==================== design 1
$ cat src/rtl/d_mem_pkg.sv
// Shared constants and state encoding for the D-memory read/write interfaces.
package d_mem_pkg;

    localparam int unsigned ADDR_W    = 5;
    localparam int unsigned DATA_W    = 8;
    localparam int unsigned MEM_DEPTH = 32;
    localparam int unsigned LAT_CNT_W = 3;

    // State bits double as output flags: [2]=busy, [1]=rd_enable, [0]=rd_done.
    localparam int unsigned ST_BUSY_BIT = 2;
    localparam int unsigned ST_EN_BIT   = 1;
    localparam int unsigned ST_DONE_BIT = 0;

    typedef enum logic [2:0] {
        IDLE     = 3'b000,
        RD_SETUP = 3'b100,
        RD_WAIT  = 3'b110,
        RD_DONE  = 3'b101
    } rd_state_t;

endpackage

$ cat src/rtl/d_mem_latency_counter.sv
// Loadable down-counter used to wait out the RAM's fixed read latency.
module d_mem_latency_counter
    import d_mem_pkg::*;
#(
    parameter int unsigned CNT_W = LAT_CNT_W
)
(
    input  logic             clk,
    input  logic             nreset,
    input  logic             i_load,
    input  logic [CNT_W-1:0] i_load_val,
    input  logic             i_dec,
    output logic             o_zero_c
);

    logic [CNT_W-1:0] r_cnt;

    // Load has priority over decrement.
    always_ff @(posedge clk or negedge nreset) begin
        if (!nreset) begin
            r_cnt <= '0;
        end else if (i_load) begin
            r_cnt <= i_load_val;
        end else if (i_dec) begin
            r_cnt <= r_cnt - CNT_W'(1);
        end
    end

    assign o_zero_c = (r_cnt == '0);

endmodule

$ cat src/rtl/d_memory_read_interface.sv
// One-shot read front-end for the 32x8 decrypted-message RAM.
// Optional burst reads are enabled by defining D_MEM_RD_BURST_EN.
module d_memory_read_interface
    import d_mem_pkg::*;
#(
    parameter int unsigned RD_LATENCY = 2
)
(
    input  logic              clk,
    input  logic              nreset,
    input  logic              rd_start,
    input  logic [ADDR_W-1:0] addr_in,
`ifdef D_MEM_RD_BURST_EN
    input  logic [ADDR_W:0]   rd_len,
    output logic              rd_beat_valid,
`endif
    input  logic [DATA_W-1:0] rd_data_mem,
    output logic [ADDR_W-1:0] addr_mem,
    output logic              rd_enable,
    output logic [DATA_W-1:0] rd_data_out,
    output logic              rd_done,
    output logic              rd_busy
);

    // Latency must fit the 3-bit wait counter and be non-zero.
    if (RD_LATENCY < 1 || RD_LATENCY > 7) begin : g_bad_latency
        $error("RD_LATENCY out of range 1..7");
    end

    rd_state_t         r_state;
    rd_state_t         w_state_next;
    logic              w_cnt_load;
    logic              w_cnt_dec;
    logic              w_cnt_zero_c;
    logic              w_capture;
    logic              w_last_beat;
    logic [ADDR_W-1:0] r_addr_mem;
    logic [DATA_W-1:0] r_rd_data_out;

    // Latency wait counter.
    d_mem_latency_counter #(
        .CNT_W (LAT_CNT_W)
    ) u_lat_cnt (
        .clk        (clk),
        .nreset     (nreset),
        .i_load     (w_cnt_load),
        .i_load_val (LAT_CNT_W'(RD_LATENCY)),
        .i_dec      (w_cnt_dec),
        .o_zero_c   (w_cnt_zero_c)
    );

    // State register.
    always_ff @(posedge clk or negedge nreset) begin
        if (!nreset) begin
            r_state <= IDLE;
        end else begin
            r_state <= w_state_next;
        end
    end

    // Next-state and counter control.
    always_comb begin
        w_state_next = r_state;
        w_cnt_load   = 1'b0;
        w_cnt_dec    = 1'b0;
        w_capture    = 1'b0;
        case (r_state)
            IDLE: begin
                if (rd_start) begin
                    w_state_next = RD_SETUP;
                end
            end
            RD_SETUP: begin
                w_cnt_load   = 1'b1;
                w_state_next = RD_WAIT;
            end
            RD_WAIT: begin
                if (!w_cnt_zero_c) begin
                    w_cnt_dec = 1'b1;
                end else begin
                    w_capture = 1'b1;
                    if (w_last_beat) begin
                        w_state_next = RD_DONE;
                    end else begin
                        w_cnt_load = 1'b1;
                    end
                end
            end
            RD_DONE: begin
                w_state_next = IDLE;
            end
            default: begin
                w_state_next = IDLE;
            end
        endcase
    end

    // Address latch / advance and read-data capture.
    always_ff @(posedge clk or negedge nreset) begin
        if (!nreset) begin
            r_addr_mem    <= '0;
            r_rd_data_out <= '0;
        end else begin
            if (r_state == RD_SETUP) begin
                r_addr_mem <= addr_in;
            end else if (w_capture && !w_last_beat) begin
                r_addr_mem <= r_addr_mem + ADDR_W'(1);
            end
            if (w_capture) begin
                r_rd_data_out <= rd_data_mem;
            end
        end
    end

`ifdef D_MEM_RD_BURST_EN
    localparam int unsigned BEAT_W = ADDR_W + 1;

    logic [BEAT_W-1:0] r_beats_left;
    logic              r_beat_valid;

    assign w_last_beat = (r_beats_left == BEAT_W'(1));

    // Remaining beat count (zero length means one beat) and per-beat pulse.
    always_ff @(posedge clk or negedge nreset) begin
        if (!nreset) begin
            r_beats_left <= '0;
            r_beat_valid <= 1'b0;
        end else begin
            if (r_state == RD_SETUP) begin
                r_beats_left <= (rd_len == '0) ? BEAT_W'(1) : rd_len;
            end else if (w_capture) begin
                r_beats_left <= r_beats_left - BEAT_W'(1);
            end
            r_beat_valid <= w_capture;
        end
    end

    assign rd_beat_valid = r_beat_valid;
`else
    assign w_last_beat = 1'b1;
`endif

    assign addr_mem    = r_addr_mem;
    assign rd_data_out = r_rd_data_out;
    assign rd_enable   = r_state[ST_EN_BIT];
    assign rd_done     = r_state[ST_DONE_BIT];
    assign rd_busy     = r_state[ST_BUSY_BIT];

endmodule

$ cat config.mk
export PLATFORM = sky130hd
export DESIGN_NAME = d_memory_read_interface
export DESIGN_NICKNAME = d
export VERILOG_FILES = /design/src/rtl/d_mem_pkg.sv /design/src/rtl/d_mem_latency_counter.sv /design/src/rtl/d_memory_read_interface.sv
export SDC_FILE = /design/constraint.sdc
export NUM_CORES = 1
export LEC_CHECK = 0
export CAP_MARGIN = 20
export CORE_ASPECT_RATIO = 2
export CORE_MARGIN = 2
export CORE_UTILIZATION = 25
export DETAILED_ROUTE_END_ITERATION = 6
export PLACE_DENSITY_LB_ADDON = 0.3
export SYNTH_ARGS = -nofsm -noshare
export SYNTH_HDL_FRONTEND = slang
export SYNTH_SLANG_ARGS = --single-unit
$ cat constraint.sdc
create_clock -name clk -period 4.6 [get_ports clk]
set_input_delay 0.46 -clock clk [delete_from_list [all_inputs] [get_ports clk]]
set_output_delay 0.46 -clock clk [all_outputs]
set_load 0.01 [all_outputs]
**Design 1: gate-type map**

Drawn at 8 px/um.
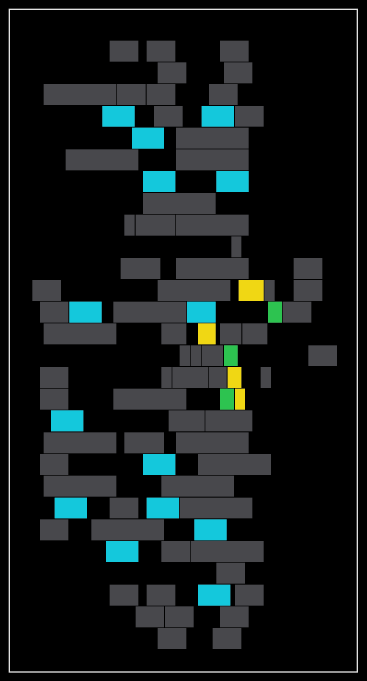
colour	family	cells
yellow	NAND gates	4
cyan	multiplexers	14
green	inverting AOI/OAI gates	3

**Design 1: signal wires on met1**

Drawn at 6 px/um. Supply wires on this layer in grey.
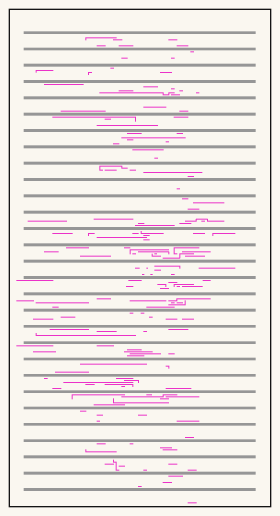
nets with wire on the layer	90
main direction	horizontal
wire length on this layer	503 um
longest straight run	16.6 um
wire length reported by the detailed router: 1.47 mm
global-route met1 utilization: 8.84%

**Design 1: congestion heat map**

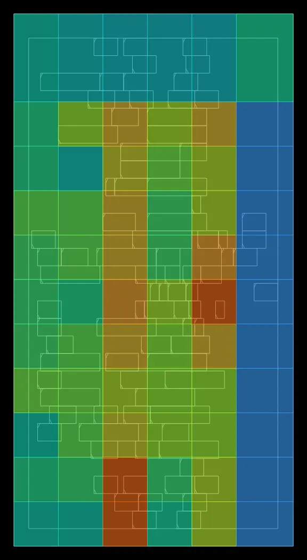
global-route usage over all layers: 9.09%
met2 track demand over resource: 16.7%
detail-routed net length per standard cell: 12.3 um
met3 usage: 1.52%

==> flow report <==
======================================================================
Sinks on the clock net ..................................           19
Result of the run ....................................... complete, no violations
Fin. Hold Viols .........................................            0
Worst setup path start .................................. r_state[2]$_DFFE_PN0P_
Largest fanout on the critical path .....................            4
TritonCTS clock tree ....................................         done
Overflow left after global routing ......................            0
Yosys warning count .....................................            0
Critical path endpoint ..................................      rd_busy
Routed vias .............................................          542
Metal2 WL ...............................................       879 um
CTS buffer count ........................................            3
Number of H-tree levels .................................            1
DRT met1 WL .............................................       502 um
Die Y-Extent ............................................      82.7 um
Worst-case vdd ir drop ..................................     0.273 mV
Final critical path time including I/O delays and setup .      1.65 ns
Final core utilization ..................................        39.6%
Wire length of the first global-routing pass ............      2.38 mm
======================================================================
[power by group]
group          leakage, nW  switching [mW]  internal, mW
Clock               0.0228          0.0498        0.0614
Sequential           0.226          0.0473         0.249
Combinational        0.247           0.147         0.230
[cell families after synthesis]
kind of cell / count (synthesis) / share of synthesized area (%)
compound gates: 5 / 4.05
fa+ha+maj: 2 / 3.24
buf+inv: 4 / 1.94
flops: 19 / 61.5
mux: 14 / 20.2
simple gates: 10 / 9.06
[metrics by stage]
stage | cell area, um^2 | hold WS [ns] | worst slack [ns] | std cells
after floorplan | 773 | 0.164 | 3.12 | 54
after detailed placement | 1120 | 0.478 | 2.93 | 115
final | 1170 | 0.481 | 2.95 | 119
after global routing | 1170 | 0.499 | 2.86 | 119
after global placement | 1120 | 0.460 | 3.00 | 115
after CTS | 1170 | 0.487 | 2.93 | 119
[sequential cells by signal (all words and copies together), names as in the netlist]
name	cells
r_state	3
rd_data_out	8
u_lat_cnt.r_cnt	3
addr_mem	5
[layout make-up]
cell class	count	area (um^2)
Inverter	4	15.0
Timing Repair Buffer	31	310
Multi-Input combinational cell	31	283
Clock buffer	4	45.0
Fill cell	315	1780
Tap cell	30	37.5
Sequential cell	19	475

==================== design 2
**Design 2: congestion heat map**

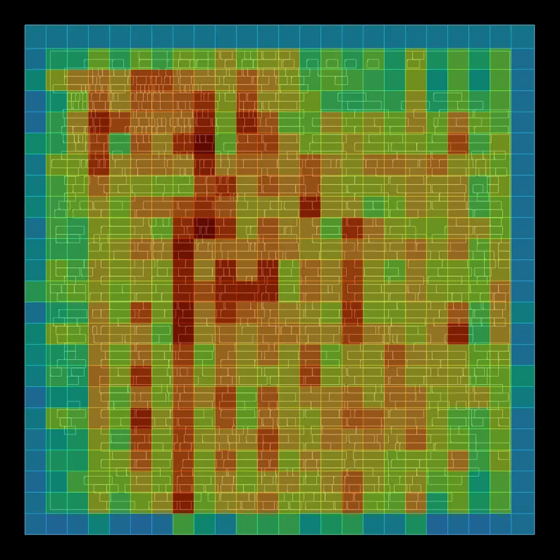
**Design 2: wiring by layer**

Drawn at 2 px/um. Only two layers are drawn.
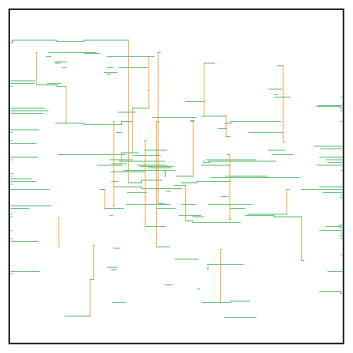
`src/rtl/bram_loader_if.sv`:
```
// rtl/bram_loader_if.sv - stream input and blk_mem_gen port A bundle for bram_loader
interface bram_loader_if #(
   parameter int ADDR_W = 3,
   parameter int DATA_W = 32
);
   logic [DATA_W-1:0] in_data;
   logic              in_valid;
   logic              in_ready;
   logic              bram_ena;
   logic              bram_wea;
   logic [ADDR_W-1:0] bram_addra;
   logic [DATA_W-1:0] bram_dina;
   logic [DATA_W-1:0] bram_douta;

   // Loader side: consumes the stream, drives the BRAM port.
   modport slave (
      input  in_data, in_valid, bram_douta,
      output in_ready, bram_ena, bram_wea, bram_addra, bram_dina
   );

   // Environment side: stream source plus the BRAM itself.
   modport master (
      output in_data, in_valid, bram_douta,
      input  in_ready, bram_ena, bram_wea, bram_addra, bram_dina
   );
endinterface

```
`src/rtl/bram_loader.sv`:
```
// rtl/bram_loader.sv - streams words into BRAM port A, optionally reads them back and counts mismatches
module bram_loader #(
   parameter int ADDR_W = 3,
   parameter int DATA_W = 32,
   parameter int RD_LAT = 1,
   parameter int VERIFY = 1
) (
   input  logic              clk,
   input  logic              rst_n,
   input  logic              start,
   input  logic [ADDR_W-1:0] base_addr,
   input  logic [ADDR_W:0]   length,
   bram_loader_if.slave      bus,
   output logic              busy,
   output logic              done,
   output logic [ADDR_W:0]   mismatch_cnt
);
   localparam int DEPTH = 1 << ADDR_W;
   localparam logic [ADDR_W:0] CNT_ONE = (ADDR_W+1)'(1);

   typedef enum logic [2:0] {
      ST_IDLE,
      ST_WRITE,
      ST_VERIFY,
      ST_DRAIN,
      ST_DONE
   } state_t;

   state_t            state;
   logic [ADDR_W-1:0] ptr;
   logic [ADDR_W:0]   remaining;
   logic [ADDR_W-1:0] base_q;
   logic [ADDR_W:0]   len_q;
   logic [1:0]        drain_cnt;

   logic [DATA_W-1:0] shadow [DEPTH];
   logic [RD_LAT-1:0] rd_vld;
   logic [ADDR_W-1:0] rd_addr [RD_LAT];

   logic              cmp_fail;

   // A read is in flight when the port shows ena without wea; its data
   // arrives RD_LAT cycles later, so the last pipeline stage lines up with douta.
   assign cmp_fail = rd_vld[RD_LAT-1] && (bus.bram_douta != shadow[rd_addr[RD_LAT-1]]);

   // Shadow copy of every accepted word, the reference for read-back.
   always_ff @(posedge clk) begin
      if (bus.in_ready && bus.in_valid) begin
         shadow[ptr] <= bus.in_data;
      end
   end

   // Carry each issued read address down the latency pipeline.
   always_ff @(posedge clk or negedge rst_n) begin
      if (!rst_n) begin
         rd_vld <= '0;
         for (int i = 0; i < RD_LAT; i++) begin
            rd_addr[i] <= '0;
         end
      end else begin
         rd_vld[0]  <= bus.bram_ena & ~bus.bram_wea;
         rd_addr[0] <= bus.bram_addra;
         for (int i = 1; i < RD_LAT; i++) begin
            rd_vld[i]  <= rd_vld[i-1];
            rd_addr[i] <= rd_addr[i-1];
         end
      end
   end

   // Load sequencer with registered BRAM, handshake and status outputs.
   always_ff @(posedge clk or negedge rst_n) begin
      if (!rst_n) begin
         state           <= ST_IDLE;
         ptr             <= '0;
         remaining       <= '0;
         base_q          <= '0;
         len_q           <= '0;
         drain_cnt       <= '0;
         bus.in_ready    <= 1'b0;
         bus.bram_ena    <= 1'b0;
         bus.bram_wea    <= 1'b0;
         bus.bram_addra  <= '0;
         bus.bram_dina   <= '0;
         busy            <= 1'b0;
         done            <= 1'b0;
         mismatch_cnt    <= '0;
      end else begin
         done         <= 1'b0;
         bus.bram_ena <= 1'b0;
         bus.bram_wea <= 1'b0;

         if (cmp_fail && (mismatch_cnt != '1)) begin
            mismatch_cnt <= mismatch_cnt + 1'b1;
         end

         case (state)
            ST_IDLE: begin
               if (start) begin
                  ptr          <= base_addr;
                  base_q       <= base_addr;
                  remaining    <= length;
                  len_q        <= length;
                  mismatch_cnt <= '0;
                  if (length == '0) begin
                     state <= ST_DONE;
                     done  <= 1'b1;
                  end else begin
                     state        <= ST_WRITE;
                     bus.in_ready <= 1'b1;
                     busy         <= 1'b1;
                  end
               end
            end

            ST_WRITE: begin
               if (bus.in_valid) begin
                  bus.bram_ena   <= 1'b1;
                  bus.bram_wea   <= 1'b1;
                  bus.bram_addra <= ptr;
                  bus.bram_dina  <= bus.in_data;
                  ptr            <= ptr + 1'b1;
                  remaining      <= remaining - 1'b1;
                  if (remaining == CNT_ONE) begin
                     bus.in_ready <= 1'b0;
                     if (VERIFY != 0) begin
                        state     <= ST_VERIFY;
                        ptr       <= base_q;
                        remaining <= len_q;
                     end else begin
                        state <= ST_DONE;
                        busy  <= 1'b0;
                        done  <= 1'b1;
                     end
                  end
               end
            end

            ST_VERIFY: begin
               bus.bram_ena   <= 1'b1;
               bus.bram_addra <= ptr;
               ptr            <= ptr + 1'b1;
               remaining      <= remaining - 1'b1;
               if (remaining == CNT_ONE) begin
                  state     <= ST_DRAIN;
                  drain_cnt <= '0;
               end
            end

            // One extra cycle beyond RD_LAT covers the output register on the last read.
            ST_DRAIN: begin
               if (drain_cnt == 2'(RD_LAT)) begin
                  state <= ST_DONE;
                  busy  <= 1'b0;
                  done  <= 1'b1;
               end else begin
                  drain_cnt <= drain_cnt + 1'b1;
               end
            end

            ST_DONE: begin
               state <= ST_IDLE;
            end

            default: begin
               state <= ST_IDLE;
            end
         endcase
      end
   end
endmodule

```
`src/flat_wrapper.sv`:
```
// flat-port wrapper written by rule: the top's interface ports become plain ports
module bram_loader_flat 
#(
   parameter int ADDR_W = 3,
   parameter int DATA_W = 32,
   parameter int RD_LAT = 1,
   parameter int VERIFY = 1
)
  (clk, rst_n, start, base_addr, length, busy, done, mismatch_cnt, bus_in_data, bus_in_valid, bus_bram_douta, bus_in_ready, bus_bram_ena, bus_bram_wea, bus_bram_addra, bus_bram_dina);
  bram_loader_if #(.ADDR_W(ADDR_W), .DATA_W(DATA_W)) bus_i ();
  input  logic clk;
  input  logic rst_n;
  input  logic start;
  input  logic [ADDR_W-1:0] base_addr;
  input  logic [ADDR_W:0] length;
  output logic busy;
  output logic done;
  output logic [ADDR_W:0] mismatch_cnt;
  input wire logic [$bits(bus_i.in_data)-1:0] bus_in_data;
  input wire logic [$bits(bus_i.in_valid)-1:0] bus_in_valid;
  input wire logic [$bits(bus_i.bram_douta)-1:0] bus_bram_douta;
  output wire logic [$bits(bus_i.in_ready)-1:0] bus_in_ready;
  output wire logic [$bits(bus_i.bram_ena)-1:0] bus_bram_ena;
  output wire logic [$bits(bus_i.bram_wea)-1:0] bus_bram_wea;
  output wire logic [$bits(bus_i.bram_addra)-1:0] bus_bram_addra;
  output wire logic [$bits(bus_i.bram_dina)-1:0] bus_bram_dina;
  assign bus_i.in_data = bus_in_data;
  assign bus_i.in_valid = bus_in_valid;
  assign bus_i.bram_douta = bus_bram_douta;
  assign bus_in_ready = bus_i.in_ready;
  assign bus_bram_ena = bus_i.bram_ena;
  assign bus_bram_wea = bus_i.bram_wea;
  assign bus_bram_addra = bus_i.bram_addra;
  assign bus_bram_dina = bus_i.bram_dina;
  bram_loader #(.ADDR_W(ADDR_W), .DATA_W(DATA_W), .RD_LAT(RD_LAT), .VERIFY(VERIFY)) u_core (.clk(clk), .rst_n(rst_n), .start(start), .base_addr(base_addr), .length(length), .bus(bus_i), .busy(busy), .done(done), .mismatch_cnt(mismatch_cnt));
endmodule
```
`config.mk`:
```
export PLATFORM = sky130hd
export DESIGN_NAME = bram_loader_flat
export DESIGN_NICKNAME = d
export VERILOG_FILES = /design/src/rtl/bram_loader_if.sv /design/src/rtl/bram_loader.sv /design/src/flat_wrapper.sv
export SDC_FILE = /design/constraint.sdc
export NUM_CORES = 1
export LEC_CHECK = 0
export CORE_MARGIN = 8
export CORE_UTILIZATION = 57
export CTS_CLUSTER_DIAMETER = 50
export DETAILED_ROUTE_END_ITERATION = 16
export PLACE_DENSITY = 0.79
export SLEW_MARGIN = 40
export SYNTH_ARGS = -nofsm -noshare
export SYNTH_HDL_FRONTEND = slang
export SYNTH_SLANG_ARGS = --single-unit
```
`constraint.sdc`:
```
create_clock -name clk -period 4.7 [get_ports clk]
set_input_delay 0.94 -clock clk [delete_from_list [all_inputs] [get_ports clk]]
set_output_delay 0.94 -clock clk [all_outputs]
set_load 0.005 [all_outputs]
```
==> flow report <==
=====================================================================================
Critical path endpoint ................................................. u_core.mismatch_cnt[3]$_DFF_PN0_
Number of synthesized flops with an enable pin .........................          256
Pins over their slew limit .............................................            0
Total number of cells along the worst setup path .......................            9
Largest net degree at the start of global routing ......................           68
First DRT Iteration DRCs ...............................................          601
Worst rel slew slack ...................................................        54.3%
Top cells excl fill/tap ................................................ 256 x sky130_fd_sc_hd__edfxtp_1, 117 x sky130_fd_sc_hd__clkdlybuf4s50_1, 64 x sky130_fd_sc_hd__dfrtp_1
Cell count after synthesis .............................................          689
Sinks on the clock net .................................................          323
Hold worst-path end .................................................... u_core.rd_addr[1]$_DFF_PN0_
Worst setup path start ................................................. u_core.rd_addr[1]$_DFF_PN0_
Final design instance area without fill ................................   15600 um^2
Clock-pin slew of the registers on the worst-case setup and hold paths .      0.06 ns
Final Worst Setup Slack ................................................      1.35 ns
Crit path buf inv count ................................................            1
Number of flip-flops in the largest register ...........................          256
Wire length reported by the detailed router ............................      27.7 mm
Clock root buffer ...................................................... sky130_fd_sc_hd__clkbuf_16
Detailed-routing iteration count for the pre-antenna-repair pass .......            5
Register name with the most flops ...................................... u_core.shadow
XOR Share, Synth .......................................................        2.18%
Post-placement worst setup slack .......................................      1.30 ns
Worst flop-to-flop path endpoint ....................................... u_core.mismatch_cnt[3]$_DFF_PN0_
Number of instances in the placed design ...............................         1079
Compound-Gate Fraction of Synth Area ...................................        2.91%
Result of the run ...................................................... complete, no violations
Synthesized Nets .......................................................          769
Most common reg cell ................................................... sky130_fd_sc_hd__edfxtp_1
Post-DP HPWL ...........................................................      16.5 mm
=====================================================================================
Notes on 'congestion heat map' of design 2 above:
final core utilization: 69.4%
global-route usage over all layers: 20.2%
global-route met1 utilization: 25.3%

Notes on 'wiring by layer' of design 2 above:
colour	layer	wire length
green	met3	1550 um
orange	met4	656 um
detail-routed net length per standard cell: 24.3 um
routed vias: 6865

[routing by layer]
layer / GRT usage, % / vias up
met5: 0 / -
met3: 3.80 / 51
met1: 25.3 / 3556
li1: - / 3017
met2: 35.2 / 241
met4: 6.54 / 0
[cells by family (layout without fill, tap and decap cells)]
| group | after synthesis | count (layout) |
|---|---|---|
| AOI/OAI and AO/OA | 55 | 55 |
| adders and majority gates | 5 | 5 |
| xor gates and xnor gates | 32 | 32 |
| and+or+nand+nor | 102 | 102 |
| muxes | 136 | 136 |
| DFF | 323 | 323 |
| buffers and inverters | 36 | 202 |
[final cells by class]
cell class / instances / area (um^2)
multi-input combinational: 330 / 3410
clock buffer: 47 / 983
tap: 285 / 357
fill: 1381 / 6870
inverter: 8 / 30.0
sequential: 323 / 9380
clock inverter: 14 / 105
timing repair buffer: 133 / 1310
[where the power goes]
part / switching, mW / internal, mW / total (mW)
sequential: 0.480 / 3.68 / 4.16
combinational: 1.34 / 1.54 / 2.88
clock: 1.06 / 1.53 / 2.59
total: 2.88 / 6.74 / 9.62

==================== design 3
## src/rtl/ram_master.sv

```systemverilog
// ram_master: initiator-side controller for the single-port synchronous RAM.
//
// Takes single or burst read/write commands over a valid/ready front end,
// streams write beats straight into the RAM and returns read beats through
// a registered, backpressured output.
//
// Handshake rule used on every channel here (cmd, wr, rd): a transfer
// happens at a rising edge where valid && ready are both high; a source
// holds its payload stable while valid is high and ready is low, and ready
// never depends on anything but the state of the receiving side.
//
// Optional build macro: RAM_MASTER_ADDR_CHECK_EN
//   Adds a sticky err output. A command whose start address is >= DEPTH is
//   accepted but performs no RAM access; err is set at the acceptance edge
//   and the controller stays idle. Without the macro, out-of-range start
//   addresses are used as-is and wrap like any other address.
//
// The FSM state is exported on dbg_state for checkers and waveform reading.

module ram_master #(
    parameter int ADDRESS = 3,
    parameter int DEPTH   = 8,
    parameter int WIDTH   = 16
) (
    input  logic               clk,
    input  logic               rst,

    input  logic               cmd_valid,
    output logic               cmd_ready,
    input  logic               cmd_write,
    input  logic [ADDRESS-1:0] cmd_addr,
    input  logic [ADDRESS-1:0] cmd_len,

    input  logic [WIDTH-1:0]   wr_data,
    input  logic               wr_valid,
    output logic               wr_ready,

    output logic [WIDTH-1:0]   rd_data,
    output logic               rd_valid,
    input  logic               rd_ready,

    output logic               busy,

    output logic               RdEn,
    output logic               WrEn,
    output logic [ADDRESS-1:0] Address,
    output logic [WIDTH-1:0]   WrData,
    input  logic [WIDTH-1:0]   RdData,

`ifdef RAM_MASTER_ADDR_CHECK_EN
    output logic               err,
`endif
    output logic [2:0]         dbg_state
);

    localparam logic [2:0] IDLE    = 3'd0;
    localparam logic [2:0] WR      = 3'd1;
    localparam logic [2:0] RD_REQ  = 3'd2;
    localparam logic [2:0] RD_WAIT = 3'd3;
    localparam logic [2:0] RD_OUT  = 3'd4;

    // Highest legal RAM address; the word after it is address 0.
    localparam logic [ADDRESS-1:0] LAST_ADDR = ADDRESS'(DEPTH - 1);

    logic [2:0]         state;
    logic [ADDRESS-1:0] addr_q;
    logic [ADDRESS-1:0] cnt_q;
    logic [ADDRESS-1:0] len_q;
    logic [ADDRESS-1:0] addr_nxt;
    logic               cmd_fire;
    logic               wr_fire;
    logic               last_beat;
    logic               start_ok;

    assign cmd_fire  = cmd_valid && cmd_ready;
    assign wr_fire   = wr_valid && wr_ready;
    assign last_beat = (cnt_q == len_q);
    assign addr_nxt  = (addr_q == LAST_ADDR) ? '0 : addr_q + ADDRESS'(1);

`ifdef RAM_MASTER_ADDR_CHECK_EN
    assign start_ok = ({1'b0, cmd_addr} < (ADDRESS + 1)'(DEPTH));
`else
    assign start_ok = 1'b1;
`endif

    // The RAM address is the burst pointer itself, so it only moves when a
    // burst starts or advances (entering WR/RD_REQ) and on reset.
    assign Address   = addr_q;
    assign dbg_state = state;

    // Handshake and RAM strobes decoded from state; everything is forced
    // quiet during a reset cycle so an abandoned burst issues no access.
    always_comb begin
        cmd_ready = 1'b0;
        busy      = 1'b0;
        wr_ready  = 1'b0;
        WrEn      = 1'b0;
        RdEn      = 1'b0;
        WrData    = '0;
        if (!rst) begin
            cmd_ready = (state == IDLE);
            busy      = (state != IDLE);
            wr_ready  = (state == WR);
            WrEn      = (state == WR) && wr_valid;
            RdEn      = (state == RD_REQ);
            if (state == WR) begin
                WrData = wr_data;
            end
        end
    end

    // Burst sequencing: command latch, beat counting, address wrap and the
    // registered read-return stage.
    always_ff @(posedge clk) begin
        if (rst) begin
            state    <= IDLE;
            addr_q   <= '0;
            cnt_q    <= '0;
            len_q    <= '0;
            rd_data  <= '0;
            rd_valid <= 1'b0;
`ifdef RAM_MASTER_ADDR_CHECK_EN
            err      <= 1'b0;
`endif
        end else begin
            case (state)
                IDLE: begin
                    if (cmd_fire) begin
                        if (start_ok) begin
                            addr_q <= cmd_addr;
                            len_q  <= cmd_len;
                            cnt_q  <= '0;
                            state  <= cmd_write ? WR : RD_REQ;
                        end
`ifdef RAM_MASTER_ADDR_CHECK_EN
                        else begin
                            err <= 1'b1;
                        end
`endif
                    end
                end

                WR: begin
                    if (wr_fire) begin
                        if (last_beat) begin
                            state <= IDLE;
                        end else begin
                            addr_q <= addr_nxt;
                            cnt_q  <= cnt_q + ADDRESS'(1);
                        end
                    end
                end

                RD_REQ: begin
                    state <= RD_WAIT;
                end

                RD_WAIT: begin
                    // RAM data for the request issued last cycle is on RdData now.
                    rd_data  <= RdData;
                    rd_valid <= 1'b1;
                    state    <= RD_OUT;
                end

                RD_OUT: begin
                    if (rd_ready) begin
                        rd_valid <= 1'b0;
                        if (last_beat) begin
                            state <= IDLE;
                        end else begin
                            addr_q <= addr_nxt;
                            cnt_q  <= cnt_q + ADDRESS'(1);
                            state  <= RD_REQ;
                        end
                    end
                end

                default: begin
                    state <= IDLE;
                end
            endcase
        end
    end

    // The RAM port can only do one thing per cycle.
    a_en_exclusive: assert property (@(posedge clk) disable iff (rst) !(RdEn && WrEn));

    // A read beat is presented exactly while the FSM is waiting to hand it off.
    a_rd_valid_state: assert property (@(posedge clk) disable iff (rst) rd_valid == (state == RD_OUT));

endmodule

```

## config.mk

```make
export PLATFORM = sky130hd
export DESIGN_NAME = ram_master
export DESIGN_NICKNAME = d
export VERILOG_FILES = /design/src/rtl/ram_master.sv
export SDC_FILE = /design/constraint.sdc
export NUM_CORES = 1
export LEC_CHECK = 0
export CORE_ASPECT_RATIO = 1.5
export CORE_MARGIN = 2
export CORE_UTILIZATION = 38
export CTS_BUF_LIST = sky130_fd_sc_hd__clkbuf_8
export CTS_CLUSTER_SIZE = 40
export DETAILED_ROUTE_END_ITERATION = 10
export GPL_TIMING_DRIVEN = 0
export PLACE_DENSITY = 0.94
export SETUP_SLACK_MARGIN = 0.5
export SLEW_MARGIN = 20
export SYNTH_ARGS = -nofsm -noshare
export SYNTH_HDL_FRONTEND = slang
export SYNTH_SLANG_ARGS = --single-unit
```

## constraint.sdc

```tcl
create_clock -name clk -period 3.2 [get_ports clk]
set_input_delay 0.8 -clock clk [delete_from_list [all_inputs] [get_ports clk]]
set_output_delay 0.8 -clock clk [all_outputs]
set_load 0.05 [all_outputs]
```

**Design 3: wiring by layer**

Drawn at 4 px/um. Only two layers are drawn.
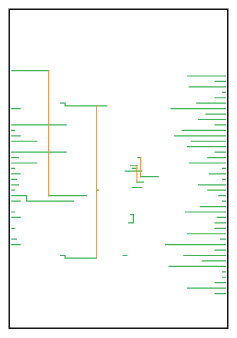
colour	layer	wire length
green	met3	371 um
orange	met4	78.2 um

-- flip-flops by register name, summed over array words and instances (netlist names) --
| name | flops |
|---|---|
| Address | 3 |
| dbg_state | 3 |
| cnt_q | 3 |
| rd_data | 16 |
| len_q | 3 |
| rd_valid | 1 |
-- final cells by class --
cell class | instances | area share, %
buffer | 12 | 2.80
tap | 43 | 2.15
multi-input combinational | 131 | 33.0
timing repair buffer | 89 | 35.2
inverter | 3 | 0.450
clock buffer | 5 | 2.75
clock inverter | 3 | 0.450
sequential | 29 | 23.2
-- worst min path at each step --
stage,start,to,slack [ns]
2_1_floorplan,cnt_q[1]$_SDFFE_PP0P_,cnt_q[1]$_SDFFE_PP0P_,0.47
3_3_place_gp,rd_data[5]$_SDFFE_PP0P_,rd_data[5]$_SDFFE_PP0P_,0.44
3_5_place_dp,rd_data[1]$_SDFFE_PP0P_,rd_data[1]$_SDFFE_PP0P_,0.45
4_1_cts,rd_data[1]$_SDFFE_PP0P_,rd_data[1]$_SDFFE_PP0P_,0.45
5_1_grt,rd_data[2]$_SDFFE_PP0P_,rd_data[2]$_SDFFE_PP0P_,0.47
6_report,rd_data[13]$_SDFFE_PP0P_,rd_data[13]$_SDFFE_PP0P_,0.45
==> flow report <==
=====================================================================================
Result of the run ...................................................... complete, no violations
Fraction of layout instances using a drive strength above 1 ............        18.4%
Sw frac ................................................................        32.7%
Clock network fraction of total power ..................................        27.5%
Critical path endpoint .................................................   WrData[10]
Area leader share ......................................................        40.3%
Worst flop-to-flop path endpoint ....................................... Address[2]$_SDFFE_PP0P_
Wire length of the first global-routing pass ...........................      6.66 mm
First DRT Iteration DRCs ...............................................           32
Wire length reported by the detailed router ............................      4.18 mm
Ratio of routed vias to standard cells .................................         5.17
Post-DP HPWL ...........................................................      3.15 mm
Post-synthesis cell area ...............................................    1440 um^2
Clock-pin slew of the registers on the worst-case setup and hold paths .      0.06 ns
XOR Share, Synth .......................................................        2.43%
Data required time at the worst endpoint ...............................      2.40 ns
Number of diodes added for antenna fixing ..............................            0
Total number of warnings across the stage logs .........................           27
Clock root buffer ...................................................... sky130_fd_sc_hd__clkbuf_8
CTS buffer count .......................................................            5
FILL cells .............................................................          310
Crit path largest cell delay ...........................................      0.29 ns
Data arrival, critical path ............................................      1.76 ns
=====================================================================================

==================== design 4
**Design 4: zoomed window**

Region (63, 63) to (93, 93) um. Cells in grey, sequential cells in the stronger grey; small squares are vias.
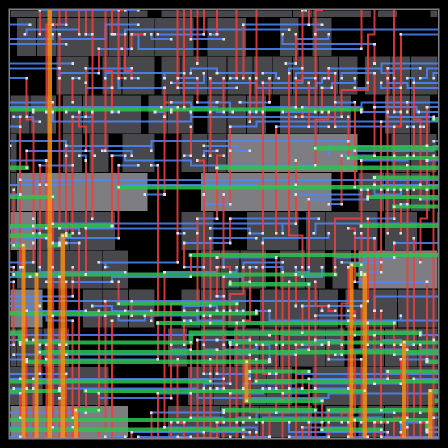
===== src/rtl/booth_pkg.sv =====
// Shared definitions for the radix-2 Booth multiplier with run-skipping:
// FSM state encoding, operand width, iteration count and a shift clamp.
package booth_pkg;

  localparam int WIDTH    = 16;
  localparam int CNT_INIT = 16;
  localparam int CNT_W    = 5;

  typedef enum logic [1:0] {
    IDLE = 2'd0,
    CALC = 2'd1,
    DONE = 2'd2
  } state_t;

  // Largest no-add shift allowed this cycle: the run length, but never past
  // the number of multiplier bits still to be retired.
  function automatic logic [CNT_W-1:0] clamp_shift(input logic [3:0]       amt,
                                                   input logic [CNT_W-1:0] cnt);
    logic [CNT_W-1:0] amt_ext;
    amt_ext = {1'b0, amt};
    return (amt_ext < cnt) ? amt_ext : cnt;
  endfunction

endpackage


===== src/rtl/shift_amount.sv =====
// Run-length detector for Booth skipping. Counts how many consecutive
// adjacent bit pairs, starting at bit 0, hold equal values; each such pair
// is a Booth step with no add/subtract, so they can be retired in one shift.
// The count saturates at 15 so it always fits the 4-bit amount field.
module shift_amount (
  input  logic [16:0] i_number,
  output logic [5:0]  o_amt
);

  logic [5:0] w_cnt;
  logic       w_run;

  // Walk up from bit 0 while neighbouring bits agree.
  always_comb begin
    w_cnt = 6'd0;
    w_run = 1'b1;
    for (int i = 0; i < 16; i++) begin
      if (w_run && (i_number[i+1] == i_number[i])) begin
        w_cnt = w_cnt + 6'd1;
      end else begin
        w_run = 1'b0;
      end
    end
    o_amt = (w_cnt > 6'd15) ? 6'd15 : w_cnt;
  end

endmodule


===== src/rtl/booth_multiplier.sv =====
// Sequential signed 16x16 Booth multiplier. Each CALC cycle either performs
// one add/subtract step followed by a 1-bit arithmetic shift, or skips a run
// of identical multiplier bits with a multi-bit shift. The accumulator is one
// bit wider than the operands so that M = -32768 cannot overflow it.
module booth_multiplier #(
  parameter int WIDTH = 16
) (
  input  logic                 clk,
  input  logic                 rst,
  input  logic                 start,
  input  logic [WIDTH-1:0]     multiplicand,
  input  logic [WIDTH-1:0]     multiplier,
  output logic                 busy,
  output logic                 done,
  output logic [2*WIDTH-1:0]   product
);

  import booth_pkg::*;

  // Architectural state
  state_t                    r_state;
  logic signed [WIDTH:0]     r_a;
  logic signed [WIDTH:0]     r_m;
  logic [WIDTH-1:0]          r_q;
  logic                      r_q1;
  logic [CNT_W-1:0]          r_cnt;
  logic                      r_busy;
  logic                      r_done;
  logic [2*WIDTH-1:0]        r_product;

  // Datapath for one CALC cycle
  logic [WIDTH:0]            w_number;
  logic [5:0]                w_amt;
  logic [3:0]                w_amt_lo;
  logic                      w_unused_amt_hi;
  logic [1:0]                w_pair;
  logic                      w_add_step;
  logic signed [WIDTH:0]     w_a_sum;
  logic [CNT_W-1:0]          w_step;
  logic signed [2*WIDTH+1:0] w_acc;
  logic signed [2*WIDTH+1:0] w_acc_sh;
  logic signed [WIDTH:0]     w_a_next;
  logic [WIDTH-1:0]          w_q_next;
  logic                      w_q1_next;
  logic [CNT_W-1:0]          w_cnt_next;

  assign w_number = {r_q, r_q1};
  assign w_pair   = {r_q[0], r_q1};

  shift_amount u_shift_amount (
    .i_number (w_number),
    .o_amt    (w_amt)
  );

  // Only the low nibble steers the shifter; the detector saturates at 15,
  // so the upper bits carry no information here.
  assign w_amt_lo        = w_amt[3:0];
  assign w_unused_amt_hi = |w_amt[5:4];

  // Booth recoding of the current pair: 10 subtracts M, 01 adds M,
  // 00/11 leave the accumulator alone and allow a multi-bit skip.
  always_comb begin
    w_a_sum    = r_a;
    w_add_step = 1'b0;
    case (w_pair)
      2'b10: begin
        w_a_sum    = r_a - r_m;
        w_add_step = 1'b1;
      end
      2'b01: begin
        w_a_sum    = r_a + r_m;
        w_add_step = 1'b1;
      end
      default: begin
        w_a_sum    = r_a;
        w_add_step = 1'b0;
      end
    endcase
  end

  // An add/subtract step always retires exactly one bit; a skip retires the
  // whole run, clipped to the bits that remain.
  assign w_step = w_add_step ? CNT_W'(1) : clamp_shift(w_amt_lo, r_cnt);

  // Arithmetic right shift of the joint {A, Q, q_1} register.
  assign w_acc      = {w_a_sum, r_q, r_q1};
  assign w_acc_sh   = w_acc >>> w_step;
  assign w_a_next   = w_acc_sh[2*WIDTH+1:WIDTH+1];
  assign w_q_next   = w_acc_sh[WIDTH:1];
  assign w_q1_next  = w_acc_sh[0];
  assign w_cnt_next = r_cnt - w_step;

  // Control FSM with registered busy/done/product; the async reset clears
  // everything so an aborted multiply leaves no trace.
  always_ff @(posedge clk or posedge rst) begin
    if (rst) begin
      r_state   <= IDLE;
      r_a       <= '0;
      r_m       <= '0;
      r_q       <= '0;
      r_q1      <= 1'b0;
      r_cnt     <= '0;
      r_busy    <= 1'b0;
      r_done    <= 1'b0;
      r_product <= '0;
    end else begin
      case (r_state)
        IDLE: begin
          r_done <= 1'b0;
          if (start) begin
            r_a     <= '0;
            r_m     <= $signed({multiplicand[WIDTH-1], multiplicand});
            r_q     <= multiplier;
            r_q1    <= 1'b0;
            r_cnt   <= CNT_W'(CNT_INIT);
            r_busy  <= 1'b1;
            r_state <= CALC;
          end
        end
        CALC: begin
          r_a   <= w_a_next;
          r_q   <= w_q_next;
          r_q1  <= w_q1_next;
          r_cnt <= w_cnt_next;
          if (w_cnt_next == '0) begin
            r_product <= {w_a_next[WIDTH-1:0], w_q_next};
            r_done    <= 1'b1;
            r_state   <= DONE;
          end
        end
        DONE: begin
          // Start is not sampled here; the next request is taken in IDLE.
          r_done  <= 1'b0;
          r_busy  <= 1'b0;
          r_state <= IDLE;
        end
        default: begin
          r_done  <= 1'b0;
          r_busy  <= 1'b0;
          r_state <= IDLE;
        end
      endcase
    end
  end

  assign busy    = r_busy;
  assign done    = r_done;
  assign product = r_product;

endmodule

===== config.mk =====
export PLATFORM = sky130hd
export DESIGN_NAME = booth_multiplier
export DESIGN_NICKNAME = d
export VERILOG_FILES = /design/src/rtl/booth_pkg.sv /design/src/rtl/shift_amount.sv /design/src/rtl/booth_multiplier.sv
export SDC_FILE = /design/constraint.sdc
export NUM_CORES = 1
export LEC_CHECK = 0
export ABC_AREA = 1
export CAP_MARGIN = 40
export CORE_ASPECT_RATIO = 0.7
export CORE_MARGIN = 4
export CORE_UTILIZATION = 54
export DETAILED_ROUTE_END_ITERATION = 6
export MAX_ROUTING_LAYER = met4
export PLACE_DENSITY_LB_ADDON = 0.1
export SLEW_MARGIN = 20
export SYNTH_ARGS = -nofsm -noshare
export SYNTH_HDL_FRONTEND = slang
export SYNTH_SLANG_ARGS = --single-unit

===== constraint.sdc =====
create_clock -name clk -period 10 [get_ports clk]
set_input_delay 2.5 -clock clk [delete_from_list [all_inputs] [get_ports clk]]
set_output_delay 2.5 -clock clk [all_outputs]
set_load 0.05 [all_outputs]

==> flow report <==
=====================================================================================
Result of the run ...................................................... finished with violations
Failing checks ......................................................... DRC, setup timing
Non-filler instance count after layout .................................         1673
Count of buffers not belonging to the clock network in the layout ......          199
Final Worst Setup Slack ................................................    -0.332 ns
Sinks on the clock net .................................................           91
Detailed-routing iteration count for the pre-antenna-repair pass .......            7
Area of the die ........................................................   17200 um^2
Final setup viols ......................................................           41
Die Y-Extent ...........................................................       111 um
Data arrival, critical path ............................................     10.55 ns
Area delta synth->final ................................................        41.7%
Yosys warning count ....................................................            0
Post-Route Skew ........................................................    0.0149 ns
Post-detailed-route DRC marker count ...................................            1
Clock-pin slew of the registers on the worst-case setup and hold paths .      0.08 ns
R2R setup slack ........................................................     -0.33 ns
Core Region ............................................................   14800 um^2
Final worst path period share ..........................................         103%
Type of origin of the critical path ....................................         flop
Multi-input gate share of the layout cell area .........................        52.8%
Met2 track demand over resource ........................................        40.8%
Worst rel slew slack ...................................................        49.0%
Ratio of routed vias to standard cells .................................         5.92
Routed vias ............................................................         9904
Routed Antenna Nets ....................................................            0
Largest fanout on the critical path ....................................            7
Number of antenna violations at the first check in global routing ......            0
Met3 WL post-DR ........................................................      3.96 mm
=====================================================================================
Notes on 'zoomed window' of design 4 above:
colour	layer
orange	met4
red	met2
blue	met1
green	met3
cells with their middle in the window	102
most frequent	nand3_1 (26), nand2_1 (25), inv_1 (10)
sequential cells in the window	5
netlist names of flops here include	`r_q` (4), `product` (1)

[metrics by stage]
step	TNS (ns)	instance area [um^2]
after floorplan	-7.70	8330
after global placement	-5.18	9450
after detailed placement	-11.31	9450
after CTS	-3.68	10400
after global routing	-40.51	11600
final	-9.68	11600
[registers in the layout (all words and copies together), names as in the netlist]
| name | cells |
|---|---|
| busy | 1 |
| done | 1 |
| product | 32 |
| r_a | 17 |
| r_cnt | 5 |
| r_m | 16 |
| r_q | 16 |
| r_q1 | 1 |
| r_state | 2 |
[timing repair]
action / in CTS / in global routing
gates resized: 56 / 227
pin swaps: 53 / 74
endpoints found under the setup margin: 62 / 72
setup buffers: 47 / 25
gates cloned: 4 / 6

==================== design 5
**Design 5: gate-type map**

Drawn at 6 px/um.
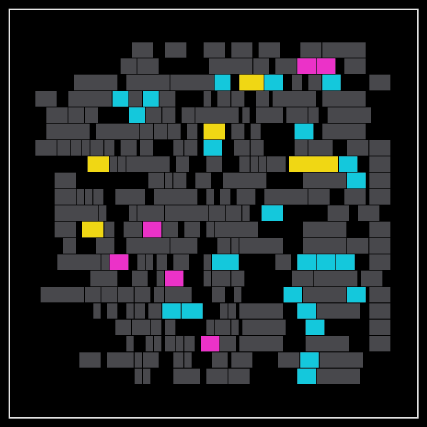
**Design 5: zoomed window**

Region (19, 32) to (49, 62) um. Cells in grey, sequential cells in the stronger grey; small squares are vias.
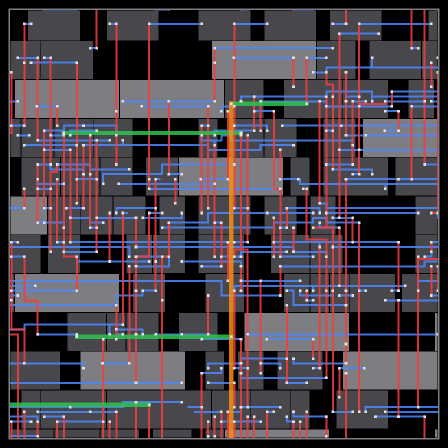
`src/rtl/bg_check.sv`:
```
// Background read-back checker: sweeps a 2^ADDR_W x DATA_W SRAM once after a
// solid fill and reports first-failure address/data plus a total error count.
module bg_check #(
  parameter int ADDR_W = 8,
  parameter int DATA_W = 4
) (
  input  logic              clk,
  input  logic              rst,
  input  logic              en_in,
  input  logic              rev_in,
  input  logic              dir_in,
  input  logic [DATA_W-1:0] dat_in,
  output logic [ADDR_W-1:0] addr_out,
  output logic              r_en_out,
  output logic              busy,
  output logic              chk_done,
  output logic              fail,
  output logic [ADDR_W-1:0] fail_addr,
  output logic [DATA_W-1:0] fail_data,
  output logic [ADDR_W:0]   err_cnt
);

  typedef enum logic [1:0] {
    IDLE,
    READ,
    DONE
  } state_t;

  state_t            state_q, state_d;
  logic [ADDR_W-1:0] addr_q, addr_d;
  logic              ren_q, ren_d;
  logic [DATA_W-1:0] exp_q, exp_d;
  logic              dir_q, dir_d;
  logic              fail_q, fail_d;
  logic [ADDR_W-1:0] faddr_q, faddr_d;
  logic [DATA_W-1:0] fdata_q, fdata_d;
  logic [ADDR_W:0]   cnt_q, cnt_d;

  logic mismatch;
  logic lastAddr;

  assign mismatch = (dat_in != exp_q);
  // Terminal address depends on sweep direction; it also prevents wrap.
  assign lastAddr = dir_q ? (addr_q == '0) : (addr_q == '1);

  always_ff @(posedge clk) begin
    if (rst) begin
      state_q <= IDLE;
      addr_q  <= '0;
      ren_q   <= 1'b0;
      exp_q   <= '0;
      dir_q   <= 1'b0;
      fail_q  <= 1'b0;
      faddr_q <= '0;
      fdata_q <= '0;
      cnt_q   <= '0;
    end else begin
      state_q <= state_d;
      addr_q  <= addr_d;
      ren_q   <= ren_d;
      exp_q   <= exp_d;
      dir_q   <= dir_d;
      fail_q  <= fail_d;
      faddr_q <= faddr_d;
      fdata_q <= fdata_d;
      cnt_q   <= cnt_d;
    end
  end

  always_comb begin
    state_d = state_q;
    addr_d  = addr_q;
    ren_d   = ren_q;
    exp_d   = exp_q;
    dir_d   = dir_q;
    fail_d  = fail_q;
    faddr_d = faddr_q;
    fdata_d = fdata_q;
    cnt_d   = cnt_q;

    unique case (state_q)
      IDLE: begin
        if (en_in) begin
          exp_d   = {DATA_W{rev_in}};
          dir_d   = dir_in;
          fail_d  = 1'b0;
          faddr_d = '0;
          fdata_d = '0;
          cnt_d   = '0;
          addr_d  = dir_in ? '1 : '0;
          ren_d   = 1'b1;
          state_d = READ;
        end
      end
      READ: begin
        // dat_in belongs to the address currently presented on addr_out.
        if (mismatch) begin
          cnt_d = cnt_q + 1'b1;
          if (!fail_q) begin
            fail_d  = 1'b1;
            faddr_d = addr_q;
            fdata_d = dat_in;
          end
        end
        if (lastAddr) begin
          ren_d   = 1'b0;
          addr_d  = '0;
          state_d = DONE;
        end else begin
          addr_d = dir_q ? (addr_q - 1'b1) : (addr_q + 1'b1);
        end
      end
      DONE: begin
        state_d = IDLE;
      end
      default: begin
        state_d = IDLE;
      end
    endcase
  end

  assign addr_out  = addr_q;
  assign r_en_out  = ren_q;
  assign busy      = (state_q != IDLE);
  assign chk_done  = (state_q == DONE);
  assign fail      = fail_q;
  assign fail_addr = faddr_q;
  assign fail_data = fdata_q;
  assign err_cnt   = cnt_q;

endmodule

```
`config.mk`:
```
export PLATFORM = sky130hd
export DESIGN_NAME = bg_check
export DESIGN_NICKNAME = d
export VERILOG_FILES = /design/src/rtl/bg_check.sv
export SDC_FILE = /design/constraint.sdc
export NUM_CORES = 1
export LEC_CHECK = 0
export CAP_MARGIN = 20
export CORE_MARGIN = 4
export CORE_UTILIZATION = 49
export CTS_CLUSTER_SIZE = 8
export DETAILED_ROUTE_END_ITERATION = 10
export PLACE_DENSITY_LB_ADDON = 0.2
export SKIP_CTS_REPAIR_TIMING = 1
export SLEW_MARGIN = 0
export SYNTH_ARGS = -nofsm -noshare
export SYNTH_HDL_FRONTEND = slang
export SYNTH_SLANG_ARGS = --single-unit
export TNS_END_PERCENT = 10
```
`constraint.sdc`:
```
create_clock -name clk -period 2.5 [get_ports clk]
set_input_delay 0.25 -clock clk [delete_from_list [all_inputs] [get_ports clk]]
set_output_delay 0.25 -clock clk [all_outputs]
set_load 0.02 [all_outputs]
```
==> flow report <==
======================================================================================
Combined flip-flop and latch cell area ..................................     701 um^2
Die width ...............................................................      67.9 um
Critical path endpoint .................................................. addr_out[7]$_SDFFE_PP0P_
Clock buffer count in the final layout ..................................            6
Post-placement worst setup slack ........................................     0.198 ns
Pins over their slew limit ..............................................            0
Crit path largest cell delay ............................................      0.61 ns
Fraction of registers with async set/reset ..............................           0%
Number of instances in the placed design ................................          273
Total placed instance area ..............................................    2210 um^2
Post-DP HPWL ............................................................      3.08 mm
Ratio of routed vias to standard cells ..................................         5.68
Worst-case vdd ir drop ..................................................     0.378 mV
Synth Register Bits .....................................................           35
Final design instance area without fill .................................    2260 um^2
Final #Nets .............................................................          251
Leading post-synthesis cells by cell area ............................... sky130_fd_sc_hd__dfxtp_1 40%, sky130_fd_sc_hd__a22o_1 7.0%, sky130_fd_sc_hd__ha_1 5.0%
Cell count in the Yosys report ..........................................          189
Gate family responsible for the most delay along the worst path ......... AND-OR/OR-AND gates
Final worst path period share ...........................................        89.1%
Most common reg cell .................................................... sky130_fd_sc_hd__dfxtp_1
Weighted congestion reported at the end of routability-driven placement .        0.798
Result of the run ....................................................... complete, no violations
Combinational Power Share ...............................................        27.3%
R2R setup slack .........................................................      0.27 ns
Number of distinct library cells after synthesis ........................           46
======================================================================================
About 'gate-type map' of design 5:
colour	family	cells	most used
yellow	multiplexers	5	mux2i_1
cyan	AND-OR and OR-AND gates	23	a22o_1
magenta	XOR/XNOR gates	6	xnor2_1
multi-input gate share of the layout cell area: 44.2%
non-filler instance count after layout: 280
most numerous logic cell after layout: sky130_fd_sc_hd__clkdlybuf4s50_1

About 'zoomed window' of design 5:
colour	layer
green	met3
red	met2
orange	met4
blue	met1
cells with their middle in the window	73
netlist names of flops here include	`err_cnt` (5), `state_q` (2)
most frequent	dfxtp_1 (9), clkdlybuf4s50_1 (8)
sequential cells in the window	9

==> power by group through the flow <==
stage	clock network (mW)	logic, mW	registers (mW)
6_report	0.307	0.360	0.651
5_1_grt	0.347	0.397	0.658
4_1_cts	0.321	0.362	0.650
3_5_place_dp	0	0.359	0.664
3_3_place_gp	0	0.348	0.659
2_1_floorplan	0	0.203	0.684
==> metal layers <==
| layer | track usage (%) | vias up | part of all wire, % |
|---|---|---|---|
| met2 | 33.4 | 38 | 47 |
| li1 | - | 796 | - |
| met4 | 6.70 | 0 | 1.2 |
| met1 | 23.3 | 751 | 46 |
| met3 | 5.42 | 6 | 5.5 |
| met5 | 0 | - | 0 |
==> logic make-up after synthesis <==
kind of cell / count (synthesis) / synth area share, %
AND/OR/NAND/NOR: 64 / 18.2
XOR/XNOR: 6 / 2.99
AND-OR/OR-AND: 61 / 26.0
multiplexers: 5 / 3.63
adder cells (fa/ha/maj): 8 / 6.13
flip-flops: 35 / 39.9
buffers and inverters: 10 / 3.06
==> registers in the layout, indices dropped and copies added, names as in the netlist <==
name       count
r_en_out       1
addr_out       8
fail_data      4
exp_q          1
state_q        2
fail           1
err_cnt        9
dir_q          1
fail_addr      8

==================== design 6
`config.mk`:
```
export PLATFORM = sky130hd
export DESIGN_NAME = mult_div_unit
export DESIGN_NICKNAME = d
export VERILOG_FILES = /design/src/rtl/mult_div_unit.sv
export SDC_FILE = /design/constraint.sdc
export NUM_CORES = 1
export LEC_CHECK = 0
export ABC_CLOCK_PERIOD_IN_PS = 3200
export CAP_MARGIN = 20
export CORE_ASPECT_RATIO = 1.5
export CORE_UTILIZATION = 23
export CTS_BUF_LIST = sky130_fd_sc_hd__clkbuf_4 sky130_fd_sc_hd__clkbuf_8
export CTS_CLUSTER_SIZE = 20
export DETAILED_ROUTE_END_ITERATION = 7
export HOLD_SLACK_MARGIN = 0.1
export PLACE_DENSITY = 0.48
export SLEW_MARGIN = 20
export SYNTH_ARGS = -nofsm -noshare
export SYNTH_HDL_FRONTEND = slang
export SYNTH_SLANG_ARGS = --single-unit
```
`constraint.sdc`:
```
create_clock -name Clock -period 3.2 [get_ports Clock]
set_input_delay 0.32 -clock Clock [delete_from_list [all_inputs] [get_ports Clock]]
set_output_delay 0.32 -clock Clock [all_outputs]
set_load 0.02 [all_outputs]
```
`src/rtl/mult_div_unit.sv`:
```
// mult_div_unit: iterative HI/LO multiply/divide unit (MULT, MULTU, DIV, DIVU).
// Multiply is shift-add and divide is restoring, one bit per cycle over
// DATA_WIDTH cycles, followed by a sign-fix cycle that writes HI/LO.
// Optional build macro MULT_DIV_FAST_MUL_EN: MULT/MULTU use a combinational
// multiplier and skip the iteration phase; divides are unaffected.
//
// state | meaning
// IDLE  | waiting for Start; MTHI/MTLO accepted here
// ITER  | one multiplier/quotient bit per cycle
// FIX   | sign correction, HI/LO write, Done pulse
module mult_div_unit #(
    parameter int DATA_WIDTH = 32
) (
    input  logic                  Clock,
    input  logic                  Reset_N,
    input  logic                  Start,
    input  logic [1:0]            Op,
    input  logic [DATA_WIDTH-1:0] Operand_A,
    input  logic [DATA_WIDTH-1:0] Operand_B,
    input  logic                  Hi_Write,
    input  logic                  Lo_Write,
    input  logic [DATA_WIDTH-1:0] Write_Data,
    output logic                  Busy,
    output logic                  Done,
    output logic [DATA_WIDTH-1:0] Hi,
    output logic [DATA_WIDTH-1:0] Lo
);

    localparam int W  = DATA_WIDTH;
    localparam int CW = $clog2(W);

    typedef enum logic [1:0] {ST_IDLE, ST_ITER, ST_FIX} state_t;

    state_t          state_q, state_d;
    logic [1:0]      op_q, op_d;
    logic [W-1:0]    opnd_q, opnd_d;
    logic [W-1:0]    a_orig_q, a_orig_d;
    logic [2*W-1:0]  acc_q, acc_d;
    logic [CW-1:0]   cnt_q, cnt_d;
    logic            neg_lo_q, neg_lo_d;
    logic            neg_hi_q, neg_hi_d;
    logic            div0_q, div0_d;
    logic [W-1:0]    hi_q, hi_d;
    logic [W-1:0]    lo_q, lo_d;
    logic            busy_q, busy_d;
    logic            done_q, done_d;

    logic            signed_op;
    logic            a_neg;
    logic            b_neg;
    logic [W-1:0]    a_mag;
    logic [W-1:0]    b_mag;
    logic [W:0]      mul_sum;
    logic            div_ge;
    logic [W-1:0]    div_sub;
    logic [2*W-1:0]  prod_fix;

    // Next-state, datapath step and HI/LO update for the current state
    always_comb begin
        state_d  = state_q;
        op_d     = op_q;
        opnd_d   = opnd_q;
        a_orig_d = a_orig_q;
        acc_d    = acc_q;
        cnt_d    = cnt_q;
        neg_lo_d = neg_lo_q;
        neg_hi_d = neg_hi_q;
        div0_d   = div0_q;
        hi_d     = hi_q;
        lo_d     = lo_q;
        busy_d   = busy_q;
        done_d   = 1'b0;

        signed_op = ~Op[0];
        a_neg     = signed_op & Operand_A[W-1];
        b_neg     = signed_op & Operand_B[W-1];
        a_mag     = a_neg ? -Operand_A : Operand_A;
        b_mag     = b_neg ? -Operand_B : Operand_B;

        // multiply: add multiplicand into upper half when low bit set, then shift right
        mul_sum  = {1'b0, acc_q[2*W-1:W]} + {1'b0, (acc_q[0] ? opnd_q : {W{1'b0}})};
        // divide: trial-subtract divisor from remainder shifted left by one
        div_ge   = acc_q[2*W-1:W-1] >= {1'b0, opnd_q};
        div_sub  = acc_q[2*W-2:W-1] - opnd_q;
        prod_fix = neg_lo_q ? -acc_q : acc_q;

        case (state_q)
            ST_IDLE: begin
                if (Start) begin
                    op_d     = Op;
                    a_orig_d = Operand_A;
                    cnt_d    = '0;
                    neg_lo_d = a_neg ^ b_neg;
                    neg_hi_d = Op[1] ? a_neg : (a_neg ^ b_neg);
                    div0_d   = Op[1] & (Operand_B == '0);
                    if (Op[1]) begin
                        opnd_d  = b_mag;
                        acc_d   = {{W{1'b0}}, a_mag};
                        state_d = ST_ITER;
                        busy_d  = 1'b1;
                    end else begin
`ifdef MULT_DIV_FAST_MUL_EN
                        opnd_d  = a_mag;
                        acc_d   = {{W{1'b0}}, a_mag} * {{W{1'b0}}, b_mag};
                        state_d = ST_FIX;
`else
                        opnd_d  = a_mag;
                        acc_d   = {{W{1'b0}}, b_mag};
                        state_d = ST_ITER;
                        busy_d  = 1'b1;
`endif
                    end
                end else begin
                    if (Hi_Write) hi_d = Write_Data;
                    if (Lo_Write) lo_d = Write_Data;
                end
            end
            ST_ITER: begin
                if (op_q[1]) begin
                    if (div_ge) acc_d = {div_sub, acc_q[W-2:0], 1'b1};
                    else        acc_d = {acc_q[2*W-2:W-1], acc_q[W-2:0], 1'b0};
                end else begin
                    acc_d = {mul_sum, acc_q[W-1:1]};
                end
                cnt_d = cnt_q + CW'(1);
                if (cnt_q == CW'(W-1)) state_d = ST_FIX;
            end
            ST_FIX: begin
                state_d = ST_IDLE;
                busy_d  = 1'b0;
                done_d  = 1'b1;
                if (!op_q[1]) begin
                    hi_d = prod_fix[2*W-1:W];
                    lo_d = prod_fix[W-1:0];
                end else if (div0_q) begin
                    // divide by zero: all-ones quotient, dividend passed through untouched
                    hi_d = a_orig_q;
                    lo_d = {W{1'b1}};
                end else begin
                    hi_d = neg_hi_q ? -acc_q[2*W-1:W] : acc_q[2*W-1:W];
                    lo_d = neg_lo_q ? -acc_q[W-1:0]   : acc_q[W-1:0];
                end
            end
            default: begin
                state_d = ST_IDLE;
                busy_d  = 1'b0;
            end
        endcase
    end

    // State and registered outputs; synchronous active-low reset aborts everything
    always_ff @(posedge Clock) begin
        if (!Reset_N) begin
            state_q  <= ST_IDLE;
            op_q     <= '0;
            opnd_q   <= '0;
            a_orig_q <= '0;
            acc_q    <= '0;
            cnt_q    <= '0;
            neg_lo_q <= 1'b0;
            neg_hi_q <= 1'b0;
            div0_q   <= 1'b0;
            hi_q     <= '0;
            lo_q     <= '0;
            busy_q   <= 1'b0;
            done_q   <= 1'b0;
        end else begin
            state_q  <= state_d;
            op_q     <= op_d;
            opnd_q   <= opnd_d;
            a_orig_q <= a_orig_d;
            acc_q    <= acc_d;
            cnt_q    <= cnt_d;
            neg_lo_q <= neg_lo_d;
            neg_hi_q <= neg_hi_d;
            div0_q   <= div0_d;
            hi_q     <= hi_d;
            lo_q     <= lo_d;
            busy_q   <= busy_d;
            done_q   <= done_d;
        end
    end

    assign Busy = busy_q;
    assign Done = done_q;
    assign Hi   = hi_q;
    assign Lo   = lo_q;

endmodule

```
**Design 6: gate-type map**

Drawn at 1.5 px/um.
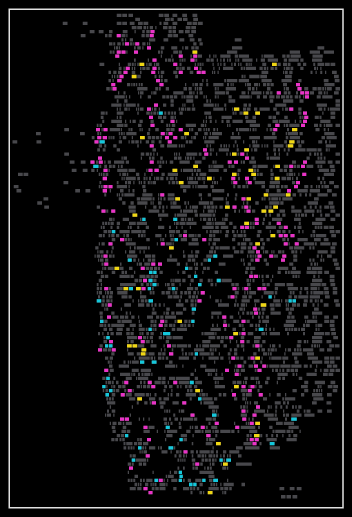
colour	family	cells	most used
magenta	XOR/XNOR gates	200	xnor2_1
cyan	AND-OR and OR-AND gates	63	a21o_1
yellow	multiplexers	55	mux2i_1
most numerous logic cell after layout: sky130_fd_sc_hd__nand2_1
multi-input gate share of the layout cell area: 52.8%
non-filler instance count after layout: 3590

==> flow report <==
=====================================================================================
Result of the run ...................................................... complete, no violations
Post-DP HPWL ...........................................................      64.5 mm
Most frequent cell after synthesis ..................................... sky130_fd_sc_hd__nand2_1
Met2 track demand over resource ........................................        37.6%
Hold buffer count at cts ...............................................            0
Seq pwr ................................................................      2.87 mW
Fraction of the yosys area taken by sequential cells ...................        24.7%
Worst Reg2Reg Path Length in Cells .....................................           12
Fin. Hold Viols ........................................................            0
Number of synthesized flops with an enable pin .........................            0
Clock-pin slew of the registers on the worst-case setup and hold paths .      0.06 ns
CP Capture Type ........................................................         flop
Sequential power share .................................................        32.0%
Type of origin of the critical path ....................................         flop
Detailed-routing iteration count for the pre-antenna-repair pass .......            6
Clock network power consumption ........................................      2.95 mW
Transition at the pin with the smallest max-transition slack ...........     0.873 ns
Clk buf depth ..........................................................            3
Routed Antenna Nets ....................................................            0
Busiest layer in global routing ........................................         met2
Worst setup path start ................................................. acc_q[0]$_SDFFE_PN0P_
Cell-internal power ....................................................      5.70 mW
Number of antenna violations at the first check in global routing ......            3
Number of distinct library cells after synthesis .......................           81
TritonCTS clock tree ...................................................         done
Met3 WL post-DR ........................................................      3.82 mm
=====================================================================================
**Design 6: signal wires on met1**

Drawn at 1 px/um. Supply wires on this layer in grey.
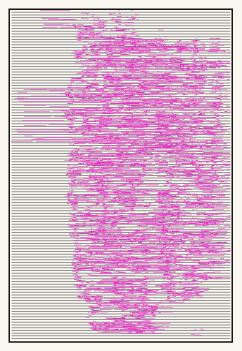
wire length on this layer	31.9 mm
longest straight run	69.9 um
nets with wire on the layer	2635
routed vias: 18709
global-route met1 utilization: 24.4%

-- critical path: cells and delay by family (launching register included) --
family	cells	cell delay, ns
XOR/XNOR	1	0.17
adder cells (fa/ha/maj)	1	0.13
flip-flops	1	0.36
AND-OR/OR-AND	3	0.51
buffers and inverters	2	0.20
AND/OR/NAND/NOR	5	1.68
-- layout make-up --
type	count	area (um^2)	area share (%)
antenna	1	2.50	0.0111
multi-input combinational	1840	11900	52.8
sequential	205	4120	18.4
tap	915	1140	5.10
clock buffer	56	702	3.13
timing repair buffer	492	4210	18.7
clock inverter	10	146	0.652
inverter	71	272	1.21
-- cell families (layout without fill, tap and decap cells) --
logic type               Yosys count  count (layout)
AND-OR/OR-AND                    770             770
AND/OR/NAND/NOR                  743             743
buffers and inverters            259             629
flip-flops                       205             205
XOR/XNOR                         200             200
adder cells (fa/ha/maj)           72              72
multiplexers                      55              55
other                              0               1
-- through the flow --
step,hold WS (ns),utilization [%],worst slack [ns]
after floorplan,0.415,-,0.0183
after global placement,0.433,29.7,-0.337
after detailed placement,0.435,29.7,-0.330
after CTS,0.354,31.1,-0.0219
after global routing,0.380,31.4,-0.0677
final,0.390,31.4,0.0243

==================== design 7
**Design 7: zoomed window**

Region (87, 128) to (117, 158) um. Cells in grey, sequential cells in the stronger grey; small squares are vias.
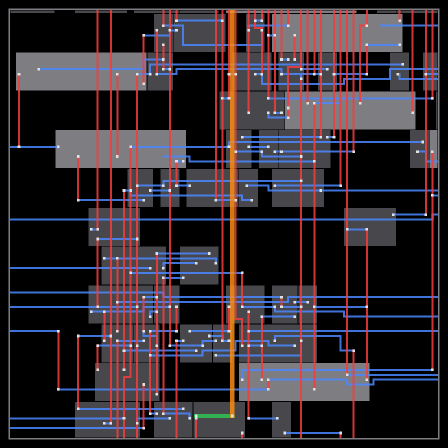
**Design 7: wiring by layer**

Drawn at 2 px/um. Only two layers are drawn.
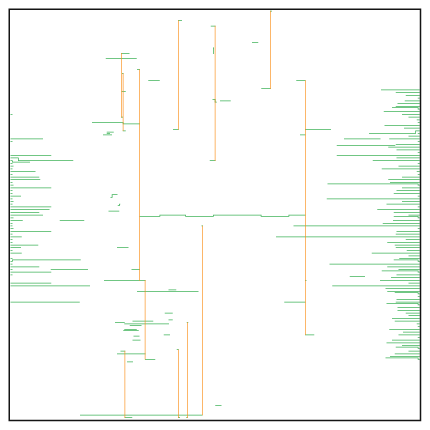
**config.mk**
```make
export PLATFORM = sky130hd
export DESIGN_NAME = id_stage
export DESIGN_NICKNAME = d
export VERILOG_FILES = /design/src/rtl/id_stage.sv
export SDC_FILE = /design/constraint.sdc
export NUM_CORES = 1
export LEC_CHECK = 0
export CORE_MARGIN = 5
export CORE_UTILIZATION = 25
export DETAILED_ROUTE_END_ITERATION = 10
export PLACE_DENSITY = 0.6
export SYNTH_ARGS = -nofsm -noshare
export SYNTH_HDL_FRONTEND = slang
export SYNTH_SLANG_ARGS = --single-unit
export TNS_END_PERCENT = 30
```
**constraint.sdc**
```tcl
create_clock -name clk -period 5.2 [get_ports clk]
set_input_delay 1.04 -clock clk [delete_from_list [all_inputs] [get_ports clk]]
set_output_delay 1.04 -clock clk [all_outputs]
set_load 0.02 [all_outputs]
```
**src/rtl/id_stage.sv**
```systemverilog
// Decode stage: instruction decode, GPR read with EX/MEM bypass, branch resolve, ID/EX register.
// Build option ID_FORWARD_EN: defined enables EX/MEM bypass; undefined stalls on any pending producer.
module id_stage #(
    parameter int unsigned ADDR_W = 30,
    parameter int unsigned DATA_W = 32,
    parameter int unsigned RA_W   = 5
) (
    input  logic              clk,
    input  logic              reset_,
    input  logic              Stall,
    input  logic              Flush,
    input  logic [ADDR_W-1:0] IFPC,
    input  logic [31:0]       IFInsn,
    input  logic              IFEn,
    output logic [RA_W-1:0]   GprRdAddr0,
    output logic [RA_W-1:0]   GprRdAddr1,
    input  logic [DATA_W-1:0] GprRdData0,
    input  logic [DATA_W-1:0] GprRdData1,
    input  logic [RA_W-1:0]   ExDst,
    input  logic              ExWE_,
    input  logic              ExLoad,
    input  logic [DATA_W-1:0] ExFwd,
    input  logic [RA_W-1:0]   MemDst,
    input  logic              MemWE_,
    input  logic [DATA_W-1:0] MemFwd,
    output logic              BrTaken,
    output logic [ADDR_W-1:0] BrAddr,
    output logic              LdHazard,
    output logic [ADDR_W-1:0] IDPC,
    output logic              IDEn,
    output logic [3:0]        IDAluOp,
    output logic [DATA_W-1:0] IDAluIn0,
    output logic [DATA_W-1:0] IDAluIn1,
    output logic [1:0]        IDMemOp,
    output logic [DATA_W-1:0] IDMemWrData,
    output logic [RA_W-1:0]   IDDst,
    output logic              IDGprWE_,
    output logic [2:0]        IDExpCode
);

    localparam int unsigned OP_W  = 6;
    localparam int unsigned IMM_W = 16;

    localparam logic [OP_W-1:0] OP_BE   = 6'h10;
    localparam logic [OP_W-1:0] OP_BNE  = 6'h11;
    localparam logic [OP_W-1:0] OP_BSGT = 6'h12;
    localparam logic [OP_W-1:0] OP_BUGT = 6'h13;
    localparam logic [OP_W-1:0] OP_JMP  = 6'h14;
    localparam logic [OP_W-1:0] OP_CALL = 6'h15;
    localparam logic [OP_W-1:0] OP_LDW  = 6'h16;
    localparam logic [OP_W-1:0] OP_STW  = 6'h17;
    localparam logic [OP_W-1:0] OP_TRAP = 6'h18;

    localparam logic [3:0] ALU_ADDU = 4'h1;
    localparam logic [3:0] ALU_PASS = 4'h8;

    localparam logic [1:0] MEM_NONE = 2'b00;
    localparam logic [1:0] MEM_LDW  = 2'b01;
    localparam logic [1:0] MEM_STW  = 2'b10;

    localparam logic [2:0] EXP_NONE    = 3'd0;
    localparam logic [2:0] EXP_ILLEGAL = 3'd1;
    localparam logic [2:0] EXP_TRAP    = 3'd2;

    localparam logic [RA_W-1:0] LINK_REG = '1;

    logic [OP_W-1:0]   op;
    logic [RA_W-1:0]   ra;
    logic [RA_W-1:0]   rb;
    logic [RA_W-1:0]   rc;
    logic [IMM_W-1:0]  imm;
    logic [DATA_W-1:0] imm_sext;
    logic [DATA_W-1:0] imm_zext;
    logic [ADDR_W-1:0] pc_inc;
    logic [ADDR_W-1:0] br_rel;

    assign op  = IFInsn[31:26];
    assign ra  = RA_W'(IFInsn[25:21]);
    assign rb  = RA_W'(IFInsn[20:16]);
    assign rc  = RA_W'(IFInsn[15:11]);
    assign imm = IFInsn[15:0];

    assign GprRdAddr0 = ra;
    assign GprRdAddr1 = rb;

    assign imm_sext = {{(DATA_W-IMM_W){imm[IMM_W-1]}}, imm};
    assign imm_zext = DATA_W'(imm);
    assign pc_inc   = IFPC + ADDR_W'(1);
    assign br_rel   = pc_inc + {{(ADDR_W-IMM_W){imm[IMM_W-1]}}, imm};

    // Which register sources the instruction actually reads (depends on opcode only)
    logic rd_ra;
    logic rd_rb;

    always_comb begin
        rd_ra = 1'b0;
        rd_rb = 1'b0;
        if (op < OP_BE) begin
            rd_ra = 1'b1;
            rd_rb = !op[0];
        end else begin
            case (op)
                OP_BE, OP_BNE, OP_BSGT, OP_BUGT, OP_STW: begin
                    rd_ra = 1'b1;
                    rd_rb = 1'b1;
                end
                OP_JMP, OP_CALL, OP_LDW: rd_ra = 1'b1;
                default: ;
            endcase
        end
    end

    logic ex_hit_ra;
    logic ex_hit_rb;
    logic mem_hit_ra;
    logic mem_hit_rb;

    assign ex_hit_ra  = !ExWE_  && (ExDst  == ra);
    assign ex_hit_rb  = !ExWE_  && (ExDst  == rb);
    assign mem_hit_ra = !MemWE_ && (MemDst == ra);
    assign mem_hit_rb = !MemWE_ && (MemDst == rb);

    logic [DATA_W-1:0] ra_val;
    logic [DATA_W-1:0] rb_val;

`ifdef ID_FORWARD_EN
    // Youngest producer wins; only a load in EX cannot be bypassed
    assign ra_val   = ex_hit_ra ? ExFwd : (mem_hit_ra ? MemFwd : GprRdData0);
    assign rb_val   = ex_hit_rb ? ExFwd : (mem_hit_rb ? MemFwd : GprRdData1);
    assign LdHazard = IFEn && ExLoad && ((rd_ra && ex_hit_ra) || (rd_rb && ex_hit_rb));
`else
    assign ra_val   = GprRdData0;
    assign rb_val   = GprRdData1;
    assign LdHazard = IFEn && ((rd_ra && (ex_hit_ra || mem_hit_ra)) ||
                               (rd_rb && (ex_hit_rb || mem_hit_rb)));

    logic unused_fwd;
    assign unused_fwd = ^{ExLoad, ExFwd, MemFwd};
`endif

    logic [3:0]        dec_alu_op;
    logic [DATA_W-1:0] dec_in0;
    logic [DATA_W-1:0] dec_in1;
    logic [1:0]        dec_mem_op;
    logic [RA_W-1:0]   dec_dst;
    logic              dec_we_;
    logic [2:0]        dec_exp;
    logic              br_cond;

    // Main decode: ALU ops 0x00-0x0f map to alu op = opcode[3:1]
    always_comb begin
        dec_alu_op = ALU_ADDU;
        dec_in0    = ra_val;
        dec_in1    = rb_val;
        dec_mem_op = MEM_NONE;
        dec_dst    = rc;
        dec_we_    = 1'b1;
        dec_exp    = EXP_NONE;
        br_cond    = 1'b0;
        BrAddr     = br_rel;
        if (op < OP_BE) begin
            dec_alu_op = {1'b0, op[3:1]};
            dec_we_    = 1'b0;
            if (op[0]) begin
                dec_in1 = (op[3:1] < 3'd2) ? imm_sext : imm_zext;
                dec_dst = rb;
            end
        end else begin
            case (op)
                OP_BE:   br_cond = (ra_val == rb_val);
                OP_BNE:  br_cond = (ra_val != rb_val);
                OP_BSGT: br_cond = ($signed(ra_val) > $signed(rb_val));
                OP_BUGT: br_cond = (ra_val > rb_val);
                OP_JMP: begin
                    br_cond = 1'b1;
                    BrAddr  = ra_val[DATA_W-1 -: ADDR_W];
                end
                OP_CALL: begin
                    br_cond    = 1'b1;
                    BrAddr     = ra_val[DATA_W-1 -: ADDR_W];
                    dec_alu_op = ALU_PASS;
                    dec_in0    = DATA_W'({pc_inc, 2'b00});
                    dec_dst    = LINK_REG;
                    dec_we_    = 1'b0;
                end
                OP_LDW: begin
                    dec_in1    = imm_sext;
                    dec_mem_op = MEM_LDW;
                    dec_dst    = rb;
                    dec_we_    = 1'b0;
                end
                OP_STW: begin
                    dec_in1    = imm_sext;
                    dec_mem_op = MEM_STW;
                end
                OP_TRAP: dec_exp = EXP_TRAP;
                default: dec_exp = EXP_ILLEGAL;
            endcase
        end
    end

    assign BrTaken = IFEn && !LdHazard && br_cond;

    logic take_bubble;
    logic load_en;

    assign take_bubble = Flush || (!Stall && (LdHazard || !IFEn));
    assign load_en     = !Flush && !Stall && !LdHazard && IFEn;

    // ID/EX register; a bubble only clears the control fields, data fields keep their value
    always_ff @(posedge clk or negedge reset_) begin
        if (!reset_) begin
            IDPC        <= '0;
            IDEn        <= 1'b0;
            IDAluOp     <= '0;
            IDAluIn0    <= '0;
            IDAluIn1    <= '0;
            IDMemOp     <= MEM_NONE;
            IDMemWrData <= '0;
            IDDst       <= '0;
            IDGprWE_    <= 1'b1;
            IDExpCode   <= EXP_NONE;
        end else if (take_bubble) begin
            IDEn      <= 1'b0;
            IDGprWE_  <= 1'b1;
            IDMemOp   <= MEM_NONE;
            IDExpCode <= EXP_NONE;
        end else if (load_en) begin
            IDPC        <= IFPC;
            IDEn        <= 1'b1;
            IDAluOp     <= dec_alu_op;
            IDAluIn0    <= dec_in0;
            IDAluIn1    <= dec_in1;
            IDMemOp     <= dec_mem_op;
            IDMemWrData <= rb_val;
            IDDst       <= dec_dst;
            IDGprWE_    <= dec_we_;
            IDExpCode   <= dec_exp;
        end
    end

endmodule

```
==> flow report <==
=================================================================================
Result of the run .................................................. complete, no violations
Global-route usage over all layers .................................        18.5%
Sequential cell area share .........................................        22.1%
Logic family by area ............................................... AND-OR/OR-AND gates
Simple logic cell fraction of the synthesized area .................        15.7%
Worst r2r src ...................................................... IDPC[4]$_DFFE_PN0P_
Post-route total power .............................................      4.57 mW
Hold Worst Slack ...................................................     0.476 ns
Critical path endpoint .............................................   BrAddr[28]
Comb gate area .....................................................    5940 um^2
Library cell occupying the most area in the post-synthesis netlist . sky130_fd_sc_hd__dfrtp_1
Switching pwr ......................................................      1.62 mW
Final setup viols ..................................................            0
Number of multi-input logic gates ..................................          822
Non-CTS inverters ..................................................           50
Final critical path time including I/O delays and setup ............      5.12 ns
Dominant cell type by count on the critical path ................... sky130_fd_sc_hd__buf_6
=================================================================================
Notes on 'zoomed window' of design 7 above:
colour	layer
red	met2
blue	met1
orange	met4
green	met3
cells with their middle in the window	42
most frequent	clkdlybuf4s50_1 (7)
sequential cells in the window	5
netlist names of flops here include	`IDMemWrData` (4), `IDAluIn0` (1)

Notes on 'wiring by layer' of design 7 above:
colour	layer	wire length
orange	met4	702 um
green	met3	2320 um
wire length reported by the detailed router: 40.1 mm
detail-routed net length per standard cell: 18.9 um
routed vias: 9687

-- placed cells by master, fill, tap and decap left out, types with 18 or more instances in the layout --
cell and count:
sky130_fd_sc_hd__a21o_1 28, sky130_fd_sc_hd__a21oi_1 43, sky130_fd_sc_hd__buf_4 237, sky130_fd_sc_hd__buf_6 18, sky130_fd_sc_hd__clkdlybuf4s50_1 281, sky130_fd_sc_hd__dfrtp_1 140, sky130_fd_sc_hd__ha_1 54, sky130_fd_sc_hd__inv_1 50
sky130_fd_sc_hd__mux2_2 28, sky130_fd_sc_hd__mux2i_1 47, sky130_fd_sc_hd__nand2_1 153, sky130_fd_sc_hd__nor2_1 56, sky130_fd_sc_hd__o21ai_0 102, sky130_fd_sc_hd__o21ai_1 49, sky130_fd_sc_hd__xnor2_1 20, sky130_fd_sc_hd__xor2_1 37
-- metal layers --
layer	global-route usage (%)	part of all wire [%]	vias up
met1	23.6	44	4580
met3	4.29	5.8	33
li1	-	-	4821
met5	0	0	-
met4	5.98	1.8	0
met2	31.1	48	253
-- repair_timing --
item | in CTS | in global routing
gates resized | 139 | 82
setup endpoints to repair | 25 | 19
pin swaps | 39 | 54
hold endpoints to repair | 0 | 0
buffers inserted | 22 | 12

==================== design 8
**Design 8: wiring by layer**

Drawn at 4 px/um. Only two layers are drawn.
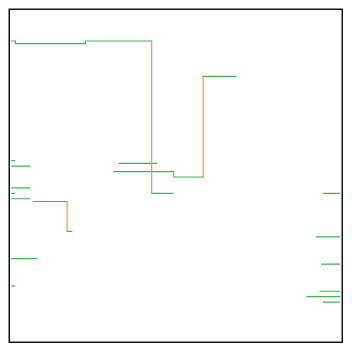
**Design 8: signal wires on met1**

Drawn at 4 px/um. Supply wires on this layer in grey.
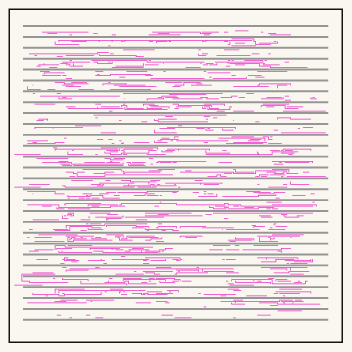
$ cat src/rtl/controlador_varredura_painel_pkg.sv
// Shared types and sizing helpers for the display panel scan sequencer.
package painel_pkg;

  typedef enum logic [1:0] {
    IDLE  = 2'd0,
    RUN   = 2'd1,
    DRAIN = 2'd2
  } estado_t;

  localparam int SCAN_DIV_PADRAO   = 65536;
  localparam int SCROLL_DIV_PADRAO = 256;
  localparam int N_COLS_PADRAO     = 5;
  localparam int MSG_LEN_PADRAO    = 16;

  // Counter width for a modulus n; a modulus of 1 still needs one storage bit.
  function automatic int largura(input int n);
    return (n > 1) ? $clog2(n) : 1;
  endfunction

endpackage

$ cat src/rtl/controlador_varredura_painel_if.sv
// Button-side commands in, panel demux / message ROM addressing out.
interface controlador_varredura_painel_if
  import painel_pkg::*;
#(
  parameter int N_COLS  = N_COLS_PADRAO,
  parameter int MSG_LEN = MSG_LEN_PADRAO
) ();

  logic                         start;
  logic                         stop;
  logic                         dir;
  logic                         home;
  logic                         busy;
  logic [largura(N_COLS)-1:0]   col_sel;
  logic [N_COLS-1:0]            col_en;
  logic [largura(MSG_LEN)-1:0]  scroll_pos;
  logic                         scan_tick;
  logic                         scroll_tick;
  logic                         frame_done;

  modport master (
    output start, stop, dir, home,
    input  busy, col_sel, col_en, scroll_pos, scan_tick, scroll_tick, frame_done
  );

  modport slave (
    input  start, stop, dir, home,
    output busy, col_sel, col_en, scroll_pos, scan_tick, scroll_tick, frame_done
  );

endinterface

$ cat src/rtl/controlador_varredura_painel_divisor_tick.sv
// Enable-driven modulo-DIV counter; tick marks the enabled cycle that completes a count.
module divisor_tick
  import painel_pkg::*;
#(
  parameter int DIV = 2
) (
  input  logic clk,
  input  logic rst,
  input  logic en,
  input  logic clr,
  output logic tick
);

  localparam int CNT_W = largura(DIV);
  localparam logic [CNT_W-1:0] ULTIMO = CNT_W'(DIV - 1);

  logic [CNT_W-1:0] cnt;

  always_ff @(posedge clk) begin
    if (rst || clr) begin
      cnt <= '0;
    end else if (en) begin
      cnt <= (cnt == ULTIMO) ? '0 : cnt + CNT_W'(1);
    end
  end

  assign tick = en && (cnt == ULTIMO);

endmodule

$ cat src/rtl/controlador_varredura_painel.sv
// Panel scan sequencer: single-clock prescaled column scan and message scroll with run/stop control.
module controlador_varredura_painel
  import painel_pkg::*;
#(
  parameter int SCAN_DIV   = SCAN_DIV_PADRAO,
  parameter int SCROLL_DIV = SCROLL_DIV_PADRAO,
  parameter int N_COLS     = N_COLS_PADRAO,
  parameter int MSG_LEN    = MSG_LEN_PADRAO
) (
  input  logic                          clk,
  input  logic                          rst,
  controlador_varredura_painel_if.slave bus
);

  localparam int COL_W = largura(N_COLS);
  localparam int POS_W = largura(MSG_LEN);
  localparam logic [COL_W-1:0] COL_ULT = COL_W'(N_COLS - 1);
  localparam logic [POS_W-1:0] POS_ULT = POS_W'(MSG_LEN - 1);

  estado_t           estado;
  logic              busy;
  logic [COL_W-1:0]  col_sel;
  logic [COL_W-1:0]  col_prox;
  logic [N_COLS-1:0] col_en;
  logic [POS_W-1:0]  scroll_pos;
  logic              rodando;
  logic              partida;
  logic              scan_tick;
  logic              scroll_tick;
  logic              frame_done;

  function automatic logic [N_COLS-1:0] um_quente(input logic [COL_W-1:0] idx);
    return N_COLS'(1) << idx;
  endfunction

  // Explicit compare-and-wrap so non-power-of-2 message lengths stay in range.
  function automatic logic [POS_W-1:0] avanca_pos(input logic [POS_W-1:0] pos, input logic recua);
    if (recua) return (pos == '0) ? POS_ULT : pos - POS_W'(1);
    else       return (pos == POS_ULT) ? '0 : pos + POS_W'(1);
  endfunction

  assign rodando = (estado != IDLE);
  assign partida = (estado == IDLE) && bus.start;

  divisor_tick #(.DIV(SCAN_DIV)) u_prescaler (
    .clk  (clk),
    .rst  (rst),
    .en   (rodando),
    .clr  (partida),
    .tick (scan_tick)
  );

  divisor_tick #(.DIV(SCROLL_DIV)) u_div_scroll (
    .clk  (clk),
    .rst  (rst),
    .en   (scan_tick),
    .clr  (partida),
    .tick (scroll_tick)
  );

  assign frame_done = scan_tick && (col_sel == COL_ULT);
  assign col_prox   = scan_tick ? ((col_sel == COL_ULT) ? '0 : col_sel + COL_W'(1)) : col_sel;

  // col_en is written alongside col_sel so the demux never sees two columns lit.
  always_ff @(posedge clk) begin
    if (rst) begin
      estado  <= IDLE;
      busy    <= 1'b0;
      col_sel <= '0;
      col_en  <= '0;
    end else begin
      case (estado)
        IDLE: begin
          if (bus.start) begin
            estado  <= RUN;
            busy    <= 1'b1;
            col_sel <= '0;
            col_en  <= um_quente('0);
          end
        end
        RUN: begin
          if (bus.stop) estado <= DRAIN;
          col_sel <= col_prox;
          col_en  <= um_quente(col_prox);
        end
        DRAIN: begin
          if (frame_done) begin
            estado  <= IDLE;
            busy    <= 1'b0;
            col_sel <= '0;
            col_en  <= '0;
          end else begin
            col_sel <= col_prox;
            col_en  <= um_quente(col_prox);
          end
        end
        default: begin
          estado  <= IDLE;
          busy    <= 1'b0;
          col_sel <= '0;
          col_en  <= '0;
        end
      endcase
    end
  end

  // Offset survives stop and idle; home takes priority over a coincident scroll step.
  always_ff @(posedge clk) begin
    if (rst || bus.home) begin
      scroll_pos <= '0;
    end else if (scroll_tick) begin
      scroll_pos <= avanca_pos(scroll_pos, bus.dir);
    end
  end

  assign bus.busy        = busy;
  assign bus.col_sel     = col_sel;
  assign bus.col_en      = col_en;
  assign bus.scroll_pos  = scroll_pos;
  assign bus.scan_tick   = scan_tick;
  assign bus.scroll_tick = scroll_tick;
  assign bus.frame_done  = frame_done;

endmodule

$ cat src/flat_wrapper.sv
// flat-port wrapper written by rule: the top's interface ports become plain ports
module controlador_varredura_painel_flat import painel_pkg::*;
#(
  parameter int SCAN_DIV   = SCAN_DIV_PADRAO,
  parameter int SCROLL_DIV = SCROLL_DIV_PADRAO,
  parameter int N_COLS     = N_COLS_PADRAO,
  parameter int MSG_LEN    = MSG_LEN_PADRAO
)
  (clk, rst, bus_start, bus_stop, bus_dir, bus_home, bus_busy, bus_col_sel, bus_col_en, bus_scroll_pos, bus_scan_tick, bus_scroll_tick, bus_frame_done);
  controlador_varredura_painel_if #(.N_COLS(N_COLS), .MSG_LEN(MSG_LEN)) bus_i ();
  input  logic clk;
  input  logic rst;
  input wire logic [$bits(bus_i.start)-1:0] bus_start;
  input wire logic [$bits(bus_i.stop)-1:0] bus_stop;
  input wire logic [$bits(bus_i.dir)-1:0] bus_dir;
  input wire logic [$bits(bus_i.home)-1:0] bus_home;
  output wire logic [$bits(bus_i.busy)-1:0] bus_busy;
  output wire logic [$bits(bus_i.col_sel)-1:0] bus_col_sel;
  output wire logic [$bits(bus_i.col_en)-1:0] bus_col_en;
  output wire logic [$bits(bus_i.scroll_pos)-1:0] bus_scroll_pos;
  output wire logic [$bits(bus_i.scan_tick)-1:0] bus_scan_tick;
  output wire logic [$bits(bus_i.scroll_tick)-1:0] bus_scroll_tick;
  output wire logic [$bits(bus_i.frame_done)-1:0] bus_frame_done;
  assign bus_i.start = bus_start;
  assign bus_i.stop = bus_stop;
  assign bus_i.dir = bus_dir;
  assign bus_i.home = bus_home;
  assign bus_busy = bus_i.busy;
  assign bus_col_sel = bus_i.col_sel;
  assign bus_col_en = bus_i.col_en;
  assign bus_scroll_pos = bus_i.scroll_pos;
  assign bus_scan_tick = bus_i.scan_tick;
  assign bus_scroll_tick = bus_i.scroll_tick;
  assign bus_frame_done = bus_i.frame_done;
  controlador_varredura_painel #(.SCAN_DIV(SCAN_DIV), .SCROLL_DIV(SCROLL_DIV), .N_COLS(N_COLS), .MSG_LEN(MSG_LEN)) u_core (.clk(clk), .rst(rst), .bus(bus_i));
endmodule
$ cat config.mk
export PLATFORM = sky130hd
export DESIGN_NAME = controlador_varredura_painel_flat
export DESIGN_NICKNAME = d
export VERILOG_FILES = /design/src/rtl/controlador_varredura_painel_pkg.sv /design/src/rtl/controlador_varredura_painel_if.sv /design/src/rtl/controlador_varredura_painel_divisor_tick.sv /design/src/rtl/controlador_varredura_painel.sv /design/src/flat_wrapper.sv
export SDC_FILE = /design/constraint.sdc
export NUM_CORES = 1
export LEC_CHECK = 0
export ABC_CLOCK_PERIOD_IN_PS = 4150
export CELL_PAD_IN_SITES_DETAIL_PLACEMENT = 2
export CELL_PAD_IN_SITES_GLOBAL_PLACEMENT = 2
export CORE_MARGIN = 3
export CORE_UTILIZATION = 36
export CTS_CLUSTER_DIAMETER = 120
export DETAILED_ROUTE_END_ITERATION = 16
export PLACE_DENSITY_LB_ADDON = 0.05
export SYNTH_ARGS = -nofsm -noshare
export SYNTH_HDL_FRONTEND = slang
export SYNTH_SLANG_ARGS = --single-unit
$ cat constraint.sdc
create_clock -name clk -period 4.15 [get_ports clk]
set_input_delay 0.83 -clock clk [delete_from_list [all_inputs] [get_ports clk]]
set_output_delay 0.83 -clock clk [all_outputs]
set_load 0.02 [all_outputs]
==> flow report <==
========================================================================
Leading post-synthesis cells by cell area ................. sky130_fd_sc_hd__dfxtp_1 37%, sky130_fd_sc_hd__nor2_1 7.2%, sky130_fd_sc_hd__ha_1 6.5%
Clock insertion delay at the later pin of the skew report .      0.30 ns
Non-CTS inverters .........................................           12
First DRT Iteration DRCs ..................................           51
Global-route usage over all layers ........................        17.7%
Die Y-Extent ..............................................      82.9 um
Tally of buffers added on design ports ....................           21
Worst r2r src ............................................. u_core.estado[0]$_SDFFE_PP0P_
CTS buffer count ..........................................            5
Data required time at the worst endpoint ..................      3.32 ns
Clk buf depth .............................................            2
Result of the run ......................................... complete, no violations
FILL cells ................................................          638
Non-filler instance count after layout ....................          352
Total number of warnings across the stage logs ............           32
Largest fanout on the critical path .......................           11
Ratio of routed vias to standard cells ....................         5.34
Summed negative setup slack over all endpoints ............         0 ns
Final critical path time including I/O delays and setup ...      3.86 ns
CP Capture Type ...........................................   output pin
========================================================================
About 'wiring by layer' of design 8:
colour	layer	wire length
orange	met4	70.7 um
green	met3	144 um

About 'signal wires on met1' of design 8:
main direction	horizontal
share of all routed wire	50%
longest straight run	48.3 um
routed vias: 1881
global-route met1 utilization: 23.7%
wire length reported by the detailed router: 5.71 mm

## per-stage QoR
stage	hold WS (ns)	cell area (um^2)
after CTS	0.492	2550
after floorplan	0.454	2130
final	0.488	2550
after global placement	0.462	2420
after detailed placement	0.467	2420
after global routing	0.521	2550
## power by group
part | internal (mW) | switching, mW
logic | 0.0875 | 0.141
registers | 0.393 | 0.0151
clock network | 0.241 | 0.142
## cell families after synthesis
group | Yosys count | synth area share (%)
flops | 39 | 36.7
simple gates | 109 | 25.6
compound gates | 46 | 14.6
xor+xnor | 24 | 9.88
fa+ha+maj | 11 | 6.47
mux | 6 | 2.82
buf+inv | 20 | 3.94
## critical path: stages (launching register included)
cell	delay [ns]
sky130_fd_sc_hd__dfxtp_1	0.41
sky130_fd_sc_hd__inv_1	0.11
sky130_fd_sc_hd__ha_2	0.27
sky130_fd_sc_hd__nand4b_2	0.26
sky130_fd_sc_hd__or4_1	0.62
sky130_fd_sc_hd__nor4_4	0.27
sky130_fd_sc_hd__buf_4	0.19
sky130_fd_sc_hd__clkdlybuf4s50_1	0.61
## layer usage
metal / GRT usage, % / share of wire, %
met2: 28.1 / 46
met5: 0 / 0
met1: 23.7 / 50
met3: 4.17 / 2.5
met4: 5.50 / 1.2

==================== design 9
===== src/rtl/hazard_scheduler_if.sv =====
// Pipeline-side view of the hazard scheduler: register indices and hazard sources in,
// stall/flush/forward controls and memory status out.
interface hazard_scheduler_if #(
    parameter int AW = 5,
    parameter int CW = 32
);
    logic [AW-1:0] Rs1D, Rs2D, Rs1E, Rs2E, RdE, RdM, RdW;
    logic          RegWriteM, RegWriteW;
    logic [1:0]    ResultSrcE;
    logic          PCSrcE, DMemReq, DMemReady;
    logic          StallF, StallD, StallE, StallM;
    logic          FlushD, FlushE, FlushW;
    logic [1:0]    ForwardAE, ForwardBE;
    logic          MemTimeout;
    logic [CW-1:0] StallCycles;

    modport master (
        output Rs1D, Rs2D, Rs1E, Rs2E, RdE, RdM, RdW, RegWriteM, RegWriteW,
               ResultSrcE, PCSrcE, DMemReq, DMemReady,
        input  StallF, StallD, StallE, StallM, FlushD, FlushE, FlushW,
               ForwardAE, ForwardBE, MemTimeout, StallCycles
    );

    modport slave (
        input  Rs1D, Rs2D, Rs1E, Rs2E, RdE, RdM, RdW, RegWriteM, RegWriteW,
               ResultSrcE, PCSrcE, DMemReq, DMemReady,
        output StallF, StallD, StallE, StallM, FlushD, FlushE, FlushW,
               ForwardAE, ForwardBE, MemTimeout, StallCycles
    );
endinterface


===== src/rtl/hazard_scheduler.sv =====
// 5-stage RV32I hazard scheduler: forwarding, load-use/branch resolution, and a
// data-memory wait FSM with timeout, plus a saturating stall-cycle counter.
module hazard_scheduler #(
    parameter int ADDRESS_WIDTH = 5,
    parameter int CNT_WIDTH     = 32,
    parameter int MAX_WAIT      = 16
) (
    input logic              CLK,
    input logic              RST,
    hazard_scheduler_if.slave hz
);
    localparam logic [1:0] S_RUN  = 2'd0;
    localparam logic [1:0] S_WAIT = 2'd1;
    localparam logic [1:0] S_ERR  = 2'd2;
    localparam int         WW     = $clog2(MAX_WAIT + 1);

    logic [1:0]           state_q, state_d;
    logic [WW-1:0]        wcnt_q, wcnt_d;
    logic                 to_q, to_d;
    logic [CNT_WIDTH-1:0] cyc_q, cyc_d;

    logic mem_stall, load_use;
    logic stall_f, stall_d, stall_e, stall_m, flush_d, flush_e, flush_w;
    logic [1:0] fwd_a, fwd_b;

    function automatic logic [1:0] fwd_sel(input logic [ADDRESS_WIDTH-1:0] rs);
        if (hz.RegWriteM && hz.RdM != '0 && hz.RdM == rs)      fwd_sel = 2'b10;
        else if (hz.RegWriteW && hz.RdW != '0 && hz.RdW == rs) fwd_sel = 2'b01;
        else                                                  fwd_sel = 2'b00;
    endfunction

    assign load_use  = (hz.ResultSrcE == 2'b01) && (hz.RdE != '0) &&
                       ((hz.RdE == hz.Rs1D) || (hz.RdE == hz.Rs2D));
    assign mem_stall = (state_q == S_WAIT) || (state_q == S_ERR) ||
                       (state_q == S_RUN && hz.DMemReq && !hz.DMemReady);

    always_comb begin
        stall_f = 1'b0; stall_d = 1'b0; stall_e = 1'b0; stall_m = 1'b0;
        flush_d = 1'b0; flush_e = 1'b0; flush_w = 1'b0;
        fwd_a   = 2'b00; fwd_b  = 2'b00;
        if (RST) begin
            flush_d = 1'b1; flush_e = 1'b1; flush_w = 1'b1;
        end else begin
            fwd_a = fwd_sel(hz.Rs1E);
            fwd_b = fwd_sel(hz.Rs2E);
            // A taken branch stays parked in the stalled E register until memory releases.
            if (mem_stall) begin
                stall_f = 1'b1; stall_d = 1'b1; stall_e = 1'b1; stall_m = 1'b1;
                flush_w = 1'b1;
            end else if (hz.PCSrcE) begin
                flush_d = 1'b1; flush_e = 1'b1;
            end else if (load_use) begin
                stall_f = 1'b1; stall_d = 1'b1; flush_e = 1'b1;
            end
        end
    end

    always_comb begin
        state_d = state_q;
        wcnt_d  = wcnt_q;
        to_d    = to_q;
        cyc_d   = (stall_f && cyc_q != '1) ? cyc_q + 1'b1 : cyc_q;
        case (state_q)
            S_RUN: if (hz.DMemReq && !hz.DMemReady) begin
                state_d = S_WAIT;
                wcnt_d  = WW'(1);
            end
            S_WAIT: if (hz.DMemReady) begin
                state_d = S_RUN;
                wcnt_d  = '0;
            end else if (wcnt_q == WW'(MAX_WAIT - 1)) begin
                state_d = S_ERR;
                to_d    = 1'b1;
            end else begin
                wcnt_d  = wcnt_q + 1'b1;
            end
            default: state_d = S_ERR;
        endcase
    end

    always_ff @(posedge CLK) begin
        if (RST) begin
            state_q <= S_RUN;
            wcnt_q  <= '0;
            to_q    <= 1'b0;
            cyc_q   <= '0;
        end else begin
            state_q <= state_d;
            wcnt_q  <= wcnt_d;
            to_q    <= to_d;
            cyc_q   <= cyc_d;
        end
    end

    assign hz.StallF      = stall_f;
    assign hz.StallD      = stall_d;
    assign hz.StallE      = stall_e;
    assign hz.StallM      = stall_m;
    assign hz.FlushD      = flush_d;
    assign hz.FlushE      = flush_e;
    assign hz.FlushW      = flush_w;
    assign hz.ForwardAE   = fwd_a;
    assign hz.ForwardBE   = fwd_b;
    assign hz.MemTimeout  = to_q;
    assign hz.StallCycles = cyc_q;
endmodule


===== src/flat_wrapper.sv =====
// flat-port wrapper written by rule: the top's interface ports become plain ports
module hazard_scheduler_flat 
#(
    parameter int ADDRESS_WIDTH = 5,
    parameter int CNT_WIDTH     = 32,
    parameter int MAX_WAIT      = 16
)
  (CLK, RST, hz_Rs1D, hz_Rs2D, hz_Rs1E, hz_Rs2E, hz_RdE, hz_RdM, hz_RdW, hz_RegWriteM, hz_RegWriteW, hz_ResultSrcE, hz_PCSrcE, hz_DMemReq, hz_DMemReady, hz_StallF, hz_StallD, hz_StallE, hz_StallM, hz_FlushD, hz_FlushE, hz_FlushW, hz_ForwardAE, hz_ForwardBE, hz_MemTimeout, hz_StallCycles);
  hazard_scheduler_if #(.AW((5)), .CW((4))) hz_i ();
  input logic CLK;
  input logic RST;
  input wire logic [$bits(hz_i.Rs1D)-1:0] hz_Rs1D;
  input wire logic [$bits(hz_i.Rs2D)-1:0] hz_Rs2D;
  input wire logic [$bits(hz_i.Rs1E)-1:0] hz_Rs1E;
  input wire logic [$bits(hz_i.Rs2E)-1:0] hz_Rs2E;
  input wire logic [$bits(hz_i.RdE)-1:0] hz_RdE;
  input wire logic [$bits(hz_i.RdM)-1:0] hz_RdM;
  input wire logic [$bits(hz_i.RdW)-1:0] hz_RdW;
  input wire logic [$bits(hz_i.RegWriteM)-1:0] hz_RegWriteM;
  input wire logic [$bits(hz_i.RegWriteW)-1:0] hz_RegWriteW;
  input wire logic [$bits(hz_i.ResultSrcE)-1:0] hz_ResultSrcE;
  input wire logic [$bits(hz_i.PCSrcE)-1:0] hz_PCSrcE;
  input wire logic [$bits(hz_i.DMemReq)-1:0] hz_DMemReq;
  input wire logic [$bits(hz_i.DMemReady)-1:0] hz_DMemReady;
  output wire logic [$bits(hz_i.StallF)-1:0] hz_StallF;
  output wire logic [$bits(hz_i.StallD)-1:0] hz_StallD;
  output wire logic [$bits(hz_i.StallE)-1:0] hz_StallE;
  output wire logic [$bits(hz_i.StallM)-1:0] hz_StallM;
  output wire logic [$bits(hz_i.FlushD)-1:0] hz_FlushD;
  output wire logic [$bits(hz_i.FlushE)-1:0] hz_FlushE;
  output wire logic [$bits(hz_i.FlushW)-1:0] hz_FlushW;
  output wire logic [$bits(hz_i.ForwardAE)-1:0] hz_ForwardAE;
  output wire logic [$bits(hz_i.ForwardBE)-1:0] hz_ForwardBE;
  output wire logic [$bits(hz_i.MemTimeout)-1:0] hz_MemTimeout;
  output wire logic [$bits(hz_i.StallCycles)-1:0] hz_StallCycles;
  assign hz_i.Rs1D = hz_Rs1D;
  assign hz_i.Rs2D = hz_Rs2D;
  assign hz_i.Rs1E = hz_Rs1E;
  assign hz_i.Rs2E = hz_Rs2E;
  assign hz_i.RdE = hz_RdE;
  assign hz_i.RdM = hz_RdM;
  assign hz_i.RdW = hz_RdW;
  assign hz_i.RegWriteM = hz_RegWriteM;
  assign hz_i.RegWriteW = hz_RegWriteW;
  assign hz_i.ResultSrcE = hz_ResultSrcE;
  assign hz_i.PCSrcE = hz_PCSrcE;
  assign hz_i.DMemReq = hz_DMemReq;
  assign hz_i.DMemReady = hz_DMemReady;
  assign hz_StallF = hz_i.StallF;
  assign hz_StallD = hz_i.StallD;
  assign hz_StallE = hz_i.StallE;
  assign hz_StallM = hz_i.StallM;
  assign hz_FlushD = hz_i.FlushD;
  assign hz_FlushE = hz_i.FlushE;
  assign hz_FlushW = hz_i.FlushW;
  assign hz_ForwardAE = hz_i.ForwardAE;
  assign hz_ForwardBE = hz_i.ForwardBE;
  assign hz_MemTimeout = hz_i.MemTimeout;
  assign hz_StallCycles = hz_i.StallCycles;
  hazard_scheduler #(.ADDRESS_WIDTH(ADDRESS_WIDTH), .CNT_WIDTH(CNT_WIDTH), .MAX_WAIT(MAX_WAIT)) u_core (.CLK(CLK), .RST(RST), .hz(hz_i));
endmodule

===== config.mk =====
export PLATFORM = sky130hd
export DESIGN_NAME = hazard_scheduler_flat
export DESIGN_NICKNAME = d
export VERILOG_FILES = /design/src/rtl/hazard_scheduler_if.sv /design/src/rtl/hazard_scheduler.sv /design/src/flat_wrapper.sv
export SDC_FILE = /design/constraint.sdc
export NUM_CORES = 1
export LEC_CHECK = 0
export CAP_MARGIN = 20
export CELL_PAD_IN_SITES_DETAIL_PLACEMENT = 1
export CELL_PAD_IN_SITES_GLOBAL_PLACEMENT = 2
export CORE_AREA = 2 2 95 97
export CTS_CLUSTER_DIAMETER = 30
export DETAILED_ROUTE_END_ITERATION = 8
export DIE_AREA = 0 0 97 99
export GPL_ROUTABILITY_DRIVEN = 0
export MAX_ROUTING_LAYER = met4
export PLACE_DENSITY = 0.93
export SLEW_MARGIN = 20
export SYNTH_ARGS = -nofsm -noshare
export SYNTH_HDL_FRONTEND = slang
export SYNTH_SLANG_ARGS = --single-unit

===== constraint.sdc =====
create_clock -name CLK -period 3.8 [get_ports CLK]
set_input_delay 0.95 -clock CLK [delete_from_list [all_inputs] [get_ports CLK]]
set_output_delay 0.95 -clock CLK [all_outputs]
set_load 0.02 [all_outputs]

**Design 9: gate-type map**

Drawn at 4 px/um.
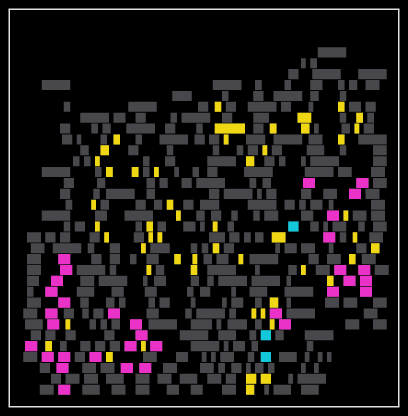
colour	family	cells	most used
magenta	XOR/XNOR gates	33	xnor2_1
yellow	NAND gates	52	nand2_1
cyan	AND-OR and OR-AND gates	3	a21o_1
multi-input gate share of the layout cell area: 48.0%
non-filler instance count after layout: 501
most numerous logic cell after layout: sky130_fd_sc_hd__clkdlybuf4s50_1

==> flow report <==
===============================================================
Synth Register Bits ..............................           40
Worst path cell trace ............................ clkdlybuf4s50_1 > nor2b_2 > o21ai_0 > or4_1 > nor4_2 > buf_2
Site Rows ........................................           34
Core Region ......................................    8550 um^2
Result of the run ................................ complete, no violations
Number of H-tree levels ..........................            2
Critical path endpoint ........................... hz_ForwardAE[0]
Final Worst Setup Slack ..........................     0.142 ns
Seq pwr ..........................................       450 uW
Standby leakage power ............................      1.20 nW
Most common reg cell ............................. sky130_fd_sc_hd__dfxtp_1
Worst r2r src .................................... u_core.cyc_q[2]$_SDFFE_PP0P_
Area of the die ..................................    9600 um^2
Sw frac ..........................................        36.3%
Number of distinct library cells after synthesis .           45
Non-Clock Buffer Area Fraction ...................        21.0%
Detail-routed net length per standard cell .......      14.4 um
Final #Nets ......................................          442
===============================================================
state kept, by name, summed over array words and instances (netlist names):
name,cells
u_core.hz.MemTimeout,1
u_core.state_q,2
u_core.wcnt_q,5
u_core.cyc_q,32
logic make-up (layout without fill, tap and decap cells):
family                   count (synthesis)  after routing  synth area share, %
AND/OR/NAND/NOR                        135            135                 30.4
AND-OR/OR-AND                           80             80                 18.1
flip-flops                              40             40                 30.6
XOR/XNOR                                33             33                 11.0
buffers and inverters                   31             98                 6.64
adder cells (fa/ha/maj)                  6              6                 2.87
multiplexers                             1              1                0.382
layout by cell type, fill, tap and decap left out, drive strengths merged, types with 13 or more instances in the layout:
cell type      count
buf               20
o21ai             18
xor2              13
nor2              18
nand3             19
a21oi             36
o31ai             18
dfxtp             40
or4               24
nand2             24
inv               13
clkdlybuf4s50     48
xnor2             20
repair_timing:
item | CTS | global route
pin swaps | 0 | 2
endpoints found under the setup margin | 8 | 2
gates resized | 17 | 7
cloned | 0 | 0
worst reg2reg max path: cells and delay by family, from the launching register on:
kind / cells / cell delay (ns)
and+or+nand+nor: 5 / 1.32
muxes: 1 / 0.21
buffers and inverters: 1 / 0.27
DFF: 1 / 0.44

==================== design 10
**Design 10: signal wires on met1**

Drawn at 3 px/um. Supply wires on this layer in grey.
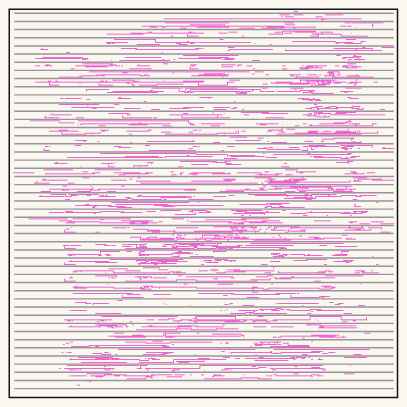
**Design 10: gate-type map**

Drawn at 4 px/um.
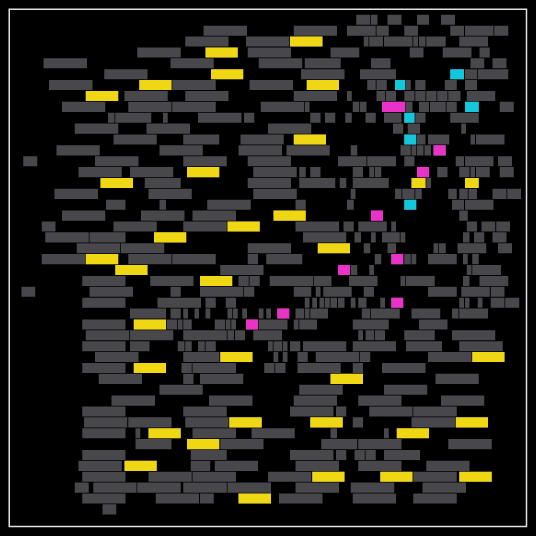
**Design 10: congestion heat map**

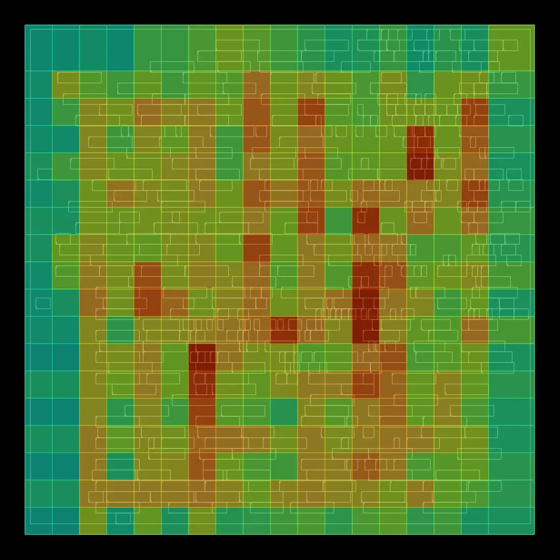
<file path="src/rtl/sync_fifo_pkg.sv">
// Shared definitions for the single-clock FIFO.
//  - DEF_DATASIZE / DEF_ADDRSIZE : default word width and address width
//  - depth_f()                   : number of words for a given address width
//  - MODE_REG / MODE_FWFT        : read-mode selectors for the FWFT parameter
package sync_fifo_pkg;

   localparam int unsigned DEF_DATASIZE = 8;
   localparam int unsigned DEF_ADDRSIZE = 4;

   localparam int unsigned MODE_REG  = 0;
   localparam int unsigned MODE_FWFT = 1;

   function automatic int unsigned depth_f(int unsigned addrsize);
      return 32'd1 << addrsize;
   endfunction

endpackage

</file>
<file path="src/rtl/sync_fifo_ram.sv">
// Storage array for the FIFO: DEPTH x DATASIZE words.
//  clk    : clock, write on posedge
//  wclken : write enable
//  waddr  : write address
//  wdata  : write data
//  raddr  : read address
//  rdata  : combinational read data (mem[raddr])
// Contents are never reset.
module sync_fifo_ram
   import sync_fifo_pkg::*;
#(
   parameter int unsigned DATASIZE = DEF_DATASIZE,
   parameter int unsigned ADDRSIZE = DEF_ADDRSIZE
) (
   input  logic                clk,
   input  logic                wclken,
   input  logic [ADDRSIZE-1:0] waddr,
   input  logic [DATASIZE-1:0] wdata,
   input  logic [ADDRSIZE-1:0] raddr,
   output logic [DATASIZE-1:0] rdata
);

   localparam int unsigned DEPTH = depth_f(ADDRSIZE);

   logic [DATASIZE-1:0] mem_q [DEPTH];

   always_ff @(posedge clk) begin
      if (wclken) begin
         mem_q[waddr] <= wdata;
      end
   end

   assign rdata = mem_q[raddr];

endmodule

</file>
<file path="src/rtl/sync_fifo_ctrl_mem.sv">
// Single-clock FIFO with occupancy count, almost-full/almost-empty flags, sticky
// overflow/underflow flags and a selectable read mode.
//  clk, rst : clock and synchronous active-high reset
//  winc     : write request, wdata : write data
//  wfull    : DEPTH words stored, wafull : count >= AFULL_TH
//  rinc     : read request (FWFT mode: pop the presented head word)
//  rdata    : read data, rvalid : registered-mode data valid / FWFT-mode !rempty
//  rempty   : no words stored, raempty : count <= AEMPTY_TH
//  count    : occupancy 0..DEPTH
//  ovf, udf : sticky write-while-full / read-while-empty
module sync_fifo_ctrl_mem
   import sync_fifo_pkg::*;
#(
   parameter int unsigned DATASIZE  = DEF_DATASIZE,
   parameter int unsigned ADDRSIZE  = DEF_ADDRSIZE,
   parameter int unsigned FWFT      = MODE_REG,
   parameter int unsigned AFULL_TH  = depth_f(ADDRSIZE) - 2,
   parameter int unsigned AEMPTY_TH = 2
) (
   input  logic                clk,
   input  logic                rst,
   input  logic                winc,
   input  logic [DATASIZE-1:0] wdata,
   output logic                wfull,
   output logic                wafull,
   input  logic                rinc,
   output logic [DATASIZE-1:0] rdata,
   output logic                rvalid,
   output logic                rempty,
   output logic                raempty,
   output logic [ADDRSIZE:0]   count,
   output logic                ovf,
   output logic                udf
);

   localparam int unsigned CW = ADDRSIZE + 1;
   localparam logic [ADDRSIZE:0] DEPTH_C  = CW'(depth_f(ADDRSIZE));
   localparam logic [ADDRSIZE:0] AFULL_C  = CW'(AFULL_TH);
   localparam logic [ADDRSIZE:0] AEMPTY_C = CW'(AEMPTY_TH);

   logic [ADDRSIZE-1:0] wptr_q, wptr_d, rptr_q, rptr_d;
   logic [ADDRSIZE:0]   count_q, count_d;
   logic                wfull_q, wfull_d, wafull_q, wafull_d;
   logic                rempty_q, rempty_d, raempty_q, raempty_d;
   logic                ovf_q, ovf_d, udf_q, udf_d;
   logic                wr_en, rd_en;
   logic [DATASIZE-1:0] ram_rdata;

   always_comb begin
      // Acceptance uses registered flags only, so a same-cycle pop never frees a slot
      // for a write into a full FIFO (and vice versa for empty).
      wr_en = winc && !wfull_q;
      rd_en = rinc && !rempty_q;

      wptr_d = wr_en ? wptr_q + ADDRSIZE'(1) : wptr_q;
      rptr_d = rd_en ? rptr_q + ADDRSIZE'(1) : rptr_q;

      case ({wr_en, rd_en})
         2'b10:   count_d = count_q + CW'(1);
         2'b01:   count_d = count_q - CW'(1);
         default: count_d = count_q;
      endcase

      wfull_d   = (count_d == DEPTH_C);
      wafull_d  = (count_d >= AFULL_C);
      rempty_d  = (count_d == '0);
      raempty_d = (count_d <= AEMPTY_C);

      ovf_d = ovf_q | (winc & wfull_q);
      udf_d = udf_q | (rinc & rempty_q);
   end

   always_ff @(posedge clk) begin
      if (rst) begin
         wptr_q    <= '0;
         rptr_q    <= '0;
         count_q   <= '0;
         wfull_q   <= 1'b0;
         wafull_q  <= (AFULL_TH == 0);
         rempty_q  <= 1'b1;
         raempty_q <= 1'b1;
         ovf_q     <= 1'b0;
         udf_q     <= 1'b0;
      end else begin
         wptr_q    <= wptr_d;
         rptr_q    <= rptr_d;
         count_q   <= count_d;
         wfull_q   <= wfull_d;
         wafull_q  <= wafull_d;
         rempty_q  <= rempty_d;
         raempty_q <= raempty_d;
         ovf_q     <= ovf_d;
         udf_q     <= udf_d;
      end
   end

   sync_fifo_ram #(
      .DATASIZE (DATASIZE),
      .ADDRSIZE (ADDRSIZE)
   ) u_ram (
      .clk    (clk),
      .wclken (wr_en),
      .waddr  (wptr_q),
      .wdata  (wdata),
      .raddr  (rptr_q),
      .rdata  (ram_rdata)
   );

   if (FWFT == MODE_FWFT) begin : g_fwft
      // Head word is presented directly from the array while the FIFO is non-empty.
      assign rdata  = ram_rdata;
      assign rvalid = !rempty_q;
   end else begin : g_reg
      logic [DATASIZE-1:0] rdata_q, rdata_d;
      logic                rvalid_q, rvalid_d;

      always_comb begin
         rdata_d  = rd_en ? ram_rdata : rdata_q;
         rvalid_d = rd_en;
      end

      always_ff @(posedge clk) begin
         if (rst) begin
            rdata_q  <= '0;
            rvalid_q <= 1'b0;
         end else begin
            rdata_q  <= rdata_d;
            rvalid_q <= rvalid_d;
         end
      end

      assign rdata  = rdata_q;
      assign rvalid = rvalid_q;
   end

   assign wfull   = wfull_q;
   assign wafull  = wafull_q;
   assign rempty  = rempty_q;
   assign raempty = raempty_q;
   assign count   = count_q;
   assign ovf     = ovf_q;
   assign udf     = udf_q;

endmodule

</file>
<file path="config.mk">
export PLATFORM = sky130hd
export DESIGN_NAME = sync_fifo_ctrl_mem
export DESIGN_NICKNAME = d
export VERILOG_FILES = /design/src/rtl/sync_fifo_pkg.sv /design/src/rtl/sync_fifo_ram.sv /design/src/rtl/sync_fifo_ctrl_mem.sv
export SDC_FILE = /design/constraint.sdc
export NUM_CORES = 1
export LEC_CHECK = 0
export ABC_CLOCK_PERIOD_IN_PS = 2600
export CORE_MARGIN = 1
export CORE_UTILIZATION = 38
export DETAILED_ROUTE_END_ITERATION = 12
export PLACE_DENSITY_LB_ADDON = 0.08
export SLEW_MARGIN = 20
export SYNTH_ARGS = -nofsm -noshare
export SYNTH_HDL_FRONTEND = slang
export SYNTH_SLANG_ARGS = --single-unit
</file>
<file path="constraint.sdc">
create_clock -name clk -period 2.6 [get_ports clk]
set_clock_uncertainty 0.2 [all_clocks]
set_input_delay 0.52 -clock clk [delete_from_list [all_inputs] [get_ports clk]]
set_output_delay 0.52 -clock clk [all_outputs]
set_load 0.02 [all_outputs]
</file>
==> flow report <==
======================================================================================
Result of the run ....................................................... complete, no violations
Overflow left after global routing ......................................            0
Logic family by area .................................................... multiplexers
Die width ...............................................................       129 um
Worst r2r src ........................................................... rempty$_SDFF_PP1_
Number of H-tree levels .................................................            4
Weighted congestion reported at the end of routability-driven placement .        0.781
Crit path largest cell delay ............................................      0.54 ns
Number of antenna violations at the first check in global routing .......            0
Synthesized Nets ........................................................          373
Post-route total power ..................................................      6.06 mW
Chip area in the Yosys report ...........................................    6120 um^2
Setup repair after global routing missed its margin .....................        false
Final critical path time including I/O delays and setup .................      2.52 ns
Clock network power consumption .........................................      2.40 mW
Fraction of layout instances using a drive strength above 1 .............        25.7%
Fin. Hold Viols .........................................................            0
Site Rows ...............................................................           46
Type of origin of the critical path .....................................    input pin
Pins over their slew limit ..............................................            0
Crit path buf inv count .................................................            2
Wire length reported by the detailed router .............................      13.0 mm
======================================================================================
Notes on 'signal wires on met1' of design 10 above:
share of all routed wire	47%
wire length on this layer	6110 um
nets with wire on the layer	409

Notes on 'gate-type map' of design 10 above:
colour	family	cells	where
magenta	XOR/XNOR gates	9	east
yellow	multiplexers	34	all over the die
cyan	AND-OR and OR-AND gates	6	north-east

Notes on 'congestion heat map' of design 10 above:
detail-routed net length per standard cell: 20.1 um
final core utilization: 47.4%
met3 usage: 4.37%
global-route met1 utilization: 24.2%
met2 track demand over resource: 25.6%

-- cell usage after synthesis (all sizes together), types with 7 or more instances --
master    n  share of area, %
nand2    11              0.67
edfxtp  128                63
dfxtp    28               9.2
a22oi    17               2.1
nor3      7              0.57
nor2     34               2.1
a21oi    23               1.9
clkbuf   10              0.78
mux4     32                12
buf      11               1.0
ha        7               1.4
-- flip-flops by register name, indices dropped and copies added (netlist names), 4 cells and up --
signal / cells
wptr_q: 4
u_ram.mem_q: 128
rdata: 8
count: 5
rptr_q: 4
-- layout make-up --
type	count	area, um^2
clock buffers	24	482
clock inverters	8	92.6
fillers	1350	8330
inverters	5	21.3
multi-input cells	172	1610
flip-flops and latches	156	4410
well taps	216	270
repair buffers	67	616
-- metrics by stage --
step | worst slack [ns] | cell area (um^2) | instances | TNS, ns | hold slack (ns)
after global placement | -0.480 | 6900 | 615 | -2.17 | 0.253
after floorplan | -0.106 | 6130 | 354 | -0.212 | 0.282
after global routing | 0.0105 | 7500 | 648 | 0 | 0.291
after detailed placement | -0.551 | 6900 | 615 | -2.55 | 0.263
after CTS | 0.0503 | 7490 | 648 | 0 | 0.266
final | 0.0792 | 7500 | 648 | 0 | 0.277

==================== design 11
===== config.mk =====
export PLATFORM = sky130hd
export DESIGN_NAME = div_ctrl
export DESIGN_NICKNAME = d
export VERILOG_FILES = /design/src/rtl/div_ctrl_pkg.sv /design/src/rtl/div_ctrl_step.sv /design/src/rtl/div_ctrl.sv
export SDC_FILE = /design/constraint.sdc
export NUM_CORES = 1
export LEC_CHECK = 0
export CAP_MARGIN = 15
export CORE_MARGIN = 10
export CORE_UTILIZATION = 30
export DETAILED_ROUTE_END_ITERATION = 10
export PLACE_DENSITY = 0.44
export SLEW_MARGIN = 5
export SYNTH_ARGS = -nofsm -noshare
export SYNTH_HDL_FRONTEND = slang
export SYNTH_SLANG_ARGS = --single-unit
export TNS_END_PERCENT = 10

===== constraint.sdc =====
create_clock -name clk -period 3.5 [get_ports clk]
set_input_delay 0.525 -clock clk [delete_from_list [all_inputs] [get_ports clk]]
set_output_delay 0.525 -clock clk [all_outputs]
set_load 0.005 [all_outputs]

===== src/rtl/div_ctrl_pkg.sv =====
// Shared definitions for the multi-cycle divider: data bus width, zero word,
// controller state encoding, iteration counter width and a magnitude helper.
package div_ctrl_pkg;

    localparam int DataBus = 32;
    localparam logic [DataBus-1:0] ZeroWord = '0;
    localparam int CNT_W = 5;

    typedef enum logic [2:0] {
        DIV_IDLE  = 3'd0,
        DIV_PREP  = 3'd1,
        DIV_CALC  = 3'd2,
        DIV_FIXUP = 3'd3,
        DIV_DONE  = 3'd4
    } div_state_e;

    // Two's-complement magnitude; only negates when the operation is signed.
    function automatic logic [DataBus-1:0] magnitude(input logic is_signed,
                                                     input logic [DataBus-1:0] x);
        return (is_signed && x[DataBus-1]) ? (ZeroWord - x) : x;
    endfunction

endpackage


===== src/rtl/div_ctrl_step.sv =====
// One radix-2 restoring division iteration (purely combinational).
// The remainder:quotient pair is shifted left by one; the divisor is
// subtracted when it fits, and the resulting quotient bit is shifted in.
module div_step
    import div_ctrl_pkg::*;
(
    input  logic [DataBus:0]   rem,
    input  logic [DataBus-1:0] quo,
    input  logic [DataBus-1:0] dvs,
    output logic [DataBus:0]   rem_next,
    output logic [DataBus-1:0] quo_next
);

    logic [DataBus+1:0] shifted;
    logic [DataBus:0]   diff;
    logic               fits;

    // Trial subtraction; the comparison decides, so the difference never wraps when used
    always_comb begin
        shifted  = {rem, quo[DataBus-1]};
        fits     = (shifted >= {2'b00, dvs});
        diff     = shifted[DataBus:0] - {1'b0, dvs};
        rem_next = fits ? diff : shifted[DataBus:0];
        quo_next = {quo[DataBus-2:0], fits};
    end

endmodule


===== src/rtl/div_ctrl.sv =====
// DIV/DIVU sequencer for the EX stage: 32-step restoring division on operand
// magnitudes, MIPS sign fix-up, one-cycle done pulse, busy stall request.
// Optional macro DIV_EARLY_DONE_EN: finish in PREP when |dividend| < |divisor|.
// Only DW = 32 is supported.
module div_ctrl
    import div_ctrl_pkg::*;
#(
    parameter int DW = 32
)
(
    input  logic          clk,
    input  logic          resetn,
    input  logic          start,
    input  logic          sign,
    input  logic [DW-1:0] opr1,
    input  logic [DW-1:0] opr2,
    input  logic          flush,
    output logic          busy,
    output logic          done,
    output logic [DW-1:0] lo,
    output logic [DW-1:0] hi
);

    div_state_e state, state_next;

    logic [CNT_W-1:0]   cnt;
    logic [DataBus:0]   rem, rem_next;
    logic [DataBus-1:0] quo, quo_next;
    logic [DataBus-1:0] dvd_mag, dvs_mag;
    logic               sign_r, neg1, neg2;
    logic [DataBus-1:0] lo_fix, hi_fix;

`ifdef DIV_EARLY_DONE_EN
    logic [DataBus-1:0] opr1_r;
    logic               early;
    // A zero divisor can never satisfy this, so division by zero takes the long path
    assign early = (dvd_mag < dvs_mag);
`endif

    div_step u_step (
        .rem      (rem),
        .quo      (quo),
        .dvs      (dvs_mag),
        .rem_next (rem_next),
        .quo_next (quo_next)
    );

    // Quotient takes the XOR of operand signs; remainder follows the dividend sign
    assign lo_fix = (sign_r && (neg1 ^ neg2)) ? (ZeroWord - quo) : quo;
    assign hi_fix = (sign_r && neg1) ? (ZeroWord - rem[DataBus-1:0]) : rem[DataBus-1:0];

    // State register, iteration counter and registered results (flush leaves results untouched)
    always_ff @(posedge clk or negedge resetn) begin
        if (!resetn) begin
            state <= DIV_IDLE;
            cnt   <= '0;
            lo    <= ZeroWord;
            hi    <= ZeroWord;
        end else begin
            state <= state_next;
            if (state == DIV_PREP) begin
                cnt <= '0;
            end else if (state == DIV_CALC) begin
                cnt <= cnt + CNT_W'(1);
            end
            if (!flush) begin
                if (state == DIV_FIXUP) begin
                    lo <= lo_fix;
                    hi <= hi_fix;
                end
`ifdef DIV_EARLY_DONE_EN
                else if (state == DIV_PREP && early) begin
                    lo <= ZeroWord;
                    hi <= opr1_r;
                end
`endif
            end
        end
    end

    // Next-state logic and status outputs; flush overrides everything
    always_comb begin
        state_next = state;
        busy       = 1'b0;
        done       = 1'b0;
        case (state)
            DIV_IDLE: begin
                if (start) state_next = DIV_PREP;
            end
            DIV_PREP: begin
                busy       = 1'b1;
                state_next = DIV_CALC;
`ifdef DIV_EARLY_DONE_EN
                if (early) state_next = DIV_DONE;
`endif
            end
            DIV_CALC: begin
                busy = 1'b1;
                if (cnt == '1) state_next = DIV_FIXUP;
            end
            DIV_FIXUP: begin
                busy       = 1'b1;
                state_next = DIV_DONE;
            end
            DIV_DONE: begin
                done       = 1'b1;
                state_next = DIV_IDLE;
            end
            default: state_next = DIV_IDLE;
        endcase
        if (flush) state_next = DIV_IDLE;
    end

    // Operand capture in IDLE and the iterated remainder/quotient datapath
    always_ff @(posedge clk) begin
        if (state == DIV_IDLE && start && !flush) begin
            sign_r  <= sign;
            neg1    <= opr1[DW-1];
            neg2    <= opr2[DW-1];
            dvd_mag <= magnitude(sign, opr1);
            dvs_mag <= magnitude(sign, opr2);
`ifdef DIV_EARLY_DONE_EN
            opr1_r  <= opr1;
`endif
        end
        if (state == DIV_PREP) begin
            rem <= '0;
            quo <= dvd_mag;
        end else if (state == DIV_CALC) begin
            rem <= rem_next;
            quo <= quo_next;
        end
    end

endmodule


**Design 11: gate-type map**

Drawn at 2 px/um.
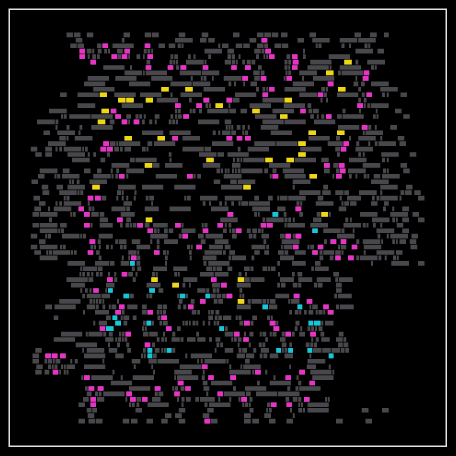
colour	family	cells	most used
magenta	XOR/XNOR gates	148	xor2_1
yellow	multiplexers	34	mux2_2
cyan	AND-OR and OR-AND gates	24	a21o_1
non-filler instance count after layout: 1895
most numerous logic cell after layout: sky130_fd_sc_hd__a21oi_1
multi-input gate share of the layout cell area: 40.2%

**Design 11: zoomed window**

Region (94, 137) to (124, 167) um. Cells in grey, sequential cells in the stronger grey; small squares are vias.
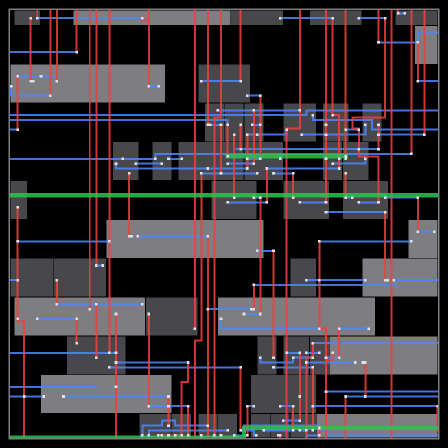
colour	layer
blue	met1
green	met3
red	met2
sequential cells in the window	7
netlist names of flops here include	`quo` (3), `dvd_mag` (2), `lo` (2)
most frequent	nand2_1 (6), edfxtp_1 (5), inv_1 (4)
cells with their middle in the window	38

**Design 11: congestion heat map**

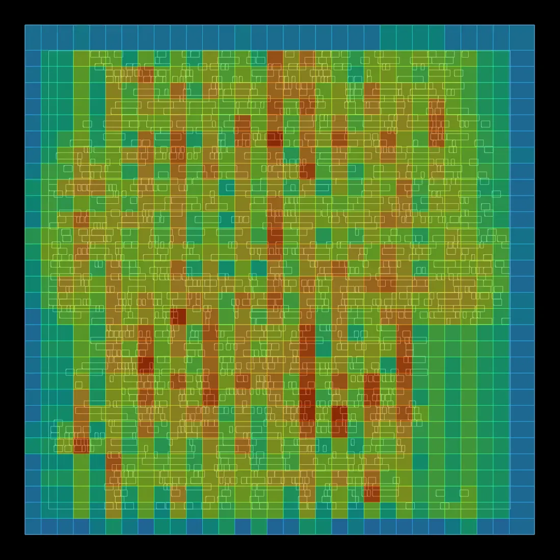
busiest layer in global routing: met2
final core utilization: 37.9%
detail-routed net length per standard cell: 17.6 um
global-route met1 utilization: 19.1%

==> flow report <==
=============================================================
Result of the run .............................. complete, no violations
Site Rows ......................................           72
Cell count after synthesis .....................         1215
Routed vias ....................................         9182
Die Y-Extent ...................................       218 um
Ratio of routed vias to standard cells .........         4.85
Biggest Area Class .............................  logic gates
FILL cells .....................................         3870
Top cell types by occurrence after synthesis ... 139 x sky130_fd_sc_hd__a21oi_1, 139 x sky130_fd_sc_hd__nor2_1, 99 x sky130_fd_sc_hd__edfxtp_1
Number of global-route vias before repair ......         9222
Combinational Power Share ......................        24.3%
Wire length reported by the detailed router ....      33.4 mm
Worst min-delay path category .................. input pin to async pin
Areal power density over the cells .............  527 nW/um^2
Cell count in the Yosys report .................         1215
Summed negative setup slack over all endpoints .         0 ns
Yosys warning count ............................            0
=============================================================
[sequential cells by signal (all words and copies together), names as in the netlist]
name	cells
quo	32
sign_r	1
hi	32
cnt	5
neg2	1
neg1	1
lo	32
rem	33
state	3
dvs_mag	32
dvd_mag	32
[kinds of logic after synthesis]
group	Yosys count	synth area share (%)
buf+inv	108	3.68
fa+ha+maj	39	4.22
xor+xnor	148	11.0
simple gates	351	14.8
mux	34	3.20
compound gates	331	16.8
flops	204	46.3
[layer usage]
metal | GRT usage [%] | vias to the layer above | wire (um)
li1 | - | 4645 | -
met1 | 19.1 | 4334 | 16100
met2 | 22.1 | 177 | 15200
met3 | 2.69 | 24 | 1690
met4 | 2.36 | 2 | 374
met5 | 0 | - | 12
[per-stage QoR]
step / worst slack [ns] / area [um^2] / instances / utilization [%]
2_1_floorplan: 0.610 / 11700 / 1215 / -
3_3_place_gp: 0.167 / 13800 / 1849 / 35.8
3_5_place_dp: 0.156 / 13800 / 1849 / 35.8
4_1_cts: 0.296 / 14700 / 1895 / 37.9
5_1_grt: 0.0144 / 14700 / 1895 / 37.9
6_report: 0.297 / 14700 / 1895 / 37.9


==> notes/layouts.md <==
Pictures saved along the way, in no particular order.

Gate-type map.
shot_01.png
Drawn at 3 px/um.
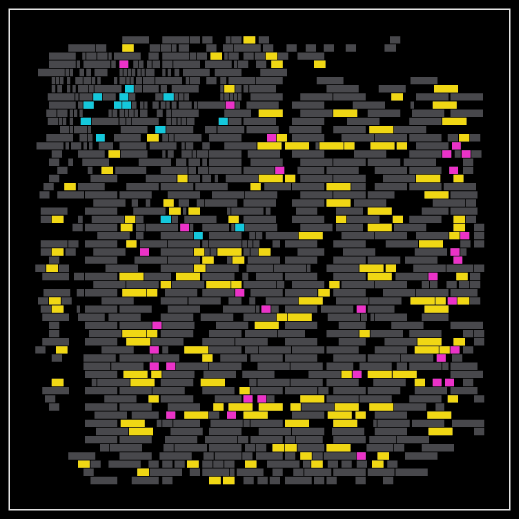
shot_02.png
Drawn at 2 px/um.
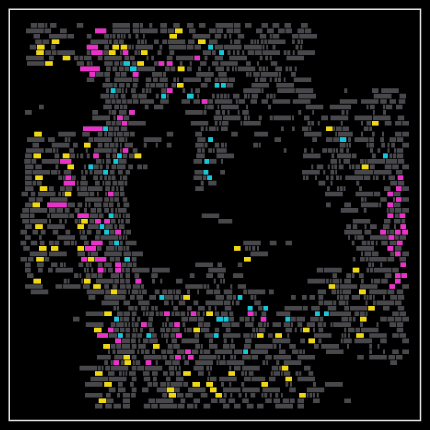
shot_03.png
Drawn at 3 px/um.
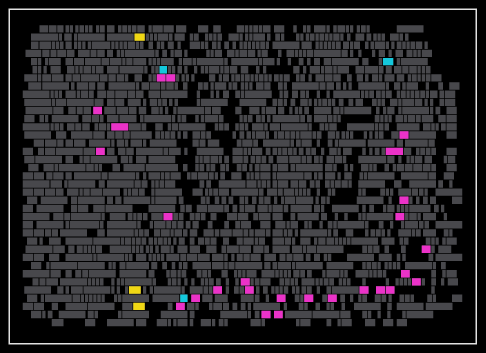
shot_04.png
Drawn at 6 px/um.
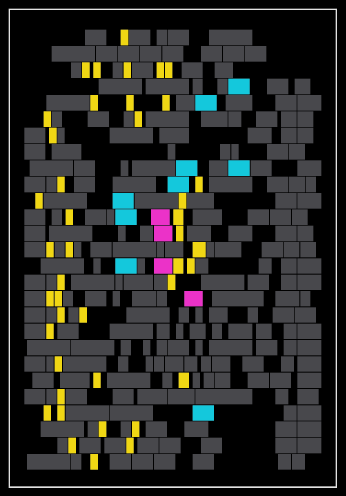
shot_05.png
Drawn at 6 px/um.
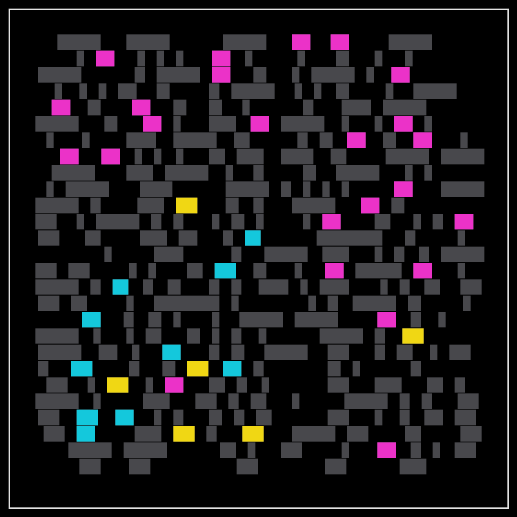
design 7: shot_02.png
design 4: shot_03.png
design 3: shot_04.png
design 8: shot_05.png
design 2: shot_01.png

Key to shot_01.png:
colour	family	cells	most used
magenta	XOR/XNOR gates	32	xor2_1
cyan	AND-OR and OR-AND gates	14	a22o_1
yellow	multiplexers	136	mux4_2


==> gallery <==
Congestion heat map.
picture 1
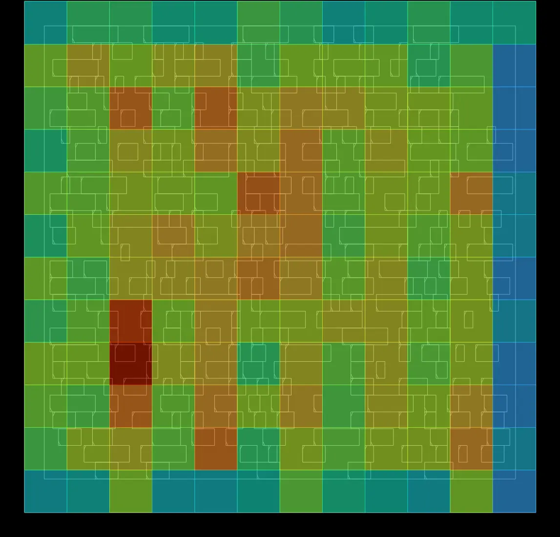
picture 2
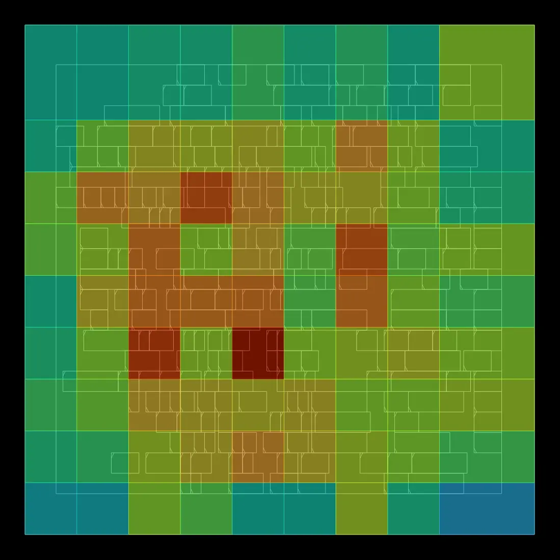
picture 3
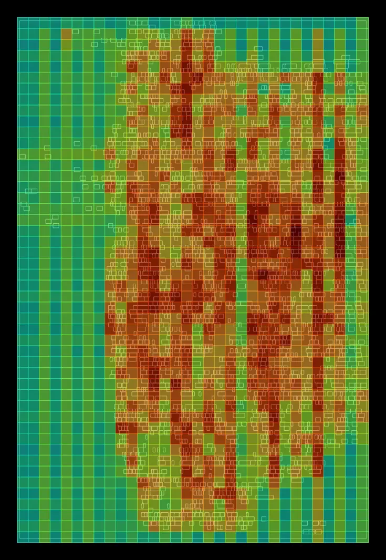
picture 4
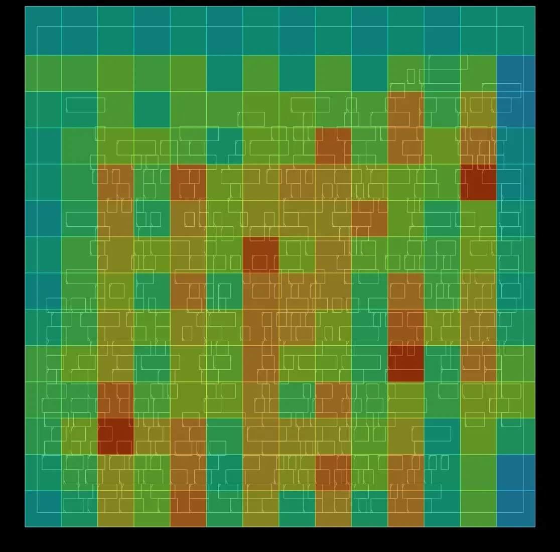
picture 5
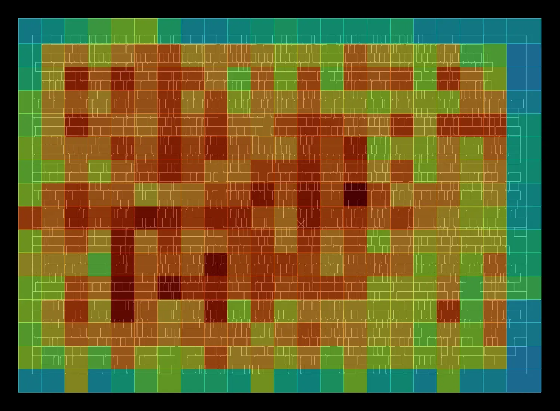
picture 6
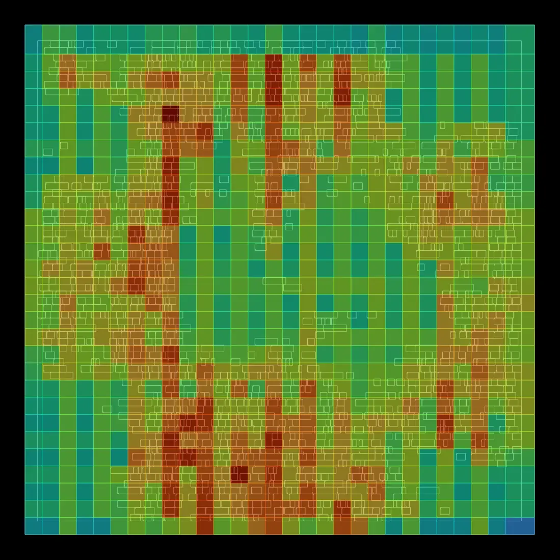
picture 3: design 6
picture 4: design 9
picture 5: design 4
picture 2: design 5
picture 6: design 7
picture 1: design 8
- most wire per cell: picture 3
- lowest utilization: picture 3

Power is estimated from default activity; no workload was simulated.
